######## design 1 ########
<file path="config.mk">
export PLATFORM = sky130hd
export DESIGN_NAME = filtro_match_x
export DESIGN_NICKNAME = d
export VERILOG_FILES = /design/src/rtl/filtro_match_x.sv
export SDC_FILE = /design/constraint.sdc
export NUM_CORES = 1
export LEC_CHECK = 0
export ABC_AREA = 1
export CORE_UTILIZATION = 50
export DETAILED_ROUTE_END_ITERATION = 8
export MAX_ROUTING_LAYER = met4
export PLACE_DENSITY = 0.76
export SLEW_MARGIN = 15
export SYNTH_ARGS = -nofsm -noshare
export SYNTH_HDL_FRONTEND = slang
export SYNTH_SLANG_ARGS = --single-unit
</file>
<file path="constraint.sdc">
create_clock -name clk -period 1.8 [get_ports clk]
set_input_delay 0.27 -clock clk [delete_from_list [all_inputs] [get_ports clk]]
set_output_delay 0.27 -clock clk [all_outputs]
set_load 0.005 [all_outputs]
</file>
<file path="src/rtl/filtro_match_x.sv">
// filtro_match_x: qualifies the comparator match output Q with a sample-valid
// strobe, confirms a match after N_CONSEC consecutive valid matches, counts
// confirmed events in a saturating counter and holds an event flag until ack.
module filtro_match_x #(
   parameter int unsigned N_CONSEC = 3,
   parameter int unsigned CNT_W    = 8
) (
   input  logic             clk,
   input  logic             rst,
   input  logic             Q,
   input  logic             v,
   input  logic             clr,
   input  logic             ack,
   output logic             det,
   output logic             evt,
   output logic [CNT_W-1:0] cnt,
   output logic             ovf
);

   localparam int unsigned RUN_W = 4;
   localparam logic [RUN_W:0]   N_TGT   = (RUN_W+1)'(N_CONSEC);
   localparam logic [CNT_W-1:0] CNT_MAX = {CNT_W{1'b1}};
   localparam logic [CNT_W-1:0] CNT_ONE = CNT_W'(1);

   typedef enum logic [1:0] {
      IDLE = 2'd0,
      ARM  = 2'd1,
      DET  = 2'd2
   } state_t;

   state_t           state;
   state_t           state_nxt;
   logic [RUN_W-1:0] run;
   logic [RUN_W-1:0] run_nxt;
   logic             confirm_c;

   // State and run-length register
   always_ff @(posedge clk) begin
      if (rst) begin
         state <= IDLE;
         run   <= '0;
      end else begin
         state <= state_nxt;
         run   <= run_nxt;
      end
   end

   // Next-state and confirmation decode; invalid samples freeze everything
   always_comb begin
      state_nxt = state;
      run_nxt   = run;
      confirm_c = 1'b0;
      if (v) begin
         case (state)
            IDLE: begin
               if (Q) begin
                  if (N_TGT == (RUN_W+1)'(1)) begin
                     state_nxt = DET;
                     confirm_c = 1'b1;
                  end else begin
                     state_nxt = ARM;
                     run_nxt   = RUN_W'(1);
                  end
               end
            end
            ARM: begin
               if (Q) begin
                  if (((RUN_W+1)'(run) + (RUN_W+1)'(1)) == N_TGT) begin
                     state_nxt = DET;
                     run_nxt   = '0;
                     confirm_c = 1'b1;
                  end else begin
                     run_nxt = run + RUN_W'(1);
                  end
               end else begin
                  state_nxt = IDLE;
                  run_nxt   = '0;
               end
            end
            DET: begin
               if (!Q) state_nxt = IDLE;
            end
            default: begin
               state_nxt = IDLE;
               run_nxt   = '0;
            end
         endcase
      end
   end

   // Registered detect level mirrors the state being entered
   always_ff @(posedge clk) begin
      if (rst) det <= 1'b0;
      else     det <= (state_nxt == DET);
   end

   // Event flag: a new confirmation wins over a coincident acknowledge
   always_ff @(posedge clk) begin
      if (rst)            evt <= 1'b0;
      else if (confirm_c) evt <= 1'b1;
      else if (ack)       evt <= 1'b0;
   end

   // Saturating event counter with sticky overflow; clear still counts a coincident event
   always_ff @(posedge clk) begin
      if (rst) begin
         cnt <= '0;
         ovf <= 1'b0;
      end else if (clr) begin
         cnt <= confirm_c ? CNT_ONE : '0;
         ovf <= 1'b0;
      end else if (confirm_c) begin
         if (cnt == CNT_MAX) ovf <= 1'b1;
         else                cnt <= cnt + CNT_ONE;
      end
   end

endmodule

</file>
######## design 2 ########
**src/rtl/sprite_compositor.sv**
```systemverilog
// Per-sprite ROM address generation and fixed-priority palette compositing for the VGA pixel path.
// SPRITES_EN -> RGB latency is two VGA_CLK cycles (ROM read, then palette lookup).
module sprite_compositor #(
    parameter int          AW        = 17,
    parameter int          BG_AREA   = 129600,
    parameter int          BTN_AREA  = 28224,
    parameter int          LOSE_AREA = 50400,
    parameter int          WIN_AREA  = 43200,
    parameter int          PWR_AREA  = 400,
    parameter logic [23:0] FILL_RGB  = 24'h000000
) (
    input  logic            VGA_CLK,
    input  logic            RESET,
    input  logic            VGA_VS,
    input  logic [7:0]      SPRITES_EN,
    output logic [8*AW-1:0] ROM_ADDR,
    input  logic [31:0]     ROM_DATA,
    output logic [23:0]     RGB
);

    // Index k matches SPRITES_EN bit k: 0 = PWR ... 7 = BG.
    localparam int AREA [8] = '{PWR_AREA, WIN_AREA, LOSE_AREA, BTN_AREA,
                                BTN_AREA, BTN_AREA, BTN_AREA, BG_AREA};

    logic [AW-1:0] cnt [8];
    logic          vs_d;
    logic [7:0]    en_d;
    logic          fall;
    logic          any_opaque;
    logic [3:0]    win_idx;
    logic [23:0]   rgb_next;

    function automatic logic [23:0] palette(input logic [3:0] idx);
        case (idx)
            4'd1:    palette = 24'h0000FF;
            4'd2:    palette = 24'h00FF00;
            4'd3:    palette = 24'hFF0000;
            4'd4:    palette = 24'hFFFF00;
            4'd5:    palette = 24'hFFFFFF;
            4'd6:    palette = 24'h808080;
            default: palette = 24'h000000;
        endcase
    endfunction

    assign fall = vs_d & ~VGA_VS;

    for (genvar g = 0; g < 8; g++) begin : g_addr
        assign ROM_ADDR[g*AW +: AW] = cnt[g];
    end

    // Walk from lowest to highest priority so the last opaque hit wins.
    always_comb begin
        any_opaque = 1'b0;
        win_idx    = 4'd0;
        for (int k = 7; k >= 0; k--) begin
            if (en_d[k] && (ROM_DATA[4*k +: 4] != 4'd0)) begin
                any_opaque = 1'b1;
                win_idx    = ROM_DATA[4*k +: 4];
            end
        end
        rgb_next = any_opaque ? palette(win_idx) : FILL_RGB;
    end

    always_ff @(posedge VGA_CLK) begin
        if (RESET) begin
            vs_d <= 1'b1;
            en_d <= 8'd0;
            RGB  <= 24'd0;
            for (int k = 0; k < 8; k++) begin
                cnt[k] <= '0;
            end
        end else begin
            vs_d <= VGA_VS;
            en_d <= SPRITES_EN;
            RGB  <= rgb_next;
            // Frame restart beats any increment in the same cycle.
            for (int k = 0; k < 8; k++) begin
                if (fall) begin
                    cnt[k] <= '0;
                end else if (SPRITES_EN[k]) begin
                    if (cnt[k] == AW'(AREA[k] - 1)) begin
                        cnt[k] <= '0;
                    end else begin
                        cnt[k] <= cnt[k] + AW'(1);
                    end
                end
            end
        end
    end

endmodule

```
**config.mk**
```make
export PLATFORM = sky130hd
export DESIGN_NAME = sprite_compositor
export DESIGN_NICKNAME = d
export VERILOG_FILES = /design/src/rtl/sprite_compositor.sv
export SDC_FILE = /design/constraint.sdc
export NUM_CORES = 1
export LEC_CHECK = 0
export CAP_MARGIN = 20
export CORE_ASPECT_RATIO = 2
export CORE_UTILIZATION = 40
export CTS_CLUSTER_SIZE = 12
export DETAILED_ROUTE_END_ITERATION = 16
export HOLD_SLACK_MARGIN = 0.15
export PLACE_DENSITY = 0.67
export SYNTH_ARGS = -nofsm -noshare
export SYNTH_HDL_FRONTEND = slang
export SYNTH_SLANG_ARGS = --single-unit
```
**constraint.sdc**
```tcl
create_clock -name VGA_CLK -period 2.6 [get_ports VGA_CLK]
set_clock_uncertainty 0.05 [all_clocks]
set_input_delay 0.26 -clock VGA_CLK [delete_from_list [all_inputs] [get_ports VGA_CLK]]
set_output_delay 0.26 -clock VGA_CLK [all_outputs]
set_load 0.01 [all_outputs]
```
Fig. 1: design 1, signal wires on met3
Drawn at 10 px/um.
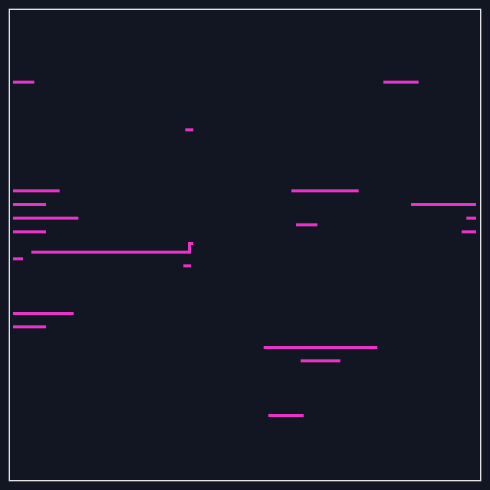
nets with wire on the layer	18
main direction	horizontal
longest straight run	15.6 um

==> README.md, design 1 <==
| Quantity | Value |
|---|---|
| Global-route track usage on met2 | 30.0% |
| Number of buffers created by CTS | 3 |
| Min-Delay Path Depth | 2 |
| Number of warnings the tools reported | 27 |
| Sequential element share of the synthesized area | 33.6% |
| Area fraction in mux cells | 0% |
| Wire length on met3 | 82 um |
| Fraction of area in registers | 27.6% |
| Nature of the critical path endpoint | flop |
| Worst setup path category | flop to flop |
| Worst clock skew | 0.00819 ns |
| XOR-XNOR Cells, Area Fraction | 0.865% |
| Area grow syn2layout | 21.9% |
| Repair and plain buffers | 17 |
| Most Crowded Layer GR | met1 |
| Number of enable-type register cells in the synthesized netlist | 0 |
| Number of ordinary inverters in the final layout | 21 |
| Result of the run | finished clean |
| Chain of cells forming the critical path | ha_1 > inv_1 > nand2_1 > nand2_4 > nor2_8 > nand2_1 > o21ai_1 > o21ai_1 > and2_1 |
| Synthesized cell area | 1010 sq um |
| Placed cell area | 1210 sq um |
| Multi-input combinational cell count | 107 |
| Antenna viol nets, final | 0 |
| Chip area from the yosys synthesis statistics | 1010 sq um |
| Number of instances in the synthesized netlist | 146 |
| Synth top area share | 33.6% |
| Reg2reg path depth | 9 |
| Count of cell instances traversed by the critical path | 9 |
| Leading cell types by total area after synthesis | dfxtp_1 (34%), nand2_1 (13%), inv_1 (7.4%), nor2_1 (6.3%), nand3_1 (5.9%) |
## design 1: final timing paths
path	from	end	slack, ns
max	run[1]$_SDFFE_PP0P_	state[0]$_SDFF_PP0_	0.20
max reg2reg	run[1]$_SDFFE_PP0P_	state[0]$_SDFF_PP0_	0.20
min reg2reg	evt$_SDFFE_PP0P_	evt$_SDFFE_PP0P_	0.48
min	evt$_SDFFE_PP0P_	evt$_SDFFE_PP0P_	0.48
## design 1: report_power, final
part           internal, mW  leakage [nW]  total, mW  switching (mW)
clock network        0.0862        0.0150      0.213           0.127
registers             0.379         0.137      0.383         0.00343
logic                0.0209         0.340     0.0513          0.0304
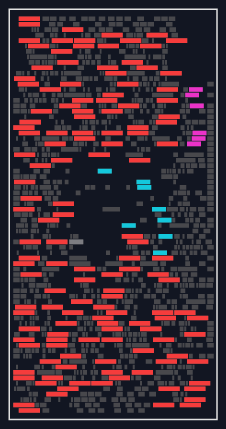
Fig. 2. Sequential cells coloured by netlist name (design 2).
Drawn at 2 px/um.
colour	signal	placed flops
magenta	RGB	6
red	cnt	136
cyan	en_d	8
combined flip-flop and latch cell area: 4380 sq um
core utilization of the finished layout: 55.9%
fraction of area in registers: 39.2%
reported sequential group power: 3.00 mW

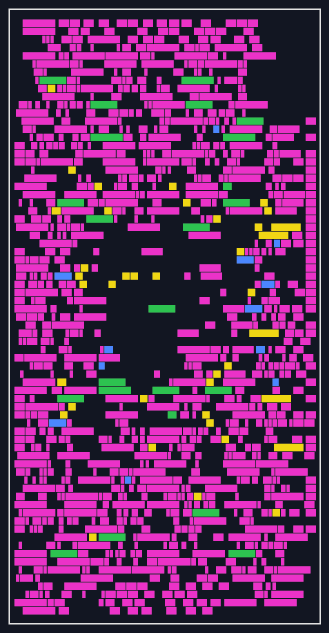
Fig. 3. Drive-strength map (design 2).
Drawn at 3 px/um.
colour	size	cells	share
blue	x2	12	1.2%
magenta	x1 and smaller	936	93%
yellow	x3 and x4	39	3.9%
green	x6 and larger	23	2.3%
Repair and plain buffers: 228
worst setup margin: 0.357 ns
cell area after layout: 11200 sq um
area grow syn2layout: 36.7%

==> README.md, design 2 <==
| Quantity | Value |
|---|---|
| Total number of tap cells | 262 |
| Number of setup buffers added after CTS | 0 |
| Critical path arrival | 2.47 ns |
| Global-route track usage on met2 | 40.2% |
| Count of nets after finishing | 1048 |
| Standard-cell rows | 73 |
| Via count of the routed design | 6605 |
| Dominant flop cell | edfxtp_1 |
| Slew headroom | 45.5% |
| Area fraction in mux cells | 0% |
| Crit path max fanout | 17 |
| Reg2Reg Launch Point | cnt[0][51]$_SDFFCE_PN0P_ |
| Wire length of the first global-routing pass | 34600 um |
| Synthesized-area fraction occupied by and/or/nand/nor cells | 23.2% |
| M3 GR Usage | 6.12% |
| Result of the run | finished clean |
| Worst hold slack | 0.371 ns |
| Synth top area share | 49.9% |
| Clk tree area frac | 5.63% |
| Most frequent cell after synthesis | nor2_1 |
| Hold buffer count at cts | 0 |
| Chain of cells forming the critical path | ha_1 > and3_1 > and3_1 > nand4_1 > nand3_1 > nor2_1 |
| Number of gates given a new drive strength after cts | 0 |
| Number of enable-type register cells in the synthesized netlist | 136 |
| Largest stage delay, worst path | 0.49 ns |
## design 2: sequential cells by signal, indices dropped and copies added (netlist names)
name and flops:
vs_d 1, en_d 8, cnt 136, RGB 6
## design 2: power by group
group	internal [mW]	switching, mW	total (mW)	leakage (nW)
registers	2.80	0.201	3.00	1.69
logic	0.474	0.391	0.865	1.92
clock network	1.61	1.04	2.65	0.285
total	4.88	1.63	6.51	3.90

######## design 3 ########
Fig. 4: design 3, sequential cells coloured by instance or generate block
Drawn at 3 px/um.
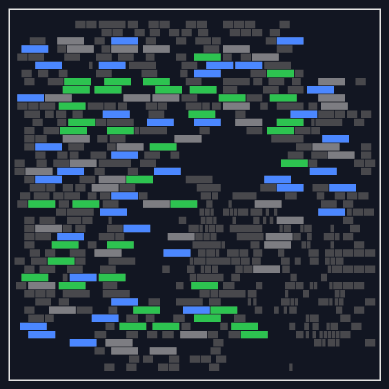

===== src/rtl/sisc_pkg.sv =====
// Shared definitions for the write-back path: default widths and the
// encoding used to name the two write-back sources.
package sisc_pkg;

  localparam int DW = 32;
  localparam int RW = 4;

  typedef enum logic {
    SRC_ALU = 1'b0,
    SRC_LD  = 1'b1
  } src_e;

endpackage


===== src/rtl/wb_slot.sv =====
// One-entry holding register for a write-back source. Holds the
// destination register, the data, and an age bit that says whether this
// entry arrived before the entry held in the other source's slot.
module wb_slot
  import sisc_pkg::*;
#(
  parameter int DW = sisc_pkg::DW,
  parameter int RW = sisc_pkg::RW
) (
  input  logic          clk,
  input  logic          rst_f,
  input  logic          flush,
  input  logic          load,
  input  logic          grant,
  input  logic [RW-1:0] load_reg,
  input  logic [DW-1:0] load_data,
  input  logic          age_next,
  output logic          full,
  output logic [RW-1:0] dest,
  output logic [DW-1:0] data,
  output logic          age
);

  // Slot state: a new load wins over the grant that empties the slot, so a
  // source can stream one entry per cycle while it keeps being granted.
  always_ff @(posedge clk or posedge rst_f) begin
    if (rst_f) begin
      full <= 1'b0;
      dest <= '0;
      data <= '0;
      age  <= 1'b0;
    end else if (flush) begin
      full <= 1'b0;
      age  <= 1'b0;
    end else begin
      if (load) begin
        full <= 1'b1;
        dest <= load_reg;
        data <= load_data;
      end else if (grant) begin
        full <= 1'b0;
      end
      age <= age_next;
    end
  end

endmodule


===== src/rtl/rf_wr_arb.sv =====
// Register file write-port arbiter. Two write-back sources (ALU and load
// unit) each feed a one-entry slot; one slot per cycle is granted into a
// registered output stage that drives the register file write port.
module rf_wr_arb #(
  parameter int DW = sisc_pkg::DW,
  parameter int RW = sisc_pkg::RW
) (
  input  logic             clk,
  input  logic             rst_f,
  input  logic             alu_valid,
  output logic             alu_ready,
  input  logic [RW-1:0]    alu_reg,
  input  logic [DW-1:0]    alu_data,
  input  logic             ld_valid,
  output logic             ld_ready,
  input  logic [RW-1:0]    ld_reg,
  input  logic [DW-1:0]    ld_data,
  input  logic             flush,
  output logic             rf_we,
  output logic [RW-1:0]    rf_wreg,
  output logic [DW-1:0]    rf_wdata,
  output logic [2**RW-1:0] pend_mask
);

  import sisc_pkg::*;

  localparam int NREG = 2 ** RW;

  logic          alu_full, ld_full;
  logic [RW-1:0] alu_dest, ld_dest;
  logic [DW-1:0] alu_held, ld_held;
  logic          alu_age, ld_age;
  logic          alu_age_next, ld_age_next;
  logic          alu_grant, ld_grant;
  logic          alu_load, ld_load;
  logic          alu_keep, ld_keep;
  src_e          prio;

  // A slot can accept when it is empty or is being drained this cycle.
  // Requests to register 0 still handshake but never occupy a slot.
  assign alu_ready = !rst_f && !flush && (!alu_full || alu_grant);
  assign ld_ready  = !rst_f && !flush && (!ld_full  || ld_grant);
  assign alu_load  = alu_valid && alu_ready && (alu_reg != '0);
  assign ld_load   = ld_valid  && ld_ready  && (ld_reg  != '0);
  assign alu_keep  = alu_full && !alu_grant;
  assign ld_keep   = ld_full  && !ld_grant;

  // Age tracking: a slot that stays full while the other one loads becomes
  // the older entry; on a same-edge load the load unit counts as older.
  always_comb begin
    alu_age_next = 1'b0;
    ld_age_next  = 1'b0;
    if (ld_load)
      ld_age_next = !alu_keep;
    else if (ld_keep)
      ld_age_next = alu_load ? 1'b1 : ld_age;
    if (alu_load)
      alu_age_next = ld_load ? 1'b0 : !ld_keep;
    else if (alu_keep)
      alu_age_next = ld_load ? 1'b1 : alu_age;
  end

  wb_slot #(.DW(DW), .RW(RW)) u_alu_slot (
    .clk       (clk),
    .rst_f     (rst_f),
    .flush     (flush),
    .load      (alu_load),
    .grant     (alu_grant),
    .load_reg  (alu_reg),
    .load_data (alu_data),
    .age_next  (alu_age_next),
    .full      (alu_full),
    .dest      (alu_dest),
    .data      (alu_held),
    .age       (alu_age)
  );

  wb_slot #(.DW(DW), .RW(RW)) u_ld_slot (
    .clk       (clk),
    .rst_f     (rst_f),
    .flush     (flush),
    .load      (ld_load),
    .grant     (ld_grant),
    .load_reg  (ld_reg),
    .load_data (ld_data),
    .age_next  (ld_age_next),
    .full      (ld_full),
    .dest      (ld_dest),
    .data      (ld_held),
    .age       (ld_age)
  );

  // Grant selection: two writes to the same register must retire in
  // arrival order, otherwise the round-robin pointer decides.
  always_comb begin
    alu_grant = 1'b0;
    ld_grant  = 1'b0;
    if (alu_full && ld_full) begin
      if (alu_dest == ld_dest) begin
        if (ld_age) ld_grant  = 1'b1;
        else        alu_grant = 1'b1;
      end else if (prio == SRC_LD) begin
        ld_grant = 1'b1;
      end else begin
        alu_grant = 1'b1;
      end
    end else if (alu_full) begin
      alu_grant = 1'b1;
    end else if (ld_full) begin
      ld_grant = 1'b1;
    end
  end

  // Output stage and round-robin pointer: the granted entry is presented
  // for exactly one cycle and the pointer moves to the losing source.
  always_ff @(posedge clk or posedge rst_f) begin
    if (rst_f) begin
      rf_we    <= 1'b0;
      rf_wreg  <= '0;
      rf_wdata <= '0;
      prio     <= SRC_ALU;
    end else if (flush) begin
      rf_we    <= 1'b0;
      rf_wreg  <= '0;
      rf_wdata <= '0;
      prio     <= SRC_ALU;
    end else if (alu_grant) begin
      rf_we    <= 1'b1;
      rf_wreg  <= alu_dest;
      rf_wdata <= alu_held;
      prio     <= SRC_LD;
    end else if (ld_grant) begin
      rf_we    <= 1'b1;
      rf_wreg  <= ld_dest;
      rf_wdata <= ld_held;
      prio     <= SRC_ALU;
    end else begin
      rf_we    <= 1'b0;
      rf_wreg  <= '0;
      rf_wdata <= '0;
    end
  end

  // Pending flags: a register stays busy from slot load until its write
  // leaves the output stage; register 0 is never pending.
  always_comb begin
    pend_mask = '0;
    for (int r = 1; r < NREG; r++) begin
      pend_mask[r] = (alu_full && (alu_dest == RW'(r))) ||
                     (ld_full  && (ld_dest  == RW'(r))) ||
                     (rf_we    && (rf_wreg  == RW'(r)));
    end
  end

endmodule

===== config.mk =====
export PLATFORM = sky130hd
export DESIGN_NAME = rf_wr_arb
export DESIGN_NICKNAME = d
export VERILOG_FILES = /design/src/rtl/sisc_pkg.sv /design/src/rtl/wb_slot.sv /design/src/rtl/rf_wr_arb.sv
export SDC_FILE = /design/constraint.sdc
export NUM_CORES = 1
export LEC_CHECK = 0
export CAP_MARGIN = 0
export CORE_UTILIZATION = 35
export CTS_CLUSTER_SIZE = 8
export DETAILED_ROUTE_END_ITERATION = 12
export PLACE_DENSITY = 0.6
export SETUP_SLACK_MARGIN = 0.1
export SLEW_MARGIN = 5
export SYNTH_ARGS = -nofsm -noshare
export SYNTH_HDL_FRONTEND = slang
export SYNTH_SLANG_ARGS = --single-unit

===== constraint.sdc =====
create_clock -name clk -period 6.4 [get_ports clk]
set_input_delay 0.96 -clock clk [delete_from_list [all_inputs] [get_ports clk]]
set_output_delay 0.96 -clock clk [all_outputs]
set_load 0.03 [all_outputs]

######## design 4 ########
<file path="config.mk">
export PLATFORM = sky130hd
export DESIGN_NAME = bidir_bus_ctrl
export DESIGN_NICKNAME = d
export VERILOG_FILES = /design/src/rtl/bidir_bus_ctrl_pkg.sv /design/src/rtl/bidir_bus_timer.sv /design/src/rtl/bidir_bus_ctrl.sv
export SDC_FILE = /design/constraint.sdc
export NUM_CORES = 1
export LEC_CHECK = 0
export ABC_AREA = 1
export ABC_CLOCK_PERIOD_IN_PS = 2400
export CAP_MARGIN = 0
export CORE_MARGIN = 2
export CORE_UTILIZATION = 49
export CTS_CLUSTER_DIAMETER = 60
export CTS_CLUSTER_SIZE = 24
export DETAILED_ROUTE_END_ITERATION = 8
export PLACE_DENSITY_LB_ADDON = 0.1
export SLEW_MARGIN = 25
export SYNTH_ARGS = -nofsm -noshare
export SYNTH_HDL_FRONTEND = slang
export SYNTH_SLANG_ARGS = --single-unit
</file>
<file path="constraint.sdc">
create_clock -name i_clk -period 2.4 [get_ports i_clk]
set_input_delay 0.36 -clock i_clk [delete_from_list [all_inputs] [get_ports i_clk]]
set_output_delay 0.36 -clock i_clk [all_outputs]
set_load 0.1 [all_outputs]
</file>
<file path="src/rtl/bidir_bus_ctrl_pkg.sv">
// Shared types and defaults for the bidirectional bus controller.
// Holds the FSM state enum, bus owner encoding and timer helpers.
package bidir_bus_ctrl_pkg;

    localparam int unsigned DW_DEF     = 8;
    localparam int unsigned TA_CYC_DEF = 2;
    localparam int unsigned RD_CYC_DEF = 2;
    localparam int unsigned TMR_W      = 4;

    typedef enum logic [2:0] {
        ST_IDLE  = 3'd0,
        ST_TURN  = 3'd1,
        ST_DRIVE = 3'd2,
        ST_HOLD  = 3'd3,
        ST_READ  = 3'd4,
        ST_RESP  = 3'd5
    } state_t;

    typedef enum logic {
        OWN_LOCAL    = 1'b0,
        OWN_EXTERNAL = 1'b1
    } owner_t;

    // Timer reload value for a phase lasting cyc cycles (done fires on the last one).
    function automatic logic [TMR_W-1:0] cyc_to_load(input int unsigned cyc);
        return TMR_W'(cyc - 1);
    endfunction

endpackage

</file>
<file path="src/rtl/bidir_bus_timer.sv">
// Loadable 4-bit down-counter; done is high while the count sits at zero.
module bidir_bus_timer
    import bidir_bus_ctrl_pkg::*;
(
    input  logic             i_clk,
    input  logic             i_rst_n,
    input  logic             i_load,
    input  logic [TMR_W-1:0] i_load_val,
    output logic             o_done_c
);

    logic [TMR_W-1:0] r_count;

    always_ff @(posedge i_clk) begin
        if (!i_rst_n) begin
            r_count <= '0;
        end else if (i_load) begin
            r_count <= i_load_val;
        end else if (r_count != '0) begin
            r_count <= r_count - TMR_W'(1);
        end
    end

    assign o_done_c = (r_count == '0);

endmodule

</file>
<file path="src/rtl/bidir_bus_ctrl.sv">
// Bidirectional bus controller: sequences turnaround, write drive/hold and
// timed read strobes on a shared pad bus, tracking which side owns it.
module bidir_bus_ctrl
    import bidir_bus_ctrl_pkg::*;
#(
    parameter int unsigned DW     = DW_DEF,
    parameter int unsigned TA_CYC = TA_CYC_DEF,
    parameter int unsigned RD_CYC = RD_CYC_DEF
) (
    input  logic          i_clk,
    input  logic          i_rst_n,
    input  logic          i_req_valid,
    output logic          o_req_ready,
    input  logic          i_req_wr,
    input  logic [DW-1:0] i_req_data,
    output logic          o_rsp_valid,
    input  logic          i_rsp_ready,
    output logic [DW-1:0] o_rsp_data,
    output logic [DW-1:0] o_io_i,
    output logic          o_io_t,
    input  logic [DW-1:0] i_io_o,
    output logic          o_bus_we,
    output logic          o_bus_re
);

    state_t           r_state;
    state_t           w_state_nxt;
    owner_t           r_owner;
    owner_t           w_owner_nxt;
    logic             r_wr;
    logic [DW-1:0]    r_wdata;
    logic [DW-1:0]    w_wdata_nxt;
    logic             w_accept;
    logic             w_capture;
    logic             w_drive_nxt;
    logic             w_tmr_load;
    logic [TMR_W-1:0] w_tmr_val;
    logic             w_tmr_done;

    bidir_bus_timer u_timer (
        .i_clk      (i_clk),
        .i_rst_n    (i_rst_n),
        .i_load     (w_tmr_load),
        .i_load_val (w_tmr_val),
        .o_done_c   (w_tmr_done)
    );

    // Next-state, owner and timer control.
    always_comb begin
        w_state_nxt = r_state;
        w_owner_nxt = r_owner;
        w_accept    = 1'b0;
        w_capture   = 1'b0;
        w_tmr_load  = 1'b0;
        w_tmr_val   = '0;
        unique case (r_state)
            ST_IDLE: begin
                if (i_req_valid) begin
                    w_accept = 1'b1;
                    if (i_req_wr && (r_owner == OWN_LOCAL)) begin
                        w_state_nxt = ST_DRIVE;
                    end else if (!i_req_wr && (r_owner == OWN_EXTERNAL)) begin
                        w_state_nxt = ST_READ;
                        w_tmr_load  = 1'b1;
                        w_tmr_val   = cyc_to_load(RD_CYC);
                    end else begin
                        w_state_nxt = ST_TURN;
                        w_tmr_load  = 1'b1;
                        w_tmr_val   = cyc_to_load(TA_CYC);
                    end
                end
            end
            ST_TURN: begin
                if (w_tmr_done) begin
                    if (r_wr) begin
                        w_state_nxt = ST_DRIVE;
                    end else begin
                        w_state_nxt = ST_READ;
                        w_tmr_load  = 1'b1;
                        w_tmr_val   = cyc_to_load(RD_CYC);
                    end
                end
            end
            ST_DRIVE: w_state_nxt = ST_HOLD;
            ST_HOLD: begin
                w_state_nxt = ST_IDLE;
                w_owner_nxt = OWN_LOCAL;
            end
            ST_READ: begin
                if (w_tmr_done) begin
                    w_state_nxt = ST_RESP;
                    w_capture   = 1'b1;
                end
            end
            ST_RESP: begin
                if (i_rsp_ready) begin
                    w_state_nxt = ST_IDLE;
                    w_owner_nxt = OWN_EXTERNAL;
                end
            end
            default: w_state_nxt = ST_IDLE;
        endcase
    end

    assign w_wdata_nxt = w_accept ? i_req_data : r_wdata;
    assign w_drive_nxt = (w_state_nxt == ST_DRIVE) || (w_state_nxt == ST_HOLD);

    // State, request latch and outputs registered from the next state.
    always_ff @(posedge i_clk) begin
        if (!i_rst_n) begin
            r_state     <= ST_IDLE;
            r_owner     <= OWN_LOCAL;
            r_wr        <= 1'b0;
            r_wdata     <= '0;
            o_req_ready <= 1'b1;
            o_io_t      <= 1'b1;
            o_io_i      <= '0;
            o_bus_we    <= 1'b0;
            o_bus_re    <= 1'b0;
            o_rsp_valid <= 1'b0;
            o_rsp_data  <= '0;
        end else begin
            r_state     <= w_state_nxt;
            r_owner     <= w_owner_nxt;
            r_wdata     <= w_wdata_nxt;
            if (w_accept) begin
                r_wr <= i_req_wr;
            end
            o_req_ready <= (w_state_nxt == ST_IDLE);
            o_io_t      <= !w_drive_nxt;
            o_io_i      <= w_drive_nxt ? w_wdata_nxt : '0;
            o_bus_we    <= (w_state_nxt == ST_DRIVE);
            o_bus_re    <= (w_state_nxt == ST_READ);
            o_rsp_valid <= (w_state_nxt == ST_RESP);
            if (w_capture) begin
                o_rsp_data <= i_io_o;
            end
        end
    end

endmodule

</file>
######## design 5 ########
**config.mk**
```make
export PLATFORM = sky130hd
export DESIGN_NAME = capture_controller
export DESIGN_NICKNAME = d
export VERILOG_FILES = /design/src/rtl/capture_controller.sv
export SDC_FILE = /design/constraint.sdc
export NUM_CORES = 1
export LEC_CHECK = 0
export ABC_CLOCK_PERIOD_IN_PS = 2800
export CORE_MARGIN = 3
export CORE_UTILIZATION = 47
export DETAILED_ROUTE_END_ITERATION = 10
export GPL_ROUTABILITY_DRIVEN = 1
export PLACE_DENSITY_LB_ADDON = 0.12
export SLEW_MARGIN = 20
export SYNTH_ARGS = -nofsm -noshare
export SYNTH_HDL_FRONTEND = slang
export SYNTH_SLANG_ARGS = --single-unit
export TNS_END_PERCENT = 5
```
**constraint.sdc**
```tcl
create_clock -name clock -period 2.8 [get_ports clock]
set_clock_uncertainty 0.15 [all_clocks]
set_input_delay 0.28 -clock clock [delete_from_list [all_inputs] [get_ports clock]]
set_output_delay 0.28 -clock clock [all_outputs]
set_load 0.05 [all_outputs]
```
**src/rtl/capture_controller.sv**
```systemverilog
// Sample-capture sequencer: loads trigger edges, arms the trigger block, streams samples into
// a circular buffer and stops post_count+1 writes after the trigger. Optional macro: CAPTURE_TIMEOUT_EN.
module capture_controller #(
  parameter int SAMPLE_WIDTH   = 8,
  parameter int ADDR_WIDTH     = 10,
  parameter int TIMEOUT_CYCLES = 1048576
) (
  input  logic                    clock,
  input  logic                    reset,
  input  logic                    start,
  input  logic                    abort,
  input  logic                    valid,
  input  logic [SAMPLE_WIDTH-1:0] dataIn,
  input  logic [SAMPLE_WIDTH-1:0] cfgRising,
  input  logic [SAMPLE_WIDTH-1:0] cfgFalling,
  input  logic [ADDR_WIDTH-1:0]   post_count,
  output logic [SAMPLE_WIDTH-1:0] trigRising,
  output logic [SAMPLE_WIDTH-1:0] trigFalling,
  output logic                    load_trigs,
  output logic                    arm,
  input  logic                    run,
  output logic                    wr_en,
  output logic [ADDR_WIDTH-1:0]   wr_addr,
  output logic [SAMPLE_WIDTH-1:0] wr_data,
  output logic [ADDR_WIDTH-1:0]   trig_addr,
  output logic                    wrapped,
  output logic                    busy,
  output logic                    done,
  output logic                    timed_out,
  output logic [2:0]              state_dbg
);

  typedef enum logic [2:0] {S_IDLE, S_LOAD, S_ARM, S_PRETRIG, S_POST, S_DONE} state_t;

  state_t                  state_q, state_d;
  logic [ADDR_WIDTH-1:0]   wr_ptr_q, wr_ptr_d;
  logic [ADDR_WIDTH-1:0]   trig_addr_q, trig_addr_d;
  logic [ADDR_WIDTH:0]     remaining_q, remaining_d;
  logic [ADDR_WIDTH-1:0]   post_q, post_d;
  logic [SAMPLE_WIDTH-1:0] rising_q, rising_d;
  logic [SAMPLE_WIDTH-1:0] falling_q, falling_d;
  logic                    wrapped_q, wrapped_d;
  logic                    write_ok;
  logic                    trig_hit;
  logic                    to_hit;
  logic [ADDR_WIDTH:0]     rem_load;

`ifdef CAPTURE_TIMEOUT_EN
  localparam int TW = $clog2(TIMEOUT_CYCLES + 1);
  logic [TW-1:0] to_cnt_q, to_cnt_d;
  logic          timed_out_q, timed_out_d;

  // Counter saturates at the limit so the forced trigger fires exactly once per PRETRIG visit.
  assign to_hit = (state_q == S_PRETRIG) && (to_cnt_q == TW'(TIMEOUT_CYCLES));

  always_comb begin
    to_cnt_d = to_cnt_q;
    if (state_q == S_ARM) begin
      to_cnt_d = '0;
    end else if ((state_q == S_PRETRIG) && !to_hit) begin
      to_cnt_d = to_cnt_q + TW'(1);
    end
  end

  always_ff @(posedge clock) begin
    if (!reset) begin
      to_cnt_q    <= '0;
      timed_out_q <= 1'b0;
    end else begin
      to_cnt_q    <= to_cnt_d;
      timed_out_q <= timed_out_d;
    end
  end

  assign timed_out = timed_out_q;
`else
  assign to_hit    = 1'b0;
  assign timed_out = 1'b0;
`endif

  assign trig_hit = run || to_hit;
  // Without a sample this cycle the trigger sample is still to come, so one extra write is owed.
  assign rem_load = valid ? {1'b0, post_q} : ({1'b0, post_q} + (ADDR_WIDTH+1)'(1));

  always_comb begin
    state_d     = state_q;
    wr_ptr_d    = wr_ptr_q;
    trig_addr_d = trig_addr_q;
    remaining_d = remaining_q;
    post_d      = post_q;
    rising_d    = rising_q;
    falling_d   = falling_q;
    wrapped_d   = wrapped_q;
    write_ok    = 1'b0;
`ifdef CAPTURE_TIMEOUT_EN
    timed_out_d = timed_out_q;
`endif
    if (abort) begin
      state_d = S_IDLE;
    end else begin
      unique case (state_q)
        S_IDLE, S_DONE: begin
          if (start) begin
            rising_d  = cfgRising;
            falling_d = cfgFalling;
            post_d    = post_count;
            wr_ptr_d  = '0;
            wrapped_d = 1'b0;
`ifdef CAPTURE_TIMEOUT_EN
            timed_out_d = 1'b0;
`endif
            state_d   = S_LOAD;
          end
        end
        S_LOAD: state_d = S_ARM;
        S_ARM:  state_d = S_PRETRIG;
        S_PRETRIG: begin
          write_ok = valid;
          if (trig_hit) begin
            trig_addr_d = wr_ptr_q;
            remaining_d = rem_load;
            state_d     = (rem_load == '0) ? S_DONE : S_POST;
`ifdef CAPTURE_TIMEOUT_EN
            if (to_hit && !run) timed_out_d = 1'b1;
`endif
          end
        end
        S_POST: begin
          write_ok = valid;
          if (valid) begin
            remaining_d = remaining_q - (ADDR_WIDTH+1)'(1);
            if (remaining_q == (ADDR_WIDTH+1)'(1)) state_d = S_DONE;
          end
        end
        default: state_d = S_IDLE;
      endcase
      if (write_ok) begin
        wr_ptr_d = wr_ptr_q + ADDR_WIDTH'(1);
        if (&wr_ptr_q) wrapped_d = 1'b1;
      end
    end
  end

  always_ff @(posedge clock) begin
    if (!reset) begin
      state_q     <= S_IDLE;
      wr_ptr_q    <= '0;
      trig_addr_q <= '0;
      remaining_q <= '0;
      post_q      <= '0;
      rising_q    <= '0;
      falling_q   <= '0;
      wrapped_q   <= 1'b0;
    end else begin
      state_q     <= state_d;
      wr_ptr_q    <= wr_ptr_d;
      trig_addr_q <= trig_addr_d;
      remaining_q <= remaining_d;
      post_q      <= post_d;
      rising_q    <= rising_d;
      falling_q   <= falling_d;
      wrapped_q   <= wrapped_d;
    end
  end

  assign trigRising  = rising_q;
  assign trigFalling = falling_q;
  assign load_trigs  = (state_q == S_LOAD);
  assign arm         = (state_q == S_ARM);
  assign busy        = (state_q == S_LOAD) || (state_q == S_ARM) ||
                       (state_q == S_PRETRIG) || (state_q == S_POST);
  assign done        = (state_q == S_DONE);
  assign wr_en       = write_ok && reset;
  assign wr_addr     = wr_ptr_q;
  assign wr_data     = dataIn;
  assign trig_addr   = trig_addr_q;
  assign wrapped     = wrapped_q;
  assign state_dbg   = state_q;

endmodule

```
Fig. 5: design 3, sequential cells coloured by netlist name
Drawn at 3 px/um.
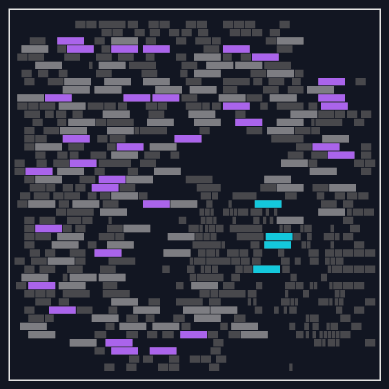
colour	signal	placed flops
cyan	rf_wreg	4
purple	rf_wdata	32
not coloured	77

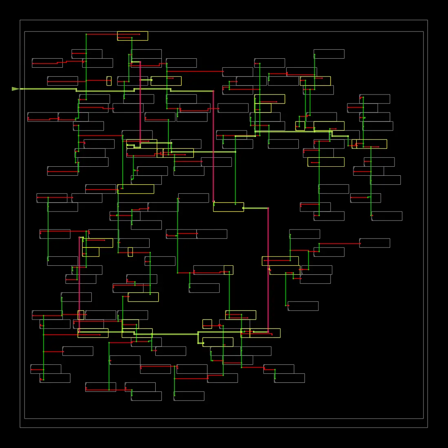
Fig. 6. The clock network (design 3).
clock distribution power: 0.961 mW
worst clock skew: 0.00934 ns
clock latency of the later-clocked register in the worst-skew pair: 0.41 ns

## Picture notes: Fig. 4
colour	scope	placed flops
blue	u_alu_slot	37
green	u_ld_slot	38
not coloured	38
core utilization of the finished layout: 50.6%
number of cells in the finished layout apart from fillers: 689

==> README.md, design 3 <==
| Quantity | Value |
|---|---|
| Result of the run | finished clean |
| Count of warnings emitted by yosys | 0 |
| Synthesized cell area | 5140 sq um |
| Chain of cells forming the critical path | clkdlybuf4s50_1 > nor2_1 > and2_1 > clkdlybuf4s50_1 |
| Portion of the clock cycle consumed by the worst path in the final layout | 59.7% |
| Core utilization before placement | 36.4% |
| Crit start category | input pin |
| Synthesized-area fraction occupied by and/or/nand/nor cells | 8.18% |
| Via count of the routed design | 3469 |
| Classification of the worst-slack hold path | flop to flop |
| Reg2Reg Launch Point | u_alu_slot.dest[0]$_DFFE_PP0P_ |
| DIE HEIGHT | 123 um |
| Chip Width | 123 um |
| Unique masters post-synth | 44 |
| Highest signal layer in the routed design | met4 |
| Diode insertion count for antenna repair | 0 |
| Count of cell instances traversed by the critical path | 4 |
-- design 3: per-stage QoR --
stage               instances  hold slack (ns)  total power, mW
detailed placement        657            0.481             2.09
global placement          657            0.480             2.06
global route              689            0.505             3.19
CTS                       689            0.492             3.07
finish                    689            0.492             3.03
floorplan                 364            0.462             1.83
-- design 3: cell type report --
class / count / area, sq um
clock buffers: 23 / 478
fillers: 1240 / 6970
repair buffers: 135 / 1340
flip-flops and latches: 113 / 2830
clock inverters: 9 / 130
multi-input cells: 225 / 2110
inverters: 4 / 17.5
well taps: 180 / 225
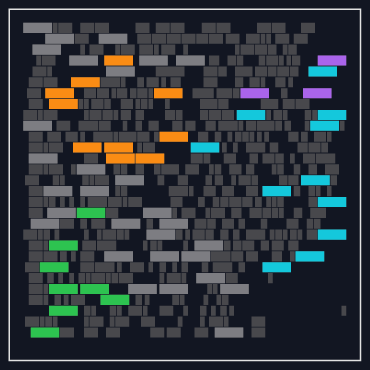
Fig. 7. Sequential cells coloured by netlist name (design 5).
Drawn at 4 px/um.
colour	signal	placed flops
orange	wr_addr	10
green	trigRising	8
purple	state_dbg	3
cyan	remaining_q	11
not coloured	29

==> README.md, design 5 <==
| Quantity | Value |
|---|---|
| Result of the run | finished clean |
| Most Crowded Layer GR | met2 |
| Crit start category | flop |
| Crit path max fanout | 16 |
| Die Outline Area | 7640 sq um |
| Most instantiated logic cells after routing | nand2_1 (79), clkdlybuf4s50_1 (75), dfxtp_1 (61) |
| Fmax | 392 MHz |
| Core utilization before placement | 48.8% |
| Global route overflow | 0 |
| Number of cells in the finished layout apart from fillers | 533 |
| Endpoint of the worst register-to-register path | wr_addr[0]$_SDFFE_PN0P_ |
| Dominant flop cell | dfxtp_1 |
| Top logic cell family in the synthesized netlist | simple AND/OR/NAND/NOR gates |
| Fraction of the mapped netlist area in compound gates | 17.9% |
| Synth top area share | 39.2% |
| Most common library cells after synthesis | nand2_1 (79), dfxtp_1 (61), a21oi_1 (39), nor2_1 (30), clkbuf_1 (17) |
| Clock-pin slew on the worst setup and hold paths | 0.07 ns |
-- design 5: power by group through the flow --
stage                     registers (mW)  logic, mW  clock network, mW
after floorplan                    0.963      0.137                  0
after global placement             0.931      0.233                  0
after detailed placement           0.931      0.234                  0
after CTS                          0.912      0.235              0.745
after global routing               0.915      0.253              0.789
final                              0.912      0.234              0.728
-- design 5: area by class of cell --
class                      count  area [sq um]  area share [%]
clock buffer                  12           165            4.08
clock inverter                 3          20.0           0.494
inverter                       6          22.5           0.556
multi-input combinational    292          1710            42.2
sequential                    61          1220            30.1
tap                           77          96.3            2.38
timing repair buffer          82           816            20.1
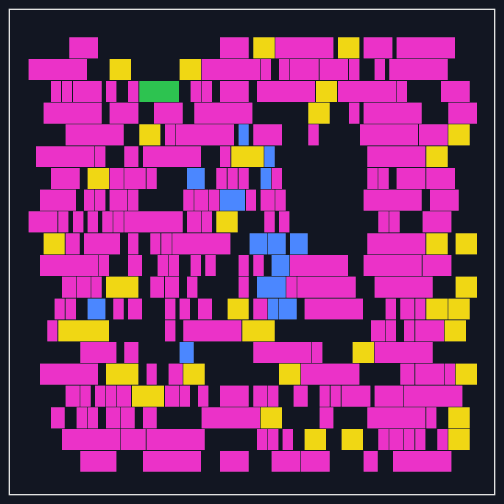
Fig. 8. Drive-strength map (design 4).
Drawn at 8 px/um.
colour	size	cells	share
green	x6 and larger	1	0.42%
magenta	x1 and smaller	190	79%
yellow	x3 and x4	34	14%
blue	x2	14	5.9%
area grow syn2layout: 29.6%
worst setup margin: 0.806 ns

==> README.md, design 4 <==
| Quantity | Value |
|---|---|
| Flop-to-flop setup slack | 0.92 ns |
| Placed cell area | 1970 sq um |
| Critical path arrival | 1.84 ns |
| Leading cell types by total area after synthesis | dfxtp_1 (49%), nor2_1 (11%), nand2_1 (5.5%), mux2i_1 (5.1%), o21ai_0 (4.2%) |
| Post-synthesis net count | 217 |
| Flop count | 38 |
| Count of cell instances traversed by the critical path | 11 |
| Antenna viol nets, final | 0 |
| Repair and plain buffers | 43 |
| Result of the run | finished clean |
| Most frequent cell after synthesis | nor2_1 |
| Number of gates given a new drive strength after cts | 0 |
| Floorplan Core Area | 3050 sq um |
| Overall Global Routing Usage | 20.1% |
| Cell area after layout | 2030 sq um |
| Synthesized cell area | 1560 sq um |
| Clock buffer depth | 2 |
| GPL Wtd Cong | 0.877 |
| Placement Setup Slack | 0.464 ns |
| Hold buffer count at cts | 0 |
design 4: state kept, by name, summed over array words and instances (netlist names):
signal / cells
r_wr: 1
o_rsp_valid: 1
o_req_ready: 1
o_io_t: 1
o_bus_we: 1
o_rsp_data: 8
o_bus_re: 1
r_owner: 1
u_timer.r_count: 4
r_wdata: 8
r_state: 3
o_io_i: 8
design 4: worst reg2reg max path, cell delays in order (launching register included):
cell and delay (ns):
dfxtp_1 0.38, inv_1 0.08, ha_1 0.24, nand2_4 0.16, inv_2 0.05, nand2_2 0.13
nand3_1 0.10, nor2_1 0.14, nand2_1 0.07, nor2_1 0.08

######## design 6 ########
Fig. 9: design 6, drive-strength map
Drawn at 3 px/um.
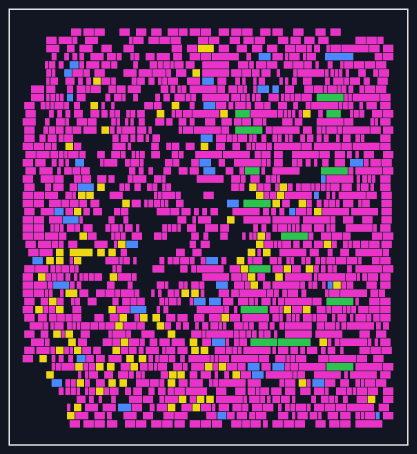

`src/rtl/pc_gen.sv`:
```
// Program counter generator with a HOLD/REQ/EXEC fetch handshake.
// Holds the fetch address, offers it to the fetch unit with valid/ready, and
// computes the next PC when the executing instruction commits (sequential,
// branch, jal, jalr, trap, mret). An external flush redirects at any time.
//
// Handshake: while in REQ, req_valid is held high and pc is held stable until
// the cycle where req_valid && req_ready are both high at a rising edge; that
// edge is the transfer and the FSM moves to EXEC. The only exception is a
// flush, which replaces pc while keeping req_valid high.
module pc_gen #(
  parameter int              XLEN      = 32,
  parameter logic [XLEN-1:0] RESET_VEC = XLEN'(32'h8000_0000),
  parameter int              C_EXT     = 0
) (
  input  logic            clk,
  input  logic            rst,
  output logic            req_valid,
  input  logic            req_ready,
  output logic [XLEN-1:0] pc,
  input  logic            commit,
  input  logic            is_c,
  input  logic            is_b,
  input  logic [2:0]      b_type,
  input  logic            cmp,
  input  logic            is_jal,
  input  logic            is_jalr,
  input  logic [XLEN-1:0] imm,
  input  logic [XLEN-1:0] rs1_data,
  input  logic            trap,
  input  logic [XLEN-1:0] trap_vec,
  input  logic            is_mret,
  input  logic [XLEN-1:0] mepc,
  input  logic            flush,
  input  logic [XLEN-1:0] flush_pc,
  output logic [XLEN-1:0] pc_link,
  output logic            misalign,
  output logic [XLEN-1:0] misalign_addr,
  output logic [1:0]      state
);

  typedef enum logic [1:0] {
    S_HOLD = 2'd0,
    S_REQ  = 2'd1,
    S_EXEC = 2'd2
  } state_t;

  localparam logic [XLEN-1:0] STEP2 = XLEN'(2);
  localparam logic [XLEN-1:0] STEP4 = XLEN'(4);

  state_t          cur_state;
  logic            use_c;
  logic            taken;
  logic [XLEN-1:0] jalr_sum;
  logic [XLEN-1:0] jalr_tgt;
  logic [XLEN-1:0] rel_tgt;
  logic [XLEN-1:0] next_pc;
  logic [XLEN-1:0] xfer_tgt;
  logic            xfer;
  logic            tgt_bad;

  assign state    = cur_state;
  assign use_c    = (C_EXT != 0) && is_c;
  assign pc_link  = pc + (use_c ? STEP2 : STEP4);
  assign jalr_sum = rs1_data + imm;
  assign jalr_tgt = {jalr_sum[XLEN-1:1], 1'b0};
  assign rel_tgt  = pc + imm;

  // Branch resolution: odd codes take on cmp=1, their complements on cmp=0.
  always_comb begin
    taken = 1'b0;
    case (b_type)
      3'b001:  taken = cmp;
      3'b010:  taken = ~cmp;
      3'b011:  taken = cmp;
      3'b100:  taken = ~cmp;
      3'b101:  taken = cmp;
      3'b110:  taken = ~cmp;
      default: taken = 1'b0;
    endcase
  end

  // Next-PC selection in priority order; xfer marks control-transfer targets
  // that are subject to the alignment check.
  always_comb begin
    next_pc  = pc_link;
    xfer_tgt = '0;
    xfer     = 1'b0;
    if (trap) begin
      next_pc = trap_vec;
    end else if (is_mret) begin
      next_pc = mepc;
    end else if (is_jalr) begin
      next_pc  = jalr_tgt;
      xfer_tgt = jalr_tgt;
      xfer     = 1'b1;
    end else if (is_jal || (is_b && taken)) begin
      next_pc  = rel_tgt;
      xfer_tgt = rel_tgt;
      xfer     = 1'b1;
    end
  end

  // With compressed support only byte alignment is illegal; otherwise the
  // target must be word aligned.
  always_comb begin
    if (C_EXT != 0) tgt_bad = xfer & xfer_tgt[0];
    else            tgt_bad = xfer & (xfer_tgt[1] | xfer_tgt[0]);
  end

  // Fetch FSM with registered req_valid, pc and misalign reporting.
  always_ff @(posedge clk or posedge rst) begin
    if (rst) begin
      cur_state     <= S_HOLD;
      req_valid     <= 1'b0;
      pc            <= RESET_VEC;
      misalign      <= 1'b0;
      misalign_addr <= '0;
    end else begin
      misalign <= 1'b0;
      if (flush) begin
        pc        <= flush_pc;
        cur_state <= S_REQ;
        req_valid <= 1'b1;
      end else begin
        case (cur_state)
          S_HOLD: begin
            cur_state <= S_REQ;
            req_valid <= 1'b1;
          end
          S_REQ: begin
            if (req_ready) begin
              cur_state <= S_EXEC;
              req_valid <= 1'b0;
            end
          end
          S_EXEC: begin
            if (commit) begin
              cur_state <= S_REQ;
              req_valid <= 1'b1;
              if (tgt_bad) begin
                pc            <= trap_vec;
                misalign      <= 1'b1;
                misalign_addr <= xfer_tgt;
              end else begin
                pc <= next_pc;
              end
            end
          end
          default: begin
            cur_state <= S_HOLD;
            req_valid <= 1'b0;
          end
        endcase
      end
    end
  end

endmodule

```
`config.mk`:
```
export PLATFORM = sky130hd
export DESIGN_NAME = pc_gen
export DESIGN_NICKNAME = d
export VERILOG_FILES = /design/src/rtl/pc_gen.sv
export SDC_FILE = /design/constraint.sdc
export NUM_CORES = 1
export LEC_CHECK = 0
export CAP_MARGIN = 20
export CORE_ASPECT_RATIO = 1.1
export CORE_MARGIN = 4
export CORE_UTILIZATION = 47
export DETAILED_ROUTE_END_ITERATION = 10
export PLACE_DENSITY = 0.83
export SYNTH_ARGS = -nofsm -noshare
export SYNTH_HDL_FRONTEND = slang
export SYNTH_SLANG_ARGS = --single-unit
```
`constraint.sdc`:
```
create_clock -name clk -period 3.4 [get_ports clk]
set_input_delay 0.34 -clock clk [delete_from_list [all_inputs] [get_ports clk]]
set_output_delay 0.34 -clock clk [all_outputs]
set_load 0.01 [all_outputs]
```
######## design 7 ########
## src/rtl/nes_pkg.sv

```systemverilog
// Shared types and constants for the MMC1-style cartridge mapper.
// The enums name the control-register fields and the serial load targets.
package nes_pkg;

  typedef enum logic [1:0] {
    MIR_ONE_LO = 2'd0,
    MIR_ONE_HI = 2'd1,
    MIR_VERT   = 2'd2,
    MIR_HORZ   = 2'd3
  } mirror_e;

  typedef enum logic [1:0] {
    PRG_32K_A     = 2'd0,
    PRG_32K_B     = 2'd1,
    PRG_FIX_FIRST = 2'd2,
    PRG_FIX_LAST  = 2'd3
  } prg_mode_e;

  typedef enum logic [1:0] {
    REG_CTRL = 2'd0,
    REG_CHR0 = 2'd1,
    REG_CHR1 = 2'd2,
    REG_PRG  = 2'd3
  } reg_sel_e;

  localparam logic [4:0] CTRL_RESET  = 5'h0C;
  localparam logic [4:0] SHIFT_EMPTY = 5'b10000;

  function automatic logic [4:0] shift_in(input logic [4:0] shift, input logic d0);
    return {d0, shift[4:1]};
  endfunction

endpackage

```

## src/rtl/mmc1_serial_loader.sv

```systemverilog
// Captures CPU writes to $8000-$FFFF, commits them on the m2 falling edge and
// assembles the 5-bit serial value; drops the second write of an RMW pair.
module mmc1_serial_loader
  import nes_pkg::*;
(
  input  logic       clk,
  input  logic       reset,
  input  logic       m2_i,
  input  logic       rw_i,
  input  logic       n_rom_sel_i,
  input  logic       d7_i,
  input  logic       d0_i,
  input  logic [1:0] sel_i,
  output logic       load_o,
  output reg_sel_e   target_o,
  output logic [4:0] value_o,
  output logic       mode_reset_o
);

  logic       m2_q;
  logic       cap_valid_q, cap_valid_d;
  logic       cap_d7_q, cap_d7_d;
  logic       cap_d0_q, cap_d0_d;
  logic [1:0] cap_sel_q, cap_sel_d;
  logic       wrote_last_q, wrote_last_d;
  logic [4:0] shift_q, shift_d;

  logic       write_cyc;
  logic       m2_fall;
  logic       commit;
  logic [4:0] shifted;
  logic       load;
  logic       mode_reset;

  // Capture, edge detect, consecutive-write filter and shift next state.
  always_comb begin
    write_cyc    = m2_i & ~rw_i & ~n_rom_sel_i;
    m2_fall      = m2_q & ~m2_i;
    commit       = m2_fall & cap_valid_q & ~wrote_last_q;
    shifted      = shift_in(shift_q, cap_d0_q);
    cap_valid_d  = cap_valid_q;
    cap_d7_d     = cap_d7_q;
    cap_d0_d     = cap_d0_q;
    cap_sel_d    = cap_sel_q;
    wrote_last_d = wrote_last_q;
    shift_d      = shift_q;
    load         = 1'b0;
    mode_reset   = 1'b0;

    if (write_cyc) begin
      cap_valid_d = 1'b1;
      cap_d7_d    = d7_i;
      cap_d0_d    = d0_i;
      cap_sel_d   = sel_i;
    end else if (m2_fall) begin
      cap_valid_d = 1'b0;
    end else begin
      cap_valid_d = cap_valid_q;
    end

    // A write cycle arms the filter; any completed non-write cycle disarms it.
    if (m2_fall) begin
      wrote_last_d = cap_valid_q;
    end else begin
      wrote_last_d = wrote_last_q;
    end

    if (commit) begin
      if (cap_d7_q) begin
        shift_d    = SHIFT_EMPTY;
        mode_reset = 1'b1;
      end else if (shift_q[0]) begin
        shift_d = SHIFT_EMPTY;
        load    = 1'b1;
      end else begin
        shift_d = shifted;
      end
    end else begin
      shift_d = shift_q;
    end
  end

  // Loader state registers.
  always_ff @(posedge clk) begin
    if (reset) begin
      m2_q         <= 1'b0;
      cap_valid_q  <= 1'b0;
      cap_d7_q     <= 1'b0;
      cap_d0_q     <= 1'b0;
      cap_sel_q    <= 2'b00;
      wrote_last_q <= 1'b0;
      shift_q      <= SHIFT_EMPTY;
    end else begin
      m2_q         <= m2_i;
      cap_valid_q  <= cap_valid_d;
      cap_d7_q     <= cap_d7_d;
      cap_d0_q     <= cap_d0_d;
      cap_sel_q    <= cap_sel_d;
      wrote_last_q <= wrote_last_d;
      shift_q      <= shift_d;
    end
  end

  assign load_o       = load;
  assign mode_reset_o = mode_reset;
  assign target_o     = reg_sel_e'(cap_sel_q);
  assign value_o      = shifted;

endmodule

```

## src/rtl/cart_mmc1.sv

```systemverilog
// MMC1-style cartridge mapper: bank registers loaded serially from CPU writes,
// PRG/CHR address extension, PRG-RAM enable and CIRAM mirroring.
module cart_mmc1
  import nes_pkg::*;
#(
  parameter int PRG_BANK_BITS = 4,
  parameter int CHR_BANK_BITS = 5
) (
  input  logic                      clk,
  input  logic                      reset,
  input  logic                      m2,
  input  logic                      rw,
  input  logic                      n_rom_sel,
  input  logic [14:0]               cpu_addr,
  input  logic [7:0]                cpu_data,
  input  logic [13:0]               ppu_addr,
  output logic [PRG_BANK_BITS+13:0] prg_addr,
  output logic                      n_prg_rom_ce,
  output logic                      n_prg_ram_ce,
  output logic [CHR_BANK_BITS+11:0] chr_addr,
  output logic                      n_vram_cs,
  output logic                      n_vram_a10,
  output logic                      n_irq
);

  logic [4:0] ctrl_q, ctrl_d;
  logic [4:0] chr0_q, chr0_d;
  logic [4:0] chr1_q, chr1_d;
  logic [4:0] prg_q, prg_d;

  logic       load;
  logic       mode_reset;
  reg_sel_e   target;
  logic [4:0] value;

  logic [PRG_BANK_BITS-1:0] prg_bank;
  logic [CHR_BANK_BITS-1:0] chr_bank;
  logic                     a10;
  logic                     unused_data;

  assign unused_data = ^cpu_data[6:1];

  mmc1_serial_loader u_loader (
    .clk          (clk),
    .reset        (reset),
    .m2_i         (m2),
    .rw_i         (rw),
    .n_rom_sel_i  (n_rom_sel),
    .d7_i         (cpu_data[7]),
    .d0_i         (cpu_data[0]),
    .sel_i        (cpu_addr[14:13]),
    .load_o       (load),
    .target_o     (target),
    .value_o      (value),
    .mode_reset_o (mode_reset)
  );

  // Bank register next state from loader strobes.
  always_comb begin
    ctrl_d = ctrl_q;
    chr0_d = chr0_q;
    chr1_d = chr1_q;
    prg_d  = prg_q;
    if (mode_reset) begin
      ctrl_d = {ctrl_q[4], 2'b11, ctrl_q[1:0]};
    end else if (load) begin
      case (target)
        REG_CTRL: ctrl_d = value;
        REG_CHR0: chr0_d = value;
        REG_CHR1: chr1_d = value;
        REG_PRG:  prg_d  = value;
        default:  ctrl_d = ctrl_q;
      endcase
    end else begin
      ctrl_d = ctrl_q;
    end
  end

  // Bank registers.
  always_ff @(posedge clk) begin
    if (reset) begin
      ctrl_q <= CTRL_RESET;
      chr0_q <= 5'h00;
      chr1_q <= 5'h00;
      prg_q  <= 5'h00;
    end else begin
      ctrl_q <= ctrl_d;
      chr0_q <= chr0_d;
      chr1_q <= chr1_d;
      prg_q  <= prg_d;
    end
  end

  // Address-path bank selection and mirroring, combinational on live addresses.
  always_comb begin
    prg_bank = '0;
    chr_bank = '0;
    a10      = 1'b0;

    case (prg_mode_e'(ctrl_q[3:2]))
      PRG_32K_A, PRG_32K_B: prg_bank = PRG_BANK_BITS'({prg_q[3:1], cpu_addr[14]});
      PRG_FIX_FIRST:        prg_bank = cpu_addr[14] ? PRG_BANK_BITS'(prg_q[3:0]) : '0;
      PRG_FIX_LAST:         prg_bank = cpu_addr[14] ? '1 : PRG_BANK_BITS'(prg_q[3:0]);
      default:              prg_bank = '0;
    endcase

    if (ctrl_q[4]) begin
      chr_bank = ppu_addr[12] ? CHR_BANK_BITS'(chr1_q) : CHR_BANK_BITS'(chr0_q);
    end else begin
      chr_bank = CHR_BANK_BITS'({chr0_q[4:1], ppu_addr[12]});
    end

    case (mirror_e'(ctrl_q[1:0]))
      MIR_ONE_LO: a10 = 1'b0;
      MIR_ONE_HI: a10 = 1'b1;
      MIR_VERT:   a10 = ppu_addr[10];
      MIR_HORZ:   a10 = ppu_addr[11];
      default:    a10 = 1'b0;
    endcase
  end

  assign prg_addr     = {prg_bank, cpu_addr[13:0]};
  assign chr_addr     = {chr_bank, ppu_addr[11:0]};
  assign n_vram_a10   = a10;
  assign n_vram_cs    = ~ppu_addr[13];
  assign n_prg_rom_ce = n_rom_sel | ~rw;
  assign n_prg_ram_ce = ~(m2 & n_rom_sel & (cpu_addr[14:13] == 2'b11) & ~prg_q[4]);
  assign n_irq        = 1'b1;

endmodule

```

## config.mk

```make
export PLATFORM = sky130hd
export DESIGN_NAME = cart_mmc1
export DESIGN_NICKNAME = d
export VERILOG_FILES = /design/src/rtl/nes_pkg.sv /design/src/rtl/mmc1_serial_loader.sv /design/src/rtl/cart_mmc1.sv
export SDC_FILE = /design/constraint.sdc
export NUM_CORES = 1
export LEC_CHECK = 0
export CORE_MARGIN = 1
export CORE_UTILIZATION = 41
export DETAILED_ROUTE_END_ITERATION = 16
export PLACE_DENSITY = 0.8
export SYNTH_ARGS = -nofsm -noshare
export SYNTH_HDL_FRONTEND = slang
export SYNTH_HIERARCHICAL = 1
export SYNTH_SLANG_ARGS = --single-unit
```

## constraint.sdc

```tcl
create_clock -name clk -period 2.1 [get_ports clk]
set_input_delay 0.42 -clock clk [delete_from_list [all_inputs] [get_ports clk]]
set_output_delay 0.42 -clock clk [all_outputs]
set_load 0.05 [all_outputs]
```


==> screenshots <==
Wiring heat map.
shot_01.png
Drawn at 6 px/um. The die is cut into 13 by 13 equal tiles; black is low, pale yellow is high, scaled to the fullest tile. Values are wire area over tile area, all layers added.
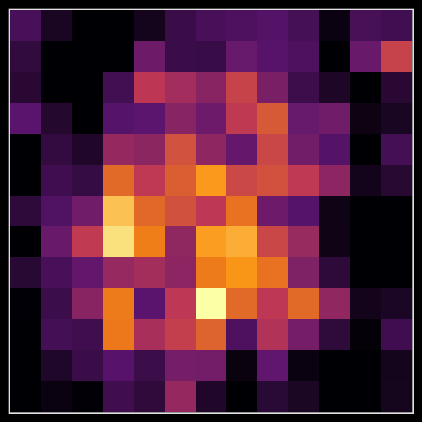
shot_02.png
Drawn at 2 px/um. The die is cut into 26 by 29 equal tiles; black is low, pale yellow is high, scaled to the fullest tile. Values are wire area over tile area, all layers added.
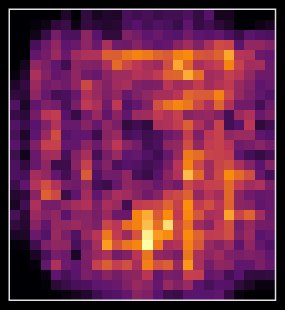
- design 7 = shot_01.png
- design 6 = shot_02.png
- largest die: shot_02.png

Fig. 10: design 6, signal wires on met3
Drawn at 3 px/um.
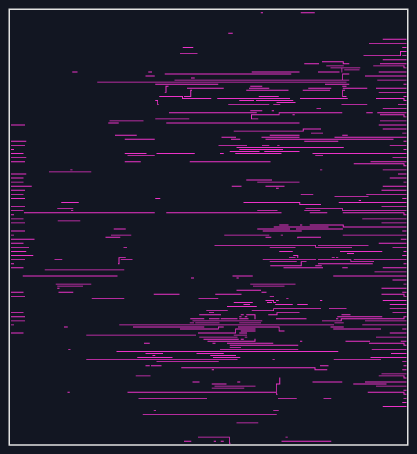
longest straight run	82.8 um
wire length on this layer	3510 um
main direction	horizontal
share of all routed wire	10%
nets with wire on the layer	294
via count of the routed design: 9999
M3 GR Usage: 7.02%
overall routed net length: 34900 um

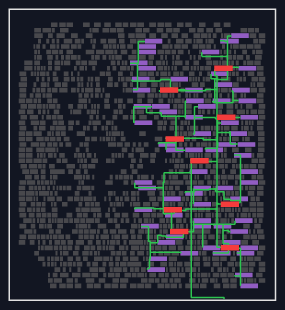
Fig. 11. Clock distribution (design 6).
Drawn at 2 px/um.
[green] clock wires | length: 917 um
[red] clock-net drivers | count: 9
[purple] flip-flops | count: 67
routed clock nets	10

Notes on Fig. 9 above:
colour	size	cells	share
blue	x2	40	2.9%
green	x6 and larger	14	1.0%
magenta	x1 and smaller	1223	89%
yellow	x3 and x4	102	7.4%

==> README.md, design 6 <==
| Quantity | Value |
|---|---|
| Result of the run | finished clean |
| Final tally of max-slew violations | 0 |
| Floorplan Core Area | 16500 sq um |
| Setup crit start | pc[8]$_DFFE_PP0P_ |
| Logic pwr share | 51.9% |
| Most Crowded Layer GR | met2 |
| H-Tree Depth | 3 |
| Number of buffers created by CTS | 9 |
| Diode insertion count for antenna repair | 2 |
| Number of setup buffers added after CTS | 0 |
| Hold buffer count at cts | 0 |
| Average routed wire per standard cell | 22.0 um |
| Number of global-route vias before repair | 9297 |
| Min-Delay Path Depth | 2 |
| TritonCTS clock tree | done |
-- design 6: state kept, by name, summed over array words and instances, names as in the netlist --
signal	flops
pc	32
state	1
misalign_addr	32
req_valid	1
misalign	1
-- design 6: power groups by stage --
stage	sequential (mW)	combinational (mW)	clock, mW
2_1_floorplan	0.960	1.08	0
3_3_place_gp	0.956	2.00	0
3_5_place_dp	0.957	2.02	0
4_1_cts	0.944	2.03	0.979
5_1_grt	0.954	2.23	1.03
6_report	0.951	2.08	0.980
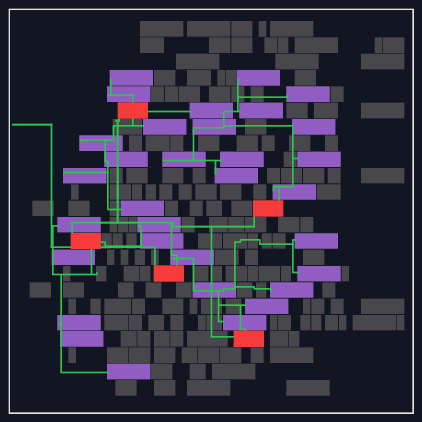
Fig. 12. Clock distribution (design 7).
Drawn at 6 px/um.
[purple] flip-flops | count: 32
[green] clock wires | length: 391 um
[red] clock-net drivers | count: 5
routed clock nets	6
clock share of power: 37.9%
worst clock skew: 0.00508 ns
clock distribution power: 0.481 mW
clock latency of the later-clocked register in the worst-skew pair: 0.28 ns

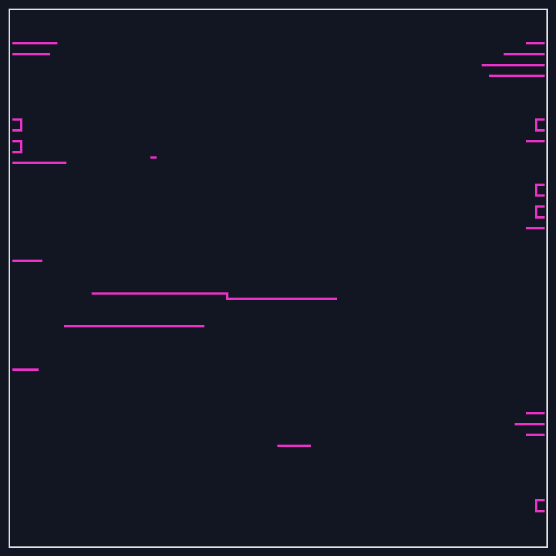
Fig. 13. Signal wires on met3 (design 7).
Drawn at 8 px/um.
wire length on this layer	127 um
longest straight run	17.2 um
main direction	horizontal
share of all routed wire	4.1%
overall routed net length: 3070 um
M3 GR Usage: 4.45%
via count of the routed design: 1219

==> README.md, design 7 <==
| Quantity | Value |
|---|---|
| Worst min-delay path startpoint | chr0_q[2]$_SDFFE_PP0P_ |
| Static Leakage | 0.902 nW |
| Number of DRC violations after detailed-routing iteration 0 | 62 |
| Placement Setup Slack | -0.140 ns |
| Most Crowded Layer GR | met2 |
| Count of cell instances traversed by the critical path | 4 |
| Total of endpoints with negative setup slack in the final report | 0 |
| Area fraction in mux cells | 17.0% |
| Count of warnings emitted by yosys | 6 |
| Cell at the root of the clock tree | clkbuf_8 |
| Fraction of the mapped netlist area in compound gates | 6.06% |
| Combined flip-flop and latch cell area | 641 sq um |
| Result of the run | finished clean |
| # DRC | 0 |
| Data-path buffer share of cell area in the final layout | 24.6% |
| Met1 capacity usage during global routing | 17.8% |
| Proportion of synthesized flip-flops having asynchronous set or reset | 0% |
| Multi-input combinational cell count | 111 |
-- design 7: what timing repair did --
item                                    CTS  global route
endpoints found under the setup margin    0             1
hold buffers                              0             0
resized                                   0             1
setup buffers                             0             0
-- design 7: power groups by stage --
stage	Combinational, mW	Sequential, mW	Clock, mW
2_1_floorplan	0.205	0.630	0
4_1_cts	0.170	0.617	0.494
3_3_place_gp	0.169	0.631	0
3_5_place_dp	0.170	0.631	0
5_1_grt	0.179	0.618	0.527
6_report	0.170	0.618	0.481
-- design 7: worst min-delay path, cell delays in order (launching register included) --
cell and delay (ns):
dfxtp_1 0.31, nand2b_1 0.06, mux2i_1 0.06

######## design 8 ########
Fig. 14: design 8, sequential cells coloured by netlist name
Drawn at 4 px/um.
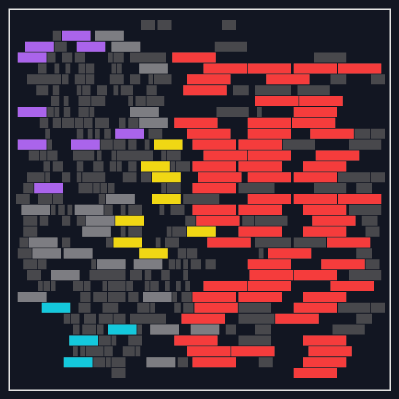

File: src/rtl/mtl1_pkg.sv
// Shared definitions for the terminal-path blocks.
//   CLK_HZ / UART_BAUD : internal oscillator and serial line rates
//   UART_CLKS_PER_BIT  : clocks per serial bit, rounded to nearest
//   rx_state_e         : receive deframer FSM states
package mtl1_pkg;

  localparam int CLK_HZ            = 44_330_000;
  localparam int UART_BAUD         = 115200;
  localparam int UART_CLKS_PER_BIT = (CLK_HZ + UART_BAUD / 2) / UART_BAUD;

  typedef enum logic [2:0] {
    RX_IDLE  = 3'd0,
    RX_START = 3'd1,
    RX_DATA  = 3'd2,
    RX_STOP  = 3'd3,
    RX_BREAK = 3'd4
  } rx_state_e;

endpackage

File: src/rtl/uart_rx_fifo_if.sv
// Consumer-side bus of the receive front end.
//   i_rd, i_clear_err          : driven by the consumer (master)
//   o_DATA, o_rx_valid, flags  : driven by uart_rx_fifo (slave)
//   dbg_state, dbg_push        : deframer state and push strobe, observation only
//
// Handshake: o_rx_valid is the valid, i_rd is the ready/pop. A byte transfers
// at a rising clk edge where both are high; o_DATA is the byte that moves.
// i_rd while o_rx_valid is low is ignored. o_DATA and o_rx_valid show the next
// head from the cycle after the transfer.
interface uart_rx_fifo_if;
  import mtl1_pkg::*;

  logic       i_rd;
  logic       i_clear_err;
  logic [7:0] o_DATA;
  logic       o_rx_valid;
  logic       o_rx_full;
  logic       o_overrun;
  logic       o_framing_err;
  rx_state_e  dbg_state;
  logic       dbg_push;

  modport slave (
    input  i_rd, i_clear_err,
    output o_DATA, o_rx_valid, o_rx_full, o_overrun, o_framing_err,
    output dbg_state, dbg_push
  );

  modport master (
    output i_rd, i_clear_err,
    input  o_DATA, o_rx_valid, o_rx_full, o_overrun, o_framing_err,
    input  dbg_state, dbg_push
  );

endinterface

File: src/rtl/sync_fifo.sv
// Single-clock first-word-fall-through FIFO.
//   clk, reset : clock, synchronous active-high reset (empties the FIFO)
//   wr_en/wr_data : push request
//   rd_en         : pop strobe; ignored while empty
//   rd_data       : word at the read pointer (valid while !empty)
//   empty, full   : occupancy status
//   wr_drop       : a push was refused because the FIFO was full
module sync_fifo #(
  parameter int WIDTH = 8,
  parameter int DEPTH = 8
) (
  input  logic             clk,
  input  logic             reset,
  input  logic             wr_en,
  input  logic [WIDTH-1:0] wr_data,
  input  logic             rd_en,
  output logic [WIDTH-1:0] rd_data,
  output logic             empty,
  output logic             full,
  output logic             wr_drop
);

  localparam int AW = $clog2(DEPTH);

  // One extra pointer bit separates the full case from the empty case.
  logic [AW:0]      wr_ptr;
  logic [AW:0]      rd_ptr;
  logic [WIDTH-1:0] mem [DEPTH];
  logic             do_rd;
  logic             do_wr;

  assign empty = (wr_ptr == rd_ptr);
  assign full  = (wr_ptr[AW-1:0] == rd_ptr[AW-1:0]) && (wr_ptr[AW] != rd_ptr[AW]);

  // A pop in the same cycle frees the slot, so a push into a full FIFO
  // still lands when it coincides with a pop.
  assign do_rd   = rd_en && !empty;
  assign do_wr   = wr_en && (!full || do_rd);
  assign wr_drop = wr_en && !do_wr;

  assign rd_data = mem[rd_ptr[AW-1:0]];

  always_ff @(posedge clk) begin
    if (reset) begin
      wr_ptr <= '0;
      rd_ptr <= '0;
    end else begin
      if (do_wr) wr_ptr <= wr_ptr + 1'b1;
      if (do_rd) rd_ptr <= rd_ptr + 1'b1;
    end
  end

  always_ff @(posedge clk) begin
    if (do_wr) mem[wr_ptr[AW-1:0]] <= wr_data;
  end

endmodule

File: src/rtl/uart_rx_fifo.sv
// 8N1 serial receiver with a first-word-fall-through receive buffer.
//   clk, reset  : oscillator clock, synchronous active-high reset
//   i_UART_TX   : asynchronous serial line, idle high
//   bus (slave) : pop strobe, error clear, head byte, valid/full and
//                 sticky overrun/framing flags, deframer debug state
module uart_rx_fifo
  import mtl1_pkg::*;
#(
  parameter int CLKS_PER_BIT = UART_CLKS_PER_BIT,
  parameter int FIFO_DEPTH   = 8
) (
  input  logic           clk,
  input  logic           reset,
  input  logic           i_UART_TX,
  uart_rx_fifo_if.slave  bus
);

  localparam int CW = $clog2(CLKS_PER_BIT);
  localparam logic [CW-1:0] HALF_BIT = CW'(CLKS_PER_BIT / 2 - 1);
  localparam logic [CW-1:0] FULL_BIT = CW'(CLKS_PER_BIT - 1);

  logic          sync1;
  logic          sync2;
  logic          prev;
  logic [1:0]    sync_vld;
  rx_state_e     state;
  logic [CW-1:0] cnt;
  logic [2:0]    bit_idx;
  logic [7:0]    shreg;
  logic          push_q;
  logic          ferr;
  logic          ovr;
  logic          fifo_empty;
  logic          fifo_full;
  logic          fifo_drop;

  always_ff @(posedge clk) begin
    if (reset) begin
      sync1    <= 1'b1;
      sync2    <= 1'b1;
      prev     <= 1'b0;
      sync_vld <= 2'b00;
      state    <= RX_IDLE;
      cnt      <= '0;
      bit_idx  <= '0;
      shreg    <= '0;
      push_q   <= 1'b0;
      ferr     <= 1'b0;
      ovr      <= 1'b0;
    end else begin
      sync1    <= i_UART_TX;
      sync2    <= sync1;
      sync_vld <= {sync_vld[0], 1'b1};
      // The edge detector only arms once sync2 carries a real line sample;
      // a line already low when reset releases never looks like a new edge.
      prev     <= sync2 & sync_vld[1];
      push_q   <= 1'b0;

      // Clear first so a same-cycle error below takes priority.
      if (bus.i_clear_err) begin
        ferr <= 1'b0;
        ovr  <= 1'b0;
      end
      if (fifo_drop) ovr <= 1'b1;

      case (state)
        RX_IDLE: begin
          if (prev && !sync2) begin
            state <= RX_START;
            cnt   <= HALF_BIT;
          end
        end
        RX_START: begin
          if (cnt == '0) begin
            if (sync2) begin
              state <= RX_IDLE;   // too short to be a start bit
            end else begin
              cnt     <= FULL_BIT;
              bit_idx <= '0;
              state   <= RX_DATA;
            end
          end else begin
            cnt <= cnt - 1'b1;
          end
        end
        RX_DATA: begin
          if (cnt == '0) begin
            shreg   <= {sync2, shreg[7:1]};
            cnt     <= FULL_BIT;
            bit_idx <= bit_idx + 3'd1;
            if (bit_idx == 3'd7) state <= RX_STOP;
          end else begin
            cnt <= cnt - 1'b1;
          end
        end
        RX_STOP: begin
          if (cnt == '0) begin
            if (sync2) begin
              push_q <= 1'b1;     // shreg holds the byte until the next frame
              state  <= RX_IDLE;
            end else begin
              ferr  <= 1'b1;
              state <= RX_BREAK;
            end
          end else begin
            cnt <= cnt - 1'b1;
          end
        end
        RX_BREAK: begin
          if (sync2) state <= RX_IDLE;
        end
        default: state <= RX_IDLE;
      endcase
    end
  end

  sync_fifo #(
    .WIDTH (8),
    .DEPTH (FIFO_DEPTH)
  ) u_fifo (
    .clk     (clk),
    .reset   (reset),
    .wr_en   (push_q),
    .wr_data (shreg),
    .rd_en   (bus.i_rd),
    .rd_data (bus.o_DATA),
    .empty   (fifo_empty),
    .full    (fifo_full),
    .wr_drop (fifo_drop)
  );

  assign bus.o_rx_valid    = !fifo_empty;
  assign bus.o_rx_full     = fifo_full;
  assign bus.o_overrun     = ovr;
  assign bus.o_framing_err = ferr;
  assign bus.dbg_state     = state;
  assign bus.dbg_push      = push_q;

endmodule

File: src/flat_wrapper.sv
// flat-port wrapper written by rule: the top's interface ports become plain ports
module uart_rx_fifo_flat import mtl1_pkg::*;
#(
  parameter int CLKS_PER_BIT = UART_CLKS_PER_BIT,
  parameter int FIFO_DEPTH   = 8
)
  (clk, reset, i_UART_TX, bus_i_rd, bus_i_clear_err, bus_o_DATA, bus_o_rx_valid, bus_o_rx_full, bus_o_overrun, bus_o_framing_err, bus_dbg_state, bus_dbg_push);
  uart_rx_fifo_if bus_i ();
  input  logic clk;
  input  logic reset;
  input  logic i_UART_TX;
  input wire logic [$bits(bus_i.i_rd)-1:0] bus_i_rd;
  input wire logic [$bits(bus_i.i_clear_err)-1:0] bus_i_clear_err;
  output wire logic [$bits(bus_i.o_DATA)-1:0] bus_o_DATA;
  output wire logic [$bits(bus_i.o_rx_valid)-1:0] bus_o_rx_valid;
  output wire logic [$bits(bus_i.o_rx_full)-1:0] bus_o_rx_full;
  output wire logic [$bits(bus_i.o_overrun)-1:0] bus_o_overrun;
  output wire logic [$bits(bus_i.o_framing_err)-1:0] bus_o_framing_err;
  output wire logic [$bits(bus_i.dbg_state)-1:0] bus_dbg_state;
  output wire logic [$bits(bus_i.dbg_push)-1:0] bus_dbg_push;
  assign bus_i.i_rd = bus_i_rd;
  assign bus_i.i_clear_err = bus_i_clear_err;
  assign bus_o_DATA = bus_i.o_DATA;
  assign bus_o_rx_valid = bus_i.o_rx_valid;
  assign bus_o_rx_full = bus_i.o_rx_full;
  assign bus_o_overrun = bus_i.o_overrun;
  assign bus_o_framing_err = bus_i.o_framing_err;
  assign bus_dbg_state = bus_i.dbg_state;
  assign bus_dbg_push = bus_i.dbg_push;
  uart_rx_fifo #(.CLKS_PER_BIT(CLKS_PER_BIT), .FIFO_DEPTH(FIFO_DEPTH)) u_core (.clk(clk), .reset(reset), .i_UART_TX(i_UART_TX), .bus(bus_i));
endmodule
File: config.mk
export PLATFORM = sky130hd
export DESIGN_NAME = uart_rx_fifo_flat
export DESIGN_NICKNAME = d
export VERILOG_FILES = /design/src/rtl/mtl1_pkg.sv /design/src/rtl/uart_rx_fifo_if.sv /design/src/rtl/sync_fifo.sv /design/src/rtl/uart_rx_fifo.sv /design/src/flat_wrapper.sv
export SDC_FILE = /design/constraint.sdc
export NUM_CORES = 1
export LEC_CHECK = 0
export ABC_CLOCK_PERIOD_IN_PS = 3600
export CORE_UTILIZATION = 50
export CTS_BUF_LIST = sky130_fd_sc_hd__clkbuf_16
export DETAILED_ROUTE_END_ITERATION = 6
export PLACE_DENSITY = 0.68
export SLEW_MARGIN = 20
export SYNTH_ARGS = -nofsm -noshare
export SYNTH_HDL_FRONTEND = slang
export SYNTH_SLANG_ARGS = --single-unit
File: constraint.sdc
create_clock -name clk -period 3.6 [get_ports clk]
set_clock_uncertainty 0.2 [all_clocks]
set_input_delay 0.72 -clock clk [delete_from_list [all_inputs] [get_ports clk]]
set_output_delay 0.72 -clock clk [all_outputs]
set_load 0.01 [all_outputs]
######## design 9 ########
File: config.mk
export PLATFORM = sky130hd
export DESIGN_NAME = shared_mult_sched
export DESIGN_NICKNAME = d
export VERILOG_FILES = /design/src/rtl/shared_mult_sched.sv
export SDC_FILE = /design/constraint.sdc
export NUM_CORES = 1
export LEC_CHECK = 0
export CELL_PAD_IN_SITES_DETAIL_PLACEMENT = 1
export CELL_PAD_IN_SITES_GLOBAL_PLACEMENT = 2
export CORE_ASPECT_RATIO = 1.1
export CORE_MARGIN = 3
export CORE_UTILIZATION = 19
export DETAILED_ROUTE_END_ITERATION = 8
export PLACE_DENSITY = 0.95
export SLEW_MARGIN = 40
export SYNTH_ARGS = -nofsm -noshare
export SYNTH_HDL_FRONTEND = slang
export SYNTH_SLANG_ARGS = --single-unit
File: constraint.sdc
create_clock -name clk -period 6.7 [get_ports clk]
set_input_delay 1.675 -clock clk [delete_from_list [all_inputs] [get_ports clk]]
set_output_delay 1.675 -clock clk [all_outputs]
set_load 0.01 [all_outputs]
File: src/rtl/shared_mult_sched.sv
// Round-robin scheduler sharing one pipelined signed multiplier between NREQ lanes.
// Define SHARED_MULT_SCHED_STATS_EN to add saturating grant/stall/idle counters.
module shared_mult_sched #(
    parameter int NREQ     = 4,
    parameter int BITS     = 17,
    parameter int WBITS    = 18,
    parameter int MULT_LAT = 2,
    parameter int IDW      = $clog2(NREQ),
    parameter int PW       = BITS + WBITS
) (
    input  logic                   clk,
    input  logic                   reset,
    input  logic [NREQ-1:0]        req_valid,
    output logic [NREQ-1:0]        req_ready,
    input  logic [NREQ*BITS-1:0]   req_data,
    input  logic [NREQ*WBITS-1:0]  req_weight,
    output logic [BITS-1:0]        mult_a,
    output logic [WBITS-1:0]       mult_b,
    output logic                   mult_ce,
    input  logic [PW-1:0]          mult_p,
    output logic                   rsp_valid,
    input  logic                   rsp_ready,
    output logic [PW-1:0]          rsp_data,
    output logic [IDW-1:0]         rsp_id
`ifdef SHARED_MULT_SCHED_STATS_EN
    ,
    output logic [NREQ*16-1:0]     stat_grants,
    output logic [15:0]            stat_stall,
    output logic [15:0]            stat_idle
`endif
);

    logic                stall;
    logic                accept;
    logic                grant_found;
    logic [IDW-1:0]      grant_idx;
    logic [IDW:0]        cand;

    logic [IDW-1:0]      ptr_q, ptr_d;
    logic [BITS-1:0]     a_q, a_d;
    logic [WBITS-1:0]    b_q, b_d;
    logic                issue_v_q, issue_v_d;
    logic [IDW-1:0]      issue_tag_q, issue_tag_d;
    logic [MULT_LAT-1:0] tag_v_q, tag_v_d;
    logic [IDW-1:0]      tag_id_q [MULT_LAT];
    logic [IDW-1:0]      tag_id_d [MULT_LAT];

    // A held response freezes the whole pipe, multiplier included.
    assign stall   = rsp_valid & ~rsp_ready;
    assign mult_ce = ~stall;

    always_comb begin
        grant_found = 1'b0;
        grant_idx   = '0;
        cand        = '0;
        for (int k = 0; k < NREQ; k++) begin
            cand = {1'b0, ptr_q} + (IDW+1)'(k);
            if (cand >= (IDW+1)'(NREQ)) begin
                cand = cand - (IDW+1)'(NREQ);
            end
            if (!grant_found && req_valid[cand[IDW-1:0]]) begin
                grant_found = 1'b1;
                grant_idx   = cand[IDW-1:0];
            end
        end
    end

    assign accept = grant_found & ~stall & ~reset;

    always_comb begin
        req_ready = '0;
        if (accept) begin
            req_ready[grant_idx] = 1'b1;
        end
    end

    always_comb begin
        ptr_d       = ptr_q;
        a_d         = a_q;
        b_d         = b_q;
        issue_v_d   = issue_v_q;
        issue_tag_d = issue_tag_q;
        if (!stall) begin
            issue_v_d = accept;
            if (accept) begin
                a_d         = req_data[grant_idx*BITS +: BITS];
                b_d         = req_weight[grant_idx*WBITS +: WBITS];
                issue_tag_d = grant_idx;
                ptr_d       = (grant_idx == IDW'(NREQ-1)) ? '0 : grant_idx + 1'b1;
            end
        end
    end

    // Tag stages track the multiplier's register stages one for one.
    always_comb begin
        tag_v_d  = tag_v_q;
        tag_id_d = tag_id_q;
        if (!stall) begin
            tag_v_d[0]  = issue_v_q;
            tag_id_d[0] = issue_tag_q;
            for (int i = 1; i < MULT_LAT; i++) begin
                tag_v_d[i]  = tag_v_q[i-1];
                tag_id_d[i] = tag_id_q[i-1];
            end
        end
    end

    always_ff @(posedge clk) begin
        if (reset) begin
            ptr_q       <= '0;
            a_q         <= '0;
            b_q         <= '0;
            issue_v_q   <= 1'b0;
            issue_tag_q <= '0;
            tag_v_q     <= '0;
            for (int i = 0; i < MULT_LAT; i++) begin
                tag_id_q[i] <= '0;
            end
        end else begin
            ptr_q       <= ptr_d;
            a_q         <= a_d;
            b_q         <= b_d;
            issue_v_q   <= issue_v_d;
            issue_tag_q <= issue_tag_d;
            tag_v_q     <= tag_v_d;
            tag_id_q    <= tag_id_d;
        end
    end

    assign mult_a    = a_q;
    assign mult_b    = b_q;
    assign rsp_valid = tag_v_q[MULT_LAT-1];
    assign rsp_id    = tag_id_q[MULT_LAT-1];
    assign rsp_data  = mult_p;

`ifdef SHARED_MULT_SCHED_STATS_EN
    logic [15:0] grant_cnt_q [NREQ];
    logic [15:0] grant_cnt_d [NREQ];
    logic [15:0] stall_cnt_q, stall_cnt_d;
    logic [15:0] idle_cnt_q, idle_cnt_d;

    always_comb begin
        grant_cnt_d = grant_cnt_q;
        stall_cnt_d = stall_cnt_q;
        idle_cnt_d  = idle_cnt_q;
        if (accept && grant_cnt_q[grant_idx] != 16'hFFFF) begin
            grant_cnt_d[grant_idx] = grant_cnt_q[grant_idx] + 16'd1;
        end
        if (stall && stall_cnt_q != 16'hFFFF) begin
            stall_cnt_d = stall_cnt_q + 16'd1;
        end
        if (!stall && !accept && idle_cnt_q != 16'hFFFF) begin
            idle_cnt_d = idle_cnt_q + 16'd1;
        end
    end

    always_ff @(posedge clk) begin
        if (reset) begin
            for (int i = 0; i < NREQ; i++) begin
                grant_cnt_q[i] <= '0;
            end
            stall_cnt_q <= '0;
            idle_cnt_q  <= '0;
        end else begin
            grant_cnt_q <= grant_cnt_d;
            stall_cnt_q <= stall_cnt_d;
            idle_cnt_q  <= idle_cnt_d;
        end
    end

    always_comb begin
        stat_grants = '0;
        for (int i = 0; i < NREQ; i++) begin
            stat_grants[i*16 +: 16] = grant_cnt_q[i];
        end
    end

    assign stat_stall = stall_cnt_q;
    assign stat_idle  = idle_cnt_q;
`endif

endmodule


## Gallery

Signal wires on met3.
(a)
Drawn at 4 px/um.
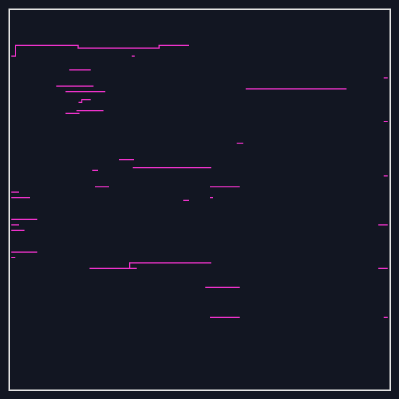
(b)
Drawn at 3 px/um.
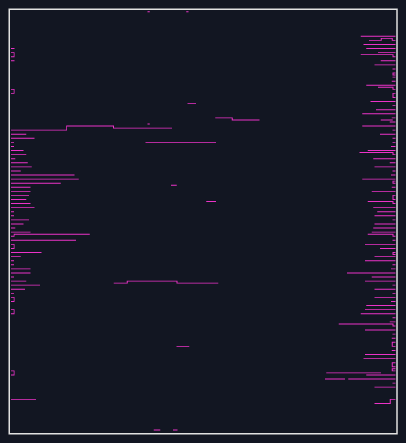
- design 9 = (b)
- design 8 = (a)
Of these, largest die: (b)

Fig. 15: design 8, drive-strength map
Drawn at 4 px/um.
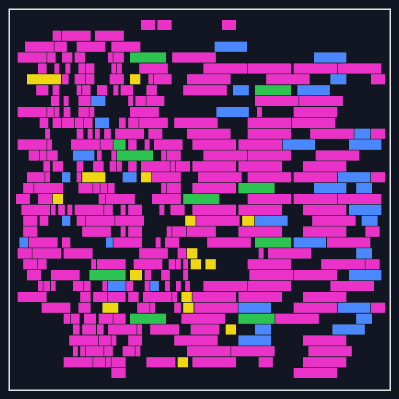
colour	size	cells	share
yellow	x3 and x4	16	4.8%
green	x6 and larger	10	3.0%
blue	x2	34	10%
magenta	x1 and smaller	276	82%

## Picture notes: Fig. 14
colour	signal	placed flops
purple	u_core.cnt	9
yellow	u_core.shreg	8
red	u_core.u_fifo.mem	64
cyan	u_core.u_fifo.rd_ptr	4
fraction of area in registers: 56.1%
core utilization of the finished layout: 59.4%
reported sequential group power: 1.28 mW

==> README.md, design 8 <==
| Quantity | Value |
|---|---|
| Total I/O pin count | 21 |
| Family with the most delay on the worst path | multiplexers |
| Proportion of synthesized flip-flops having asynchronous set or reset | 0% |
| Number of buffers created by CTS | 9 |
| Most frequently placed logic cell in the final layout | edfxtp_1 |
| Number of instances in the synthesized netlist | 303 |
| Worst setup path category | flop to output port |
| Repair and plain buffers | 30 |
| Area grow syn2layout | 14.3% |
| P_sw | 0.454 mW |
| XOR-XNOR Cells, Area Fraction | 1.42% |
| H-Tree Depth | 3 |
| Top logic cell family in the synthesized netlist | multiplexers |
| Number of ordinary inverters in the final layout | 7 |
| Antenna viol nets, final | 0 |
| Data required, critical path | 2.68 ns |
| Timing endpoint of the critical path | bus_o_DATA[7] |
| Ratio of total power to cell area | 451 nW/um^2 |
| Dominant flop cell | edfxtp_1 |
| Flip-flop count of the largest register, all copies and words added | 64 |
| Result of the run | finished clean |
| # DRC | 0 |
| Reg2reg path depth | 5 |
| Combined flip-flop and latch cell area | 2760 sq um |
| Antenna violations before repair | 0 |
| Chip area from the yosys synthesis statistics | 4310 sq um |
| Flop pwr share | 57.7% |
| Static Leakage | 1.72 nW |
| Logic pwr share | 2.8% |
| Worst min-delay path startpoint | u_core.sync1$_SDFF_PP1_ |
[design 8: per-stage QoR]
| stage | instances | power, mW | utilization, % | setup slack [ns] |
|---|---|---|---|---|
| 2_1_floorplan | 303 | 1.35 | - | 1.06 |
| 3_3_place_gp | 425 | 1.37 | 56.1 | 0.574 |
| 3_5_place_dp | 425 | 1.37 | 56.1 | 0.524 |
| 4_1_cts | 441 | 2.24 | 59.4 | 0.375 |
| 5_1_grt | 441 | 2.30 | 59.4 | 0.295 |
| 6_report | 441 | 2.22 | 59.4 | 0.422 |
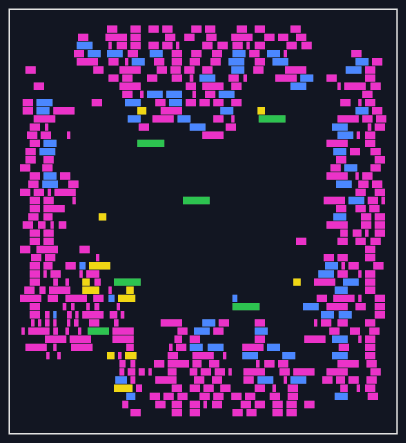
Fig. 16. Drive-strength map (design 9).
Drawn at 3 px/um.
colour	size	cells	share
yellow	x3 and x4	12	2.7%
magenta	x1 and smaller	363	82%
blue	x2	64	14%
green	x6 and larger	6	1.3%
cell area after layout: 5000 sq um
Repair and plain buffers: 194
worst setup margin: 1.21 ns
area grow syn2layout: 58.6%

==> README.md, design 9 <==
| Quantity | Value |
|---|---|
| Number of endpoints with negative hold slack in the final report | 0 |
| Number of ordinary inverters in the final layout | 39 |
| Logic pwr share | 42.7% |
| Clock buffer depth | 2 |
| Top logic cell family in the synthesized netlist | AND-OR/OR-AND gates |
| Chip Width | 129 um |
| Post-synthesis area per instance | 10.6 sq um |
| Crit start category | input pin |
| Cell repeated most along the worst path | clkdlybuf4s50_1 |
| Result of the run | finished clean |
| Min cycle time layout | 5.49 ns |
| Clk tree area frac | 2.93% |
| Nature of the critical path endpoint | output port |
| Flop pwr share | 33.9% |
| RSZ-0062 raised after global routing | no |
| Ratio of total power to cell area | 219 nW/um^2 |
| Setup crit start | req_valid[2] |
| Dominant flop cell | dfxtp_1 |
| Worst min-delay path startpoint | rsp_id[0]$_SDFFE_PP0N_ |
| Multi-input combinational cell count | 158 |
| Number of global-route vias before repair | 3208 |
==> design 9: cells in the final DEF (no fill, tap or decap), drive strengths merged, types with 2 or more instances in the layout <==
| master | count |
|---|---|
| clkinv | 2 |
| a22oi | 36 |
| mux2i | 37 |
| dfxtp | 46 |
| nand2b | 2 |
| o221ai | 35 |
| buf | 5 |
| clkbuf | 5 |
| nor2 | 9 |
| nand2 | 14 |
| inv | 39 |
| nor2b | 3 |
| a21oi | 11 |
| clkdlybuf4s50 | 189 |

######## design 10 ########
$ cat src/rtl/seq_alu.sv
// rtl/seq_alu.sv - multi-cycle 16-bit ALU: single-cycle ADD/SUB, 16-step shift-add MUL and restoring DIV.
// Optional divider enabled by defining SEQ_ALU_DIV_EN; otherwise ALUOP=11 returns 0 via the EXEC path.
module seq_alu (
  input  logic        i_clk,
  input  logic        i_rst,
  input  logic [1:0]  i_aluop,
  input  logic [15:0] i_a,
  input  logic [15:0] i_b,
  input  logic        i_start,
  output logic [15:0] o_result,
  output logic        o_done,
  output logic        o_busy
);

  typedef enum logic [1:0] {S_IDLE, S_EXEC, S_ITER, S_DONE} state_t;

  state_t      r_state;
  logic [1:0]  r_op;
  logic [15:0] r_a;
  logic [15:0] r_b;
  logic [15:0] r_acc;
  logic [3:0]  r_cnt;

  logic        w_iter_op;
  logic [15:0] w_exec_res;
  logic [15:0] w_mul_acc;

  // Multiplier bits are consumed LSB-first as r_b shifts right; r_a shifts left in step.
  assign w_mul_acc = r_acc + (r_b[0] ? r_a : 16'd0);

  always_comb begin
    w_exec_res = 16'd0;
    case (r_op)
      2'b00:   w_exec_res = r_a + r_b;
      2'b01:   w_exec_res = r_a - r_b;
      default: w_exec_res = 16'd0;
    endcase
  end

`ifdef SEQ_ALU_DIV_EN
  logic [15:0] r_rem;
  logic [16:0] w_rem_sh;
  logic [16:0] w_diff;
  logic        w_qbit;
  logic [15:0] w_rem_nx;
  logic [15:0] w_quo_nx;

  // Dividend bits enter the remainder MSB-first from r_a; a zero divisor always "fits", giving all ones.
  assign w_rem_sh  = {r_rem, r_a[15]};
  assign w_diff    = w_rem_sh - {1'b0, r_b};
  assign w_qbit    = ~w_diff[16];
  assign w_rem_nx  = w_qbit ? w_diff[15:0] : w_rem_sh[15:0];
  assign w_quo_nx  = {r_acc[14:0], w_qbit};
  assign w_iter_op = i_aluop[1];
`else
  assign w_iter_op = (i_aluop == 2'b10);
`endif

  always_ff @(posedge i_clk or posedge i_rst) begin
    if (i_rst) begin
      r_state  <= S_IDLE;
      r_op     <= 2'b00;
      r_a      <= 16'd0;
      r_b      <= 16'd0;
      r_acc    <= 16'd0;
      r_cnt    <= 4'd0;
      o_result <= 16'd0;
      o_done   <= 1'b0;
      o_busy   <= 1'b0;
`ifdef SEQ_ALU_DIV_EN
      r_rem    <= 16'd0;
`endif
    end else begin
      o_done <= 1'b0;
      case (r_state)
        S_IDLE: begin
          if (i_start) begin
            r_op    <= i_aluop;
            r_a     <= i_a;
            r_b     <= i_b;
            r_acc   <= 16'd0;
            r_cnt   <= 4'd0;
`ifdef SEQ_ALU_DIV_EN
            r_rem   <= 16'd0;
`endif
            o_busy  <= 1'b1;
            r_state <= w_iter_op ? S_ITER : S_EXEC;
          end
        end
        S_EXEC: begin
          o_result <= w_exec_res;
          o_done   <= 1'b1;
          r_state  <= S_DONE;
        end
        S_ITER: begin
          r_cnt <= r_cnt + 4'd1;
          r_a   <= r_a << 1;
`ifdef SEQ_ALU_DIV_EN
          if (r_op[0]) begin
            r_acc <= w_quo_nx;
            r_rem <= w_rem_nx;
          end else begin
            r_acc <= w_mul_acc;
            r_b   <= r_b >> 1;
          end
`else
          r_acc <= w_mul_acc;
          r_b   <= r_b >> 1;
`endif
          if (r_cnt == 4'd15) begin
`ifdef SEQ_ALU_DIV_EN
            o_result <= r_op[0] ? w_quo_nx : w_mul_acc;
`else
            o_result <= w_mul_acc;
`endif
            o_done   <= 1'b1;
            r_state  <= S_DONE;
          end
        end
        S_DONE: begin
          o_busy  <= 1'b0;
          r_state <= S_IDLE;
        end
      endcase
    end
  end

endmodule

$ cat config.mk
export PLATFORM = sky130hd
export DESIGN_NAME = seq_alu
export DESIGN_NICKNAME = d
export VERILOG_FILES = /design/src/rtl/seq_alu.sv
export SDC_FILE = /design/constraint.sdc
export NUM_CORES = 1
export LEC_CHECK = 0
export ABC_CLOCK_PERIOD_IN_PS = 3400
export CORE_MARGIN = 2
export CORE_UTILIZATION = 55
export CTS_CLUSTER_SIZE = 14
export DETAILED_ROUTE_END_ITERATION = 8
export HOLD_SLACK_MARGIN = 0.12
export PLACE_DENSITY = 0.75
export SYNTH_ARGS = -nofsm -noshare
export SYNTH_HDL_FRONTEND = slang
export SYNTH_SLANG_ARGS = --single-unit
export TNS_END_PERCENT = 50
$ cat constraint.sdc
create_clock -name i_clk -period 3.4 [get_ports i_clk]
set_input_delay 1.02 -clock i_clk [delete_from_list [all_inputs] [get_ports i_clk]]
set_output_delay 1.02 -clock i_clk [all_outputs]
set_load 0.03 [all_outputs]
######## design 11 ########
<file path="config.mk">
export PLATFORM = sky130hd
export DESIGN_NAME = rx_unstriper
export DESIGN_NICKNAME = d
export VERILOG_FILES = /design/src/rtl/rx_unstriper.sv
export SDC_FILE = /design/constraint.sdc
export NUM_CORES = 1
export LEC_CHECK = 0
export CAP_MARGIN = 20
export CELL_PAD_IN_SITES_DETAIL_PLACEMENT = 1
export CELL_PAD_IN_SITES_GLOBAL_PLACEMENT = 1
export CORE_MARGIN = 3
export CORE_UTILIZATION = 39
export DETAILED_ROUTE_END_ITERATION = 8
export GPL_TIMING_DRIVEN = 0
export MAX_ROUTING_LAYER = met4
export PLACE_DENSITY_LB_ADDON = 0.2
export SYNTH_ARGS = -nofsm -noshare
export SYNTH_HDL_FRONTEND = slang
export SYNTH_SLANG_ARGS = --single-unit
export TNS_END_PERCENT = 5
</file>
<file path="constraint.sdc">
create_clock -name clk_4f -period 2.56 [get_ports clk_4f]
set_input_delay 0.512 -clock clk_4f [delete_from_list [all_inputs] [get_ports clk_4f]]
set_output_delay 0.512 -clock clk_4f [all_outputs]
set_load 0.02 [all_outputs]
</file>
<file path="src/rtl/rx_unstriper.sv">
// rx_unstriper: reassembles a byte stream into 4-lane frames, lanes 0-2 staged
// and released together with lane 3; counts frames aborted by loss of alignment.
module rx_unstriper #(
  parameter int DATA_W = 8
) (
  input  logic              clk_4f,
  input  logic              reset,
  input  logic              active,
  input  logic [DATA_W-1:0] data_rx000,
  input  logic              valid_rx000,
  output logic [DATA_W-1:0] data_0rx,
  output logic [DATA_W-1:0] data_1rx,
  output logic [DATA_W-1:0] data_2rx,
  output logic [DATA_W-1:0] data_3rx,
  output logic              valid_0rx,
  output logic              valid_1rx,
  output logic              valid_2rx,
  output logic              valid_3rx,
  output logic              frame_valid,
  output logic [7:0]        abort_count
);
  typedef enum logic {IDLE, RUN} state_t;
  state_t                     r_state;
  logic [1:0]                 r_ptr;
  logic [2:0][DATA_W-1:0]     r_stg_d;
  logic [2:0]                 r_stg_v;
  logic [DATA_W-1:0]          w_byte;
  // invalid bytes are zeroed at capture so staging already holds the output value
  assign w_byte = valid_rx000 ? data_rx000 : '0;
  always_ff @(posedge clk_4f or negedge reset) begin
    if (!reset) begin
      r_state     <= IDLE;
      r_ptr       <= '0;
      r_stg_d     <= '0;
      r_stg_v     <= '0;
      data_0rx    <= '0;
      data_1rx    <= '0;
      data_2rx    <= '0;
      data_3rx    <= '0;
      valid_0rx   <= 1'b0;
      valid_1rx   <= 1'b0;
      valid_2rx   <= 1'b0;
      valid_3rx   <= 1'b0;
      frame_valid <= 1'b0;
      abort_count <= '0;
    end else begin
      frame_valid <= 1'b0;
      if (r_state == IDLE) begin
        r_ptr <= '0;
        if (active) r_state <= RUN;
      end else if (active) begin
        r_ptr <= r_ptr + 2'd1;
        if (r_ptr == 2'd3) begin
          data_0rx    <= r_stg_d[0];
          data_1rx    <= r_stg_d[1];
          data_2rx    <= r_stg_d[2];
          data_3rx    <= w_byte;
          valid_0rx   <= r_stg_v[0];
          valid_1rx   <= r_stg_v[1];
          valid_2rx   <= r_stg_v[2];
          valid_3rx   <= valid_rx000;
          frame_valid <= 1'b1;
        end else begin
          for (int i = 0; i < 3; i++) begin
            if (r_ptr == 2'(i)) begin
              r_stg_d[i] <= w_byte;
              r_stg_v[i] <= valid_rx000;
            end
          end
        end
      end else begin
        r_state <= IDLE;
        r_ptr   <= '0;
        r_stg_d <= '0;
        r_stg_v <= '0;
        if (r_ptr != 2'd0 && abort_count != 8'hFF) abort_count <= abort_count + 8'd1;
      end
    end
  end
endmodule

</file>
######## design 12 ########
File: src/rtl/nearest_hit_scheduler.sv
`timescale 1ns/1ps
`default_nettype none
// ============================================================================
//  Module   : nearest_hit_scheduler
//  Purpose  : Per-pixel sphere scan. Issues one intersection test per sphere,
//             collects the in-order results and reports the nearest positive
//             hit together with the captured pixel coordinates.
//  Revision : 1.0  initial release
// ============================================================================
module nearest_hit_scheduler #(
    parameter int N_SPHERES = 4
) (
    input  logic        clk,
    input  logic        rst,
    input  logic        pix_valid,
    output logic        pix_ready,
    input  logic [9:0]  pix_x,
    input  logic [9:0]  pix_y,
    output logic        sph_req,
    output logic [7:0]  sph_idx,
    input  logic        isect_valid,
    input  logic        isect_hit,
    input  logic [11:0] isect_t,
    output logic        out_valid,
    input  logic        out_ready,
    output logic        out_hit,
    output logic [7:0]  out_idx,
    output logic [11:0] out_t,
    output logic [9:0]  out_x,
    output logic [9:0]  out_y,
    output logic        err
);

    // Index of the final sphere; counters are 9 bits so 255 spheres never wrap.
    localparam logic [8:0]         c_LAST_IDX = 9'(N_SPHERES - 1);
    // "No hit yet" distance; a result equal to it can never win the strict compare.
    localparam logic signed [11:0] c_T_FAR    = 12'sh7FF;

    typedef enum logic [1:0] {
        IDLE  = 2'd0,
        ISSUE = 2'd1,
        DRAIN = 2'd2,
        OUT   = 2'd3
    } state_t;

    state_t             r_state;
    state_t             w_state_next;

    logic [8:0]         r_issue_cnt;
    logic [8:0]         r_rcv_cnt;
    logic               r_best_hit;
    logic [7:0]         r_best_idx;
    logic signed [11:0] r_best_t;
    logic [9:0]         r_x;
    logic [9:0]         r_y;
    logic               r_err;

    logic signed [11:0] w_t;
    logic               w_rcv;
    logic               w_better;

    assign w_t      = isect_t;
    // Results are only meaningful while a scan is in flight.
    assign w_rcv    = ((r_state == ISSUE) || (r_state == DRAIN)) && isect_valid;
    // Strict less-than keeps the lower index on equal distances.
    assign w_better = isect_hit && (w_t > 12'sd0) && (w_t < r_best_t);
    assign err      = r_err;

    // State register.
    always_ff @(posedge clk) begin
        if (rst) begin
            r_state <= IDLE;
        end else begin
            r_state <= w_state_next;
        end
    end

    // Next-state and output decode.
    always_comb begin
        w_state_next = r_state;
        pix_ready    = 1'b0;
        sph_req      = 1'b0;
        sph_idx      = 8'd0;
        out_valid    = 1'b0;
        out_hit      = 1'b0;
        out_idx      = 8'd0;
        out_t        = c_T_FAR;
        out_x        = 10'd0;
        out_y        = 10'd0;
        case (r_state)
            IDLE: begin
                pix_ready = 1'b1;
                if (pix_valid) begin
                    w_state_next = ISSUE;
                end
            end
            ISSUE: begin
                sph_req = 1'b1;
                sph_idx = r_issue_cnt[7:0];
                if (r_issue_cnt == c_LAST_IDX) begin
                    w_state_next = DRAIN;
                end
            end
            DRAIN: begin
                if (isect_valid && (r_rcv_cnt == c_LAST_IDX)) begin
                    w_state_next = OUT;
                end
            end
            OUT: begin
                out_valid = 1'b1;
                out_hit   = r_best_hit;
                out_idx   = r_best_idx;
                out_t     = r_best_t;
                out_x     = r_x;
                out_y     = r_y;
                if (out_ready) begin
                    w_state_next = IDLE;
                end
            end
            default: begin
                w_state_next = IDLE;
            end
        endcase
    end

    // Pixel capture, issue/receive counters, running best and error flag.
    always_ff @(posedge clk) begin
        if (rst) begin
            r_issue_cnt <= 9'd0;
            r_rcv_cnt   <= 9'd0;
            r_best_hit  <= 1'b0;
            r_best_idx  <= 8'd0;
            r_best_t    <= c_T_FAR;
            r_x         <= 10'd0;
            r_y         <= 10'd0;
            r_err       <= 1'b0;
        end else begin
            case (r_state)
                IDLE: begin
                    if (pix_valid) begin
                        r_x         <= pix_x;
                        r_y         <= pix_y;
                        r_issue_cnt <= 9'd0;
                        r_rcv_cnt   <= 9'd0;
                        r_best_hit  <= 1'b0;
                        r_best_idx  <= 8'd0;
                        r_best_t    <= c_T_FAR;
                    end
                end
                ISSUE: begin
                    r_issue_cnt <= r_issue_cnt + 9'd1;
                end
                OUT: begin
                    // A result with no outstanding request is a protocol error.
                    if (isect_valid) begin
                        r_err <= 1'b1;
                    end
                end
                default: begin
                end
            endcase

            // Results arrive in issue order, so the receive count names the sphere.
            if (w_rcv) begin
                r_rcv_cnt <= r_rcv_cnt + 9'd1;
                if (w_better) begin
                    r_best_hit <= 1'b1;
                    r_best_idx <= r_rcv_cnt[7:0];
                    r_best_t   <= w_t;
                end
            end
        end
    end

endmodule
`default_nettype wire

File: config.mk
export PLATFORM = sky130hd
export DESIGN_NAME = nearest_hit_scheduler
export DESIGN_NICKNAME = d
export VERILOG_FILES = /design/src/rtl/nearest_hit_scheduler.sv
export SDC_FILE = /design/constraint.sdc
export NUM_CORES = 1
export LEC_CHECK = 0
export CAP_MARGIN = 40
export CORE_MARGIN = 2
export CORE_UTILIZATION = 35
export DETAILED_ROUTE_END_ITERATION = 16
export SYNTH_ARGS = -nofsm -noshare
export SYNTH_HDL_FRONTEND = slang
export SYNTH_SLANG_ARGS = --single-unit
File: constraint.sdc
create_clock -name clk -period 1.8 [get_ports clk]
set_clock_uncertainty 0.15 [all_clocks]
set_input_delay 0.36 -clock clk [delete_from_list [all_inputs] [get_ports clk]]
set_output_delay 0.36 -clock clk [all_outputs]
set_load 0.02 [all_outputs]
Fig. 17: design 11, sequential cells coloured by netlist name
Drawn at 4 px/um.
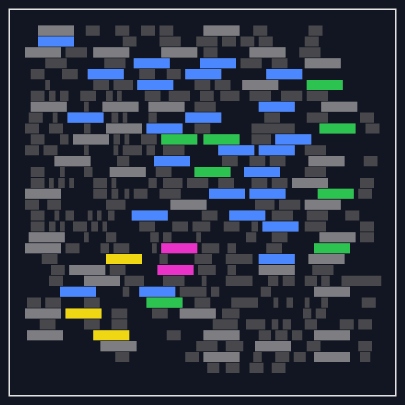
colour	signal	placed flops
green	data_1rx	8
yellow	r_stg_v	3
blue	r_stg_d	24
magenta	r_ptr	2
combined flip-flop and latch cell area: 1880 sq um
fraction of area in registers: 46.0%

==> README.md, design 11 <==
| Quantity | Value |
|---|---|
| Result of the run | finished clean |
| Average routed wire per standard cell | 16.7 um |
| Clock share of power | 34.0% |
| WL met2 | 2920 um |
| Standard-cell rows | 32 |
| Portion of the clock cycle consumed by the worst path in the final layout | 78.3% |
| Worst setup path category | flop to output port |
| Number of setup buffers added after CTS | 0 |
| Most frequently placed logic cell in the final layout | dfrtp_1 |
| Critical path arrival | 1.49 ns |
| Share of cell area taken by multi-input logic gates | 30.3% |
| Fraction of the mapped netlist area in compound gates | 4.84% |
| Maximum vdd drop | 0.204 mV |
| Endpoint of the worst register-to-register path | r_stg_d[6]$_DFFE_PN0P_ |
| Cell area after layout | 4080 sq um |
| Total number of tap cells | 102 |
| Maximum capacitance violations | 0 |
| Data-path buffer share of cell area in the final layout | 15.6% |
| Multi-input combinational cell count | 126 |
| Most Crowded Layer GR | met2 |
| Met1 capacity usage during global routing | 21.9% |
| Wire length on met3 | 260 um |
| Clk_buf instances | 9 |
| Number of I/O port buffers | 56 |
| Placed cell area | 3890 sq um |
| Number of cells in the finished layout apart from fillers | 387 |
| Data required, critical path | 2.05 ns |
| Timing endpoint of the critical path | abort_count[3] |
| Dominant kind of cell by area | sequential cells |
| Sum of buffers and inverters on the critical path | 1 |
[design 11: how the worst min path moves through the flow]
stage,from,endpoint,depth (start not counted)
2_1_floorplan,reset,abort_count[0]$_DFFE_PN0P_,0
3_3_place_gp,data_3rx[3]$_DFFE_PN0P_,data_3rx[3]$_DFFE_PN0P_,2
3_5_place_dp,reset,abort_count[3]$_DFFE_PN0P_,1
4_1_cts,reset,abort_count[3]$_DFFE_PN0P_,1
5_1_grt,reset,abort_count[3]$_DFFE_PN0P_,1
6_report,reset,abort_count[3]$_DFFE_PN0P_,1
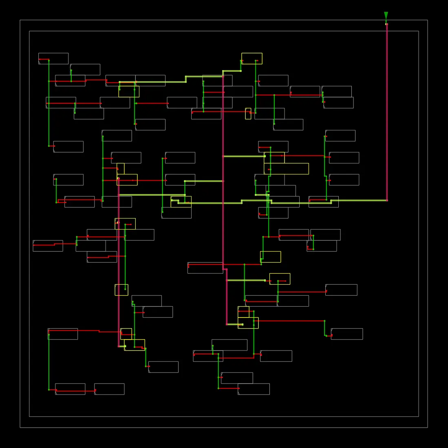
Fig. 18. The clock network (design 12).
clock latency of the later-clocked register in the worst-skew pair: 0.36 ns
flop count: 62
clk_buf instances: 11

==> README.md, design 12 <==
| Quantity | Value |
|---|---|
| Result of the run | finished with violations |
| Violations in the final reports | setup timing |
| Number of cells in the finished layout apart from fillers | 714 |
| Clock buffer depth | 2 |
| Chip area from the yosys synthesis statistics | 3270 sq um |
| Largest Register | r_best_t |
| Synthesized cell area | 3270 sq um |
| Biggest power consumer among the groups | combinational cells |
| Flop pwr share | 30.7% |
| Share of cell area taken by multi-input logic gates | 40.1% |
| Total of endpoints with negative setup slack in the final report | 73 |
| H-Tree Depth | 3 |
| Worst setup margin | -0.336 ns |
| Count of cell instances traversed by the critical path | 9 |
| Repair and plain buffers | 190 |
| Met1 capacity usage during global routing | 24.7% |
| Cell at the root of the clock tree | clkbuf_8 |
| Highest signal layer in the routed design | met4 |
| Number of buffers created by CTS | 9 |
| Vias per std cell | 4.98 |
| WL met2 | 5150 um |
design 12: cell usage in the layout, fill, tap and decap left out, types with 4 or more instances in the layout:
master	n
a22oi_1	7
dfxtp_1	52
o21ai_0	6
dlygate4sd2_1	10
inv_2	5
ha_4	9
nor3_1	4
nand2_1	62
and2_1	6
a21oi_2	4
a21oi_1	29
ha_1	6
o21ai_1	4
dfxtp_2	8
nor2_1	46
nand2b_1	11
buf_4	76
clkbuf_8	10
mux2i_1	21
nand2_2	7
buf_6	66
and2_4	33
nand3_1	5
inv_1	7
buf_12	6
nand2_4	7
clkdlybuf4s50_1	26
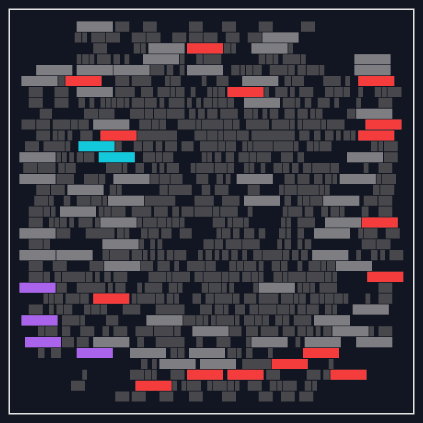
Fig. 19. Sequential cells coloured by netlist name (design 10).
Drawn at 4 px/um.
colour	signal	placed flops
purple	r_cnt	4
cyan	r_op	2
red	r_a	16
not coloured	52
fraction of area in registers: 30.7%
reported sequential group power: 1.70 mW
combined flip-flop and latch cell area: 1850 sq um

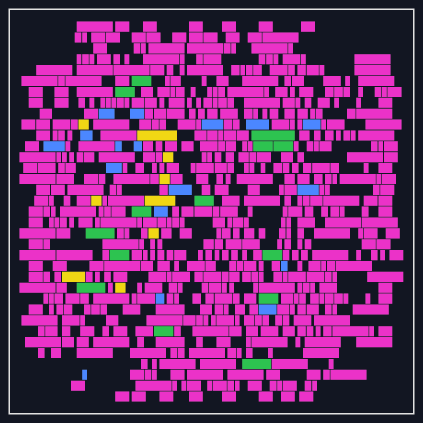
Fig. 20. Drive-strength map (design 10).
Drawn at 4 px/um.
colour	size	cells	share
blue	x2	17	2.6%
green	x6 and larger	14	2.2%
magenta	x1 and smaller	603	94%
yellow	x3 and x4	9	1.4%
Repair and plain buffers: 63
cell area after layout: 6040 sq um
area grow syn2layout: 17.3%
worst setup margin: 0.247 ns

==> README.md, design 10 <==
| Quantity | Value |
|---|---|
| Result of the run | finished clean |
| Number of global-route vias before repair | 4381 |
| Clock distribution power | 0.675 mW |
| Worst Tran Pin Value | 1.03 ns |
| Global route overflow | 0 |
| Number of ordinary inverters in the final layout | 18 |
| Largest stage delay, worst path | 0.42 ns |
| Average routed wire per standard cell | 16.4 um |
| Via count of the routed design | 4462 |
| Clock-pin slew on the worst setup and hold paths | 0.07 ns |
| Chain of cells forming the critical path | inv_1 > ha_1 > nand3b_1 > o41ai_2 > xor2_1 > ha_1 > and2_1 > a221o_1 > a31o_1 > a311oi_2 > nand3_1 > a41oi_2 |
| Clk tree area frac | 3.07% |
| Setup TNS | 0 ns |
| Dominant kind of cell by area | logic gates |
| Standard-cell rows | 35 |
| Diode insertion count for antenna repair | 0 |
| # DRC | 0 |
| Logic pwr share | 66.6% |
| XOR-XNOR Cells, Area Fraction | 6.64% |
| Overall routed net length | 12300 um |
-- design 10: metal layers --
metal,track usage (%),vias up
li1,-,2178
met1,34.3,2139
met2,44.5,128
met3,3.26,17
met4,8.43,0
met5,0,-
-- design 10: worst reg2reg max path, stage by stage (launching register included) --
cell and delay [ns]:
dfrtp_1 0.42, inv_1 0.10, ha_1 0.20, nand3b_1 0.14
o41ai_2 0.27, xor2_1 0.21, ha_1 0.29, and2_1 0.18
a221o_1 0.36, a31o_1 0.25, a311oi_2 0.30, nand3_1 0.13
a41oi_2 0.23

######## design 13 ########
Fig. 21: design 13, drive-strength map
Drawn at 4 px/um.
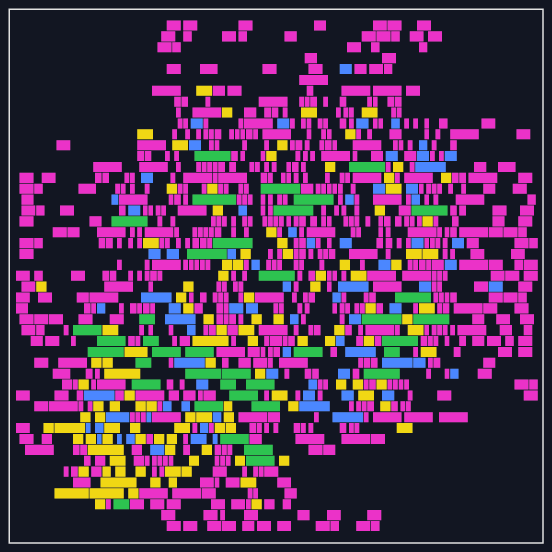
`config.mk`:
```
export PLATFORM = sky130hd
export DESIGN_NAME = pc_unit_flat
export DESIGN_NICKNAME = d
export VERILOG_FILES = /design/src/rtl/pc_unit_if.sv /design/src/rtl/pc_unit.sv /design/src/flat_wrapper.sv
export SDC_FILE = /design/constraint.sdc
export NUM_CORES = 1
export LEC_CHECK = 0
export ABC_AREA = 1
export CAP_MARGIN = 0
export CORE_UTILIZATION = 25
export DETAILED_ROUTE_END_ITERATION = 10
export SLEW_MARGIN = 10
export SYNTH_ARGS = -nofsm -noshare
export SYNTH_HDL_FRONTEND = slang
export SYNTH_SLANG_ARGS = --single-unit
```
`constraint.sdc`:
```
create_clock -name clk -period 1.7 [get_ports clk]
set_input_delay 0.34 -clock clk [delete_from_list [all_inputs] [get_ports clk]]
set_output_delay 0.34 -clock clk [all_outputs]
set_load 0.01 [all_outputs]
```
`src/rtl/pc_unit_if.sv`:
```
// Fetch-address bus between the execute/branch logic and the program-counter unit.
// The master modport is the PC unit's view; the slave modport is the requesting side.
interface pc_unit_if #(
  parameter int XLEN = 32
);
  logic            stall;
  logic            halt;
  logic            resume;
  logic            branch_taken;
  logic [XLEN-1:0] branch_target;
  logic            jump;
  logic [XLEN-1:0] jump_target;
  logic            trap;
  logic            trap_ret;
  logic            pc_ready;
  logic [XLEN-1:0] pc_o;
  logic            pc_valid;
  logic [XLEN-1:0] epc_o;
  logic            misalign_err;
  logic            halted;

  modport master (
    input  stall, halt, resume, branch_taken, branch_target,
           jump, jump_target, trap, trap_ret, pc_ready,
    output pc_o, pc_valid, epc_o, misalign_err, halted
  );

  modport slave (
    output stall, halt, resume, branch_taken, branch_target,
           jump, jump_target, trap, trap_ret, pc_ready,
    input  pc_o, pc_valid, epc_o, misalign_err, halted
  );
endinterface

```
`src/rtl/pc_unit.sv`:
```
// Program-counter unit: fetch address register with auto-increment, prioritised
// redirects (trap > trap_ret > jump > branch), trap return address and halt/resume.
module pc_unit #(
  parameter int              XLEN         = 32,
  parameter logic [XLEN-1:0] RESET_VECTOR = 32'h0000_0000,
  parameter logic [XLEN-1:0] TRAP_VECTOR  = 32'h0000_0100,
  parameter int              INC          = 4,
  parameter int              ALIGN_BITS   = 2
) (
  input  logic          clk,
  input  logic          rst,
  pc_unit_if.master     bus
);

  typedef enum logic [1:0] {
    ST_BOOT = 2'd0,
    ST_RUN  = 2'd1,
    ST_HALT = 2'd2
  } state_e;

  localparam logic [XLEN-1:0] ZERO       = {XLEN{1'b0}};
  localparam logic [XLEN-1:0] INC_W      = XLEN'(INC);
  // A zero-width alignment field yields an all-zero mask, which disables the check.
  localparam logic [XLEN-1:0] ALIGN_MASK = (XLEN'(1'b1) << ALIGN_BITS) - XLEN'(1'b1);

  function automatic logic is_aligned(input logic [XLEN-1:0] target);
    return (target & ALIGN_MASK) == ZERO;
  endfunction

  state_e          state_r, state_nx_s;
  logic [XLEN-1:0] pc_r, pc_nx_s;
  logic [XLEN-1:0] epc_r, epc_nx_s;
  logic            valid_r, valid_nx_s;
  logic            halted_r, halted_nx_s;
  logic            misalign_r, misalign_nx_s;
  logic            redirect_s;
  logic [XLEN-1:0] target_s;

  assign redirect_s = bus.jump | bus.branch_taken;
  assign target_s   = bus.jump ? bus.jump_target : bus.branch_target;

  // Next-state, next-PC and output decode in fixed priority order.
  always_comb begin
    state_nx_s    = state_r;
    pc_nx_s       = pc_r;
    epc_nx_s      = epc_r;
    valid_nx_s    = valid_r;
    halted_nx_s   = halted_r;
    misalign_nx_s = 1'b0;
    case (state_r)
      ST_BOOT: begin
        state_nx_s  = ST_RUN;
        valid_nx_s  = 1'b1;
        halted_nx_s = 1'b0;
      end
      ST_RUN: begin
        valid_nx_s  = 1'b1;
        halted_nx_s = 1'b0;
        if (bus.trap) begin
          epc_nx_s = pc_r;
          pc_nx_s  = TRAP_VECTOR;
        end else if (bus.trap_ret) begin
          pc_nx_s = epc_r;
        end else if (redirect_s) begin
          // A misaligned target becomes a trap on the current PC.
          if (is_aligned(target_s)) begin
            pc_nx_s = target_s;
          end else begin
            epc_nx_s      = pc_r;
            pc_nx_s       = TRAP_VECTOR;
            misalign_nx_s = 1'b1;
          end
        end else if (bus.halt) begin
          state_nx_s  = ST_HALT;
          valid_nx_s  = 1'b0;
          halted_nx_s = 1'b1;
        end else if (valid_r && bus.pc_ready && !bus.stall) begin
          pc_nx_s = pc_r + INC_W;
        end else begin
          pc_nx_s = pc_r;
        end
      end
      ST_HALT: begin
        if (bus.trap) begin
          epc_nx_s    = pc_r;
          pc_nx_s     = TRAP_VECTOR;
          state_nx_s  = ST_RUN;
          valid_nx_s  = 1'b1;
          halted_nx_s = 1'b0;
        end else if (bus.resume) begin
          state_nx_s  = ST_RUN;
          valid_nx_s  = 1'b1;
          halted_nx_s = 1'b0;
        end else begin
          state_nx_s  = ST_HALT;
          valid_nx_s  = 1'b0;
          halted_nx_s = 1'b1;
        end
      end
      default: begin
        state_nx_s  = ST_BOOT;
        pc_nx_s     = RESET_VECTOR;
        valid_nx_s  = 1'b0;
        halted_nx_s = 1'b0;
      end
    endcase
  end

  // State and output registers with synchronous reset.
  always_ff @(posedge clk) begin
    if (rst) begin
      state_r    <= ST_BOOT;
      pc_r       <= RESET_VECTOR;
      epc_r      <= ZERO;
      valid_r    <= 1'b0;
      halted_r   <= 1'b0;
      misalign_r <= 1'b0;
    end else begin
      state_r    <= state_nx_s;
      pc_r       <= pc_nx_s;
      epc_r      <= epc_nx_s;
      valid_r    <= valid_nx_s;
      halted_r   <= halted_nx_s;
      misalign_r <= misalign_nx_s;
    end
  end

  assign bus.pc_o         = pc_r;
  assign bus.pc_valid     = valid_r;
  assign bus.epc_o        = epc_r;
  assign bus.misalign_err = misalign_r;
  assign bus.halted       = halted_r;

endmodule

```
`src/flat_wrapper.sv`:
```
// flat-port wrapper written by rule: the top's interface ports become plain ports
module pc_unit_flat 
#(
  parameter int              XLEN         = 32,
  parameter logic [XLEN-1:0] RESET_VECTOR = 32'h0000_0000,
  parameter logic [XLEN-1:0] TRAP_VECTOR  = 32'h0000_0100,
  parameter int              INC          = 4,
  parameter int              ALIGN_BITS   = 2
)
  (clk, rst, bus_stall, bus_halt, bus_resume, bus_branch_taken, bus_branch_target, bus_jump, bus_jump_target, bus_trap, bus_trap_ret, bus_pc_ready, bus_pc_o, bus_pc_valid, bus_epc_o, bus_misalign_err, bus_halted);
  pc_unit_if #(.XLEN(XLEN)) bus_i ();
  input  logic clk;
  input  logic rst;
  input wire logic [$bits(bus_i.stall)-1:0] bus_stall;
  input wire logic [$bits(bus_i.halt)-1:0] bus_halt;
  input wire logic [$bits(bus_i.resume)-1:0] bus_resume;
  input wire logic [$bits(bus_i.branch_taken)-1:0] bus_branch_taken;
  input wire logic [$bits(bus_i.branch_target)-1:0] bus_branch_target;
  input wire logic [$bits(bus_i.jump)-1:0] bus_jump;
  input wire logic [$bits(bus_i.jump_target)-1:0] bus_jump_target;
  input wire logic [$bits(bus_i.trap)-1:0] bus_trap;
  input wire logic [$bits(bus_i.trap_ret)-1:0] bus_trap_ret;
  input wire logic [$bits(bus_i.pc_ready)-1:0] bus_pc_ready;
  output wire logic [$bits(bus_i.pc_o)-1:0] bus_pc_o;
  output wire logic [$bits(bus_i.pc_valid)-1:0] bus_pc_valid;
  output wire logic [$bits(bus_i.epc_o)-1:0] bus_epc_o;
  output wire logic [$bits(bus_i.misalign_err)-1:0] bus_misalign_err;
  output wire logic [$bits(bus_i.halted)-1:0] bus_halted;
  assign bus_i.stall = bus_stall;
  assign bus_i.halt = bus_halt;
  assign bus_i.resume = bus_resume;
  assign bus_i.branch_taken = bus_branch_taken;
  assign bus_i.branch_target = bus_branch_target;
  assign bus_i.jump = bus_jump;
  assign bus_i.jump_target = bus_jump_target;
  assign bus_i.trap = bus_trap;
  assign bus_i.trap_ret = bus_trap_ret;
  assign bus_i.pc_ready = bus_pc_ready;
  assign bus_pc_o = bus_i.pc_o;
  assign bus_pc_valid = bus_i.pc_valid;
  assign bus_epc_o = bus_i.epc_o;
  assign bus_misalign_err = bus_i.misalign_err;
  assign bus_halted = bus_i.halted;
  pc_unit #(.XLEN(XLEN), .RESET_VECTOR(RESET_VECTOR), .TRAP_VECTOR(TRAP_VECTOR), .INC(INC), .ALIGN_BITS(ALIGN_BITS)) u_core (.clk(clk), .rst(rst), .bus(bus_i));
endmodule
```
==> README.md <==
| Quantity | Value |
|---|---|
| Number of buffers created by CTS | 9 |
| Final tally of max-slew violations | 0 |
| Number of I/O port buffers | 140 |
| Crit path max fanout | 7 |
| Total design power | 9.71 mW |
| Antenna violations before repair | 0 |
| Power Combinational | 5.67 mW |
| Detailed-routing wirelength on met1 | 8470 um |
| Number of gates given a new drive strength after cts | 78 |
| Worst hold slack | 0.503 ns |
| Yosys stat cell total | 712 |
| Violations in the final reports | setup timing |
| Maximum vdd drop | 0.784 mV |
| Via count of the routed design | 5596 |
| RSZ-0062 raised after global routing | yes |
| Result of the run | finished with violations |
| Min-Delay Path Depth | 2 |
| Synthesized cell area | 4300 sq um |
| Count of nets after finishing | 1020 |
| Proportion of total power due to net switching | 37.6% |
| Total of endpoints with negative setup slack in the final report | 47 |
| Worst setup margin | -0.111 ns |
## Picture notes: Fig. 21
colour	size	cells	share
yellow	x3 and x4	117	12%
magenta	x1 and smaller	715	76%
blue	x2	76	8.0%
green	x6 and larger	38	4.0%

==> layout make-up <==
type | instances | area, sq um | area share [%]
multi-input combinational | 565 | 2950 | 38.6
sequential | 69 | 1400 | 18.3
clock buffer | 14 | 244 | 3.19
tap | 220 | 275 | 3.60
inverter | 46 | 180 | 2.36
clock inverter | 2 | 35.0 | 0.458
timing repair buffer | 250 | 2560 | 33.4
==> flip-flops by register name, indices dropped and copies added, names as in the netlist <==
name                     count
u_core.bus.halted            1
u_core.state_r               2
u_core.bus.pc_o             32
u_core.bus.misalign_err      1
u_core.bus.pc_valid          1
u_core.bus.epc_o            32


==> screenshots <==
Wiring heat map.
panel A
Drawn at 3 px/um. The die is cut into 27 by 27 equal tiles; black is low, pale yellow is high, scaled to the fullest tile. Values are wire area over tile area, all layers added.
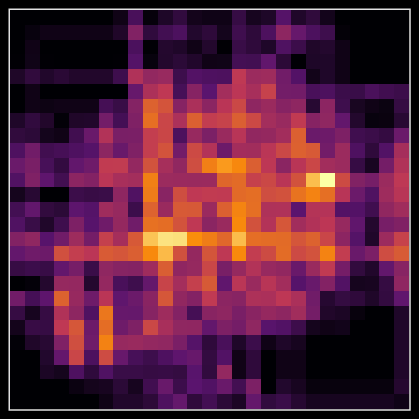
panel B
Drawn at 6 px/um. The die is cut into 12 by 12 equal tiles; black is low, pale yellow is high, scaled to the fullest tile. Values are wire area over tile area, all layers added.
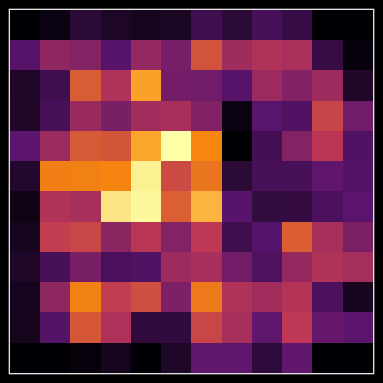
panel C
Drawn at 3 px/um. The die is cut into 25 by 25 equal tiles; black is low, pale yellow is high, scaled to the fullest tile. Values are wire area over tile area, all layers added.
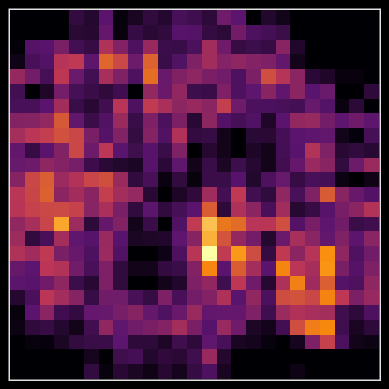
panel D
Drawn at 4 px/um. The die is cut into 20 by 20 equal tiles; black is low, pale yellow is high, scaled to the fullest tile. Values are wire area over tile area, all layers added.
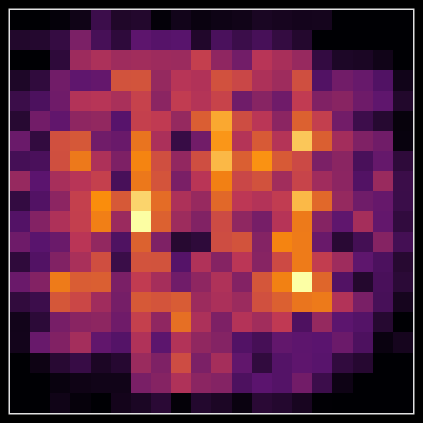
panel E
Drawn at 4 px/um. The die is cut into 20 by 20 equal tiles; black is low, pale yellow is high, scaled to the fullest tile. Values are wire area over tile area, all layers added.
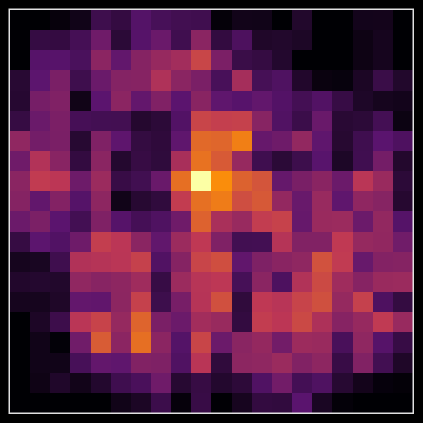
panel F
Drawn at 2 px/um. The die is cut into 10 by 20 equal tiles; black is low, pale yellow is high, scaled to the fullest tile. Values are wire area over tile area, all layers added.
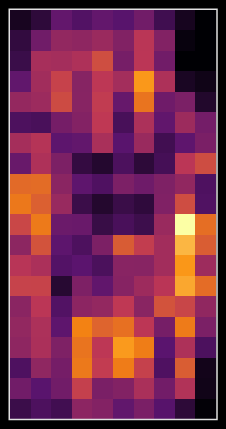
- smallest die: panel B
- largest die: panel F
Panel A is design 13.
Panel C is design 3.
Panel B is design 4.
Panel F is design 2.
Panel E is design 12.
Panel D is design 10.


==> layout pictures side by side <==
Sequential cells coloured by netlist name.
picture 1
Drawn at 4 px/um.
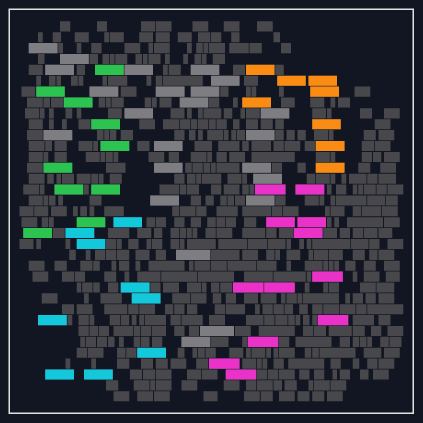
picture 2
Drawn at 3 px/um.
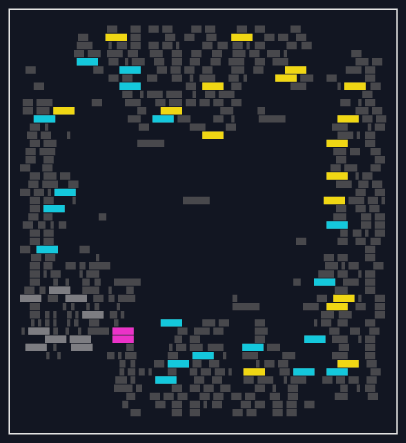
picture 3
Drawn at 8 px/um.
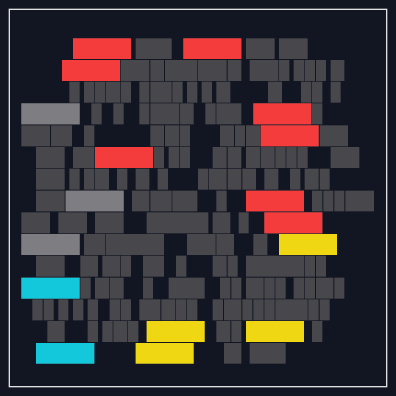
picture 4
Drawn at 3 px/um.
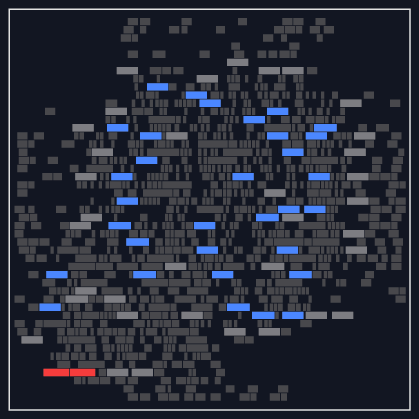
picture 5
Drawn at 6 px/um.
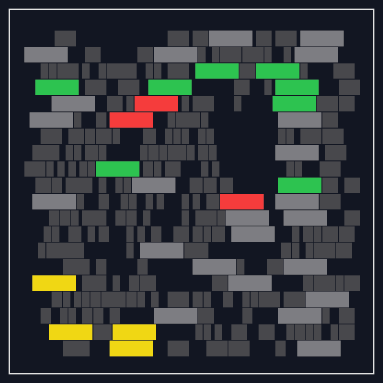
design 13 -> picture 4
design 1 -> picture 3
design 4 -> picture 5
design 12 -> picture 1
design 9 -> picture 2
The one with the fewest cells is picture 3.
The one with the most cells is picture 4.

Power and IR drop assume default switching activity.
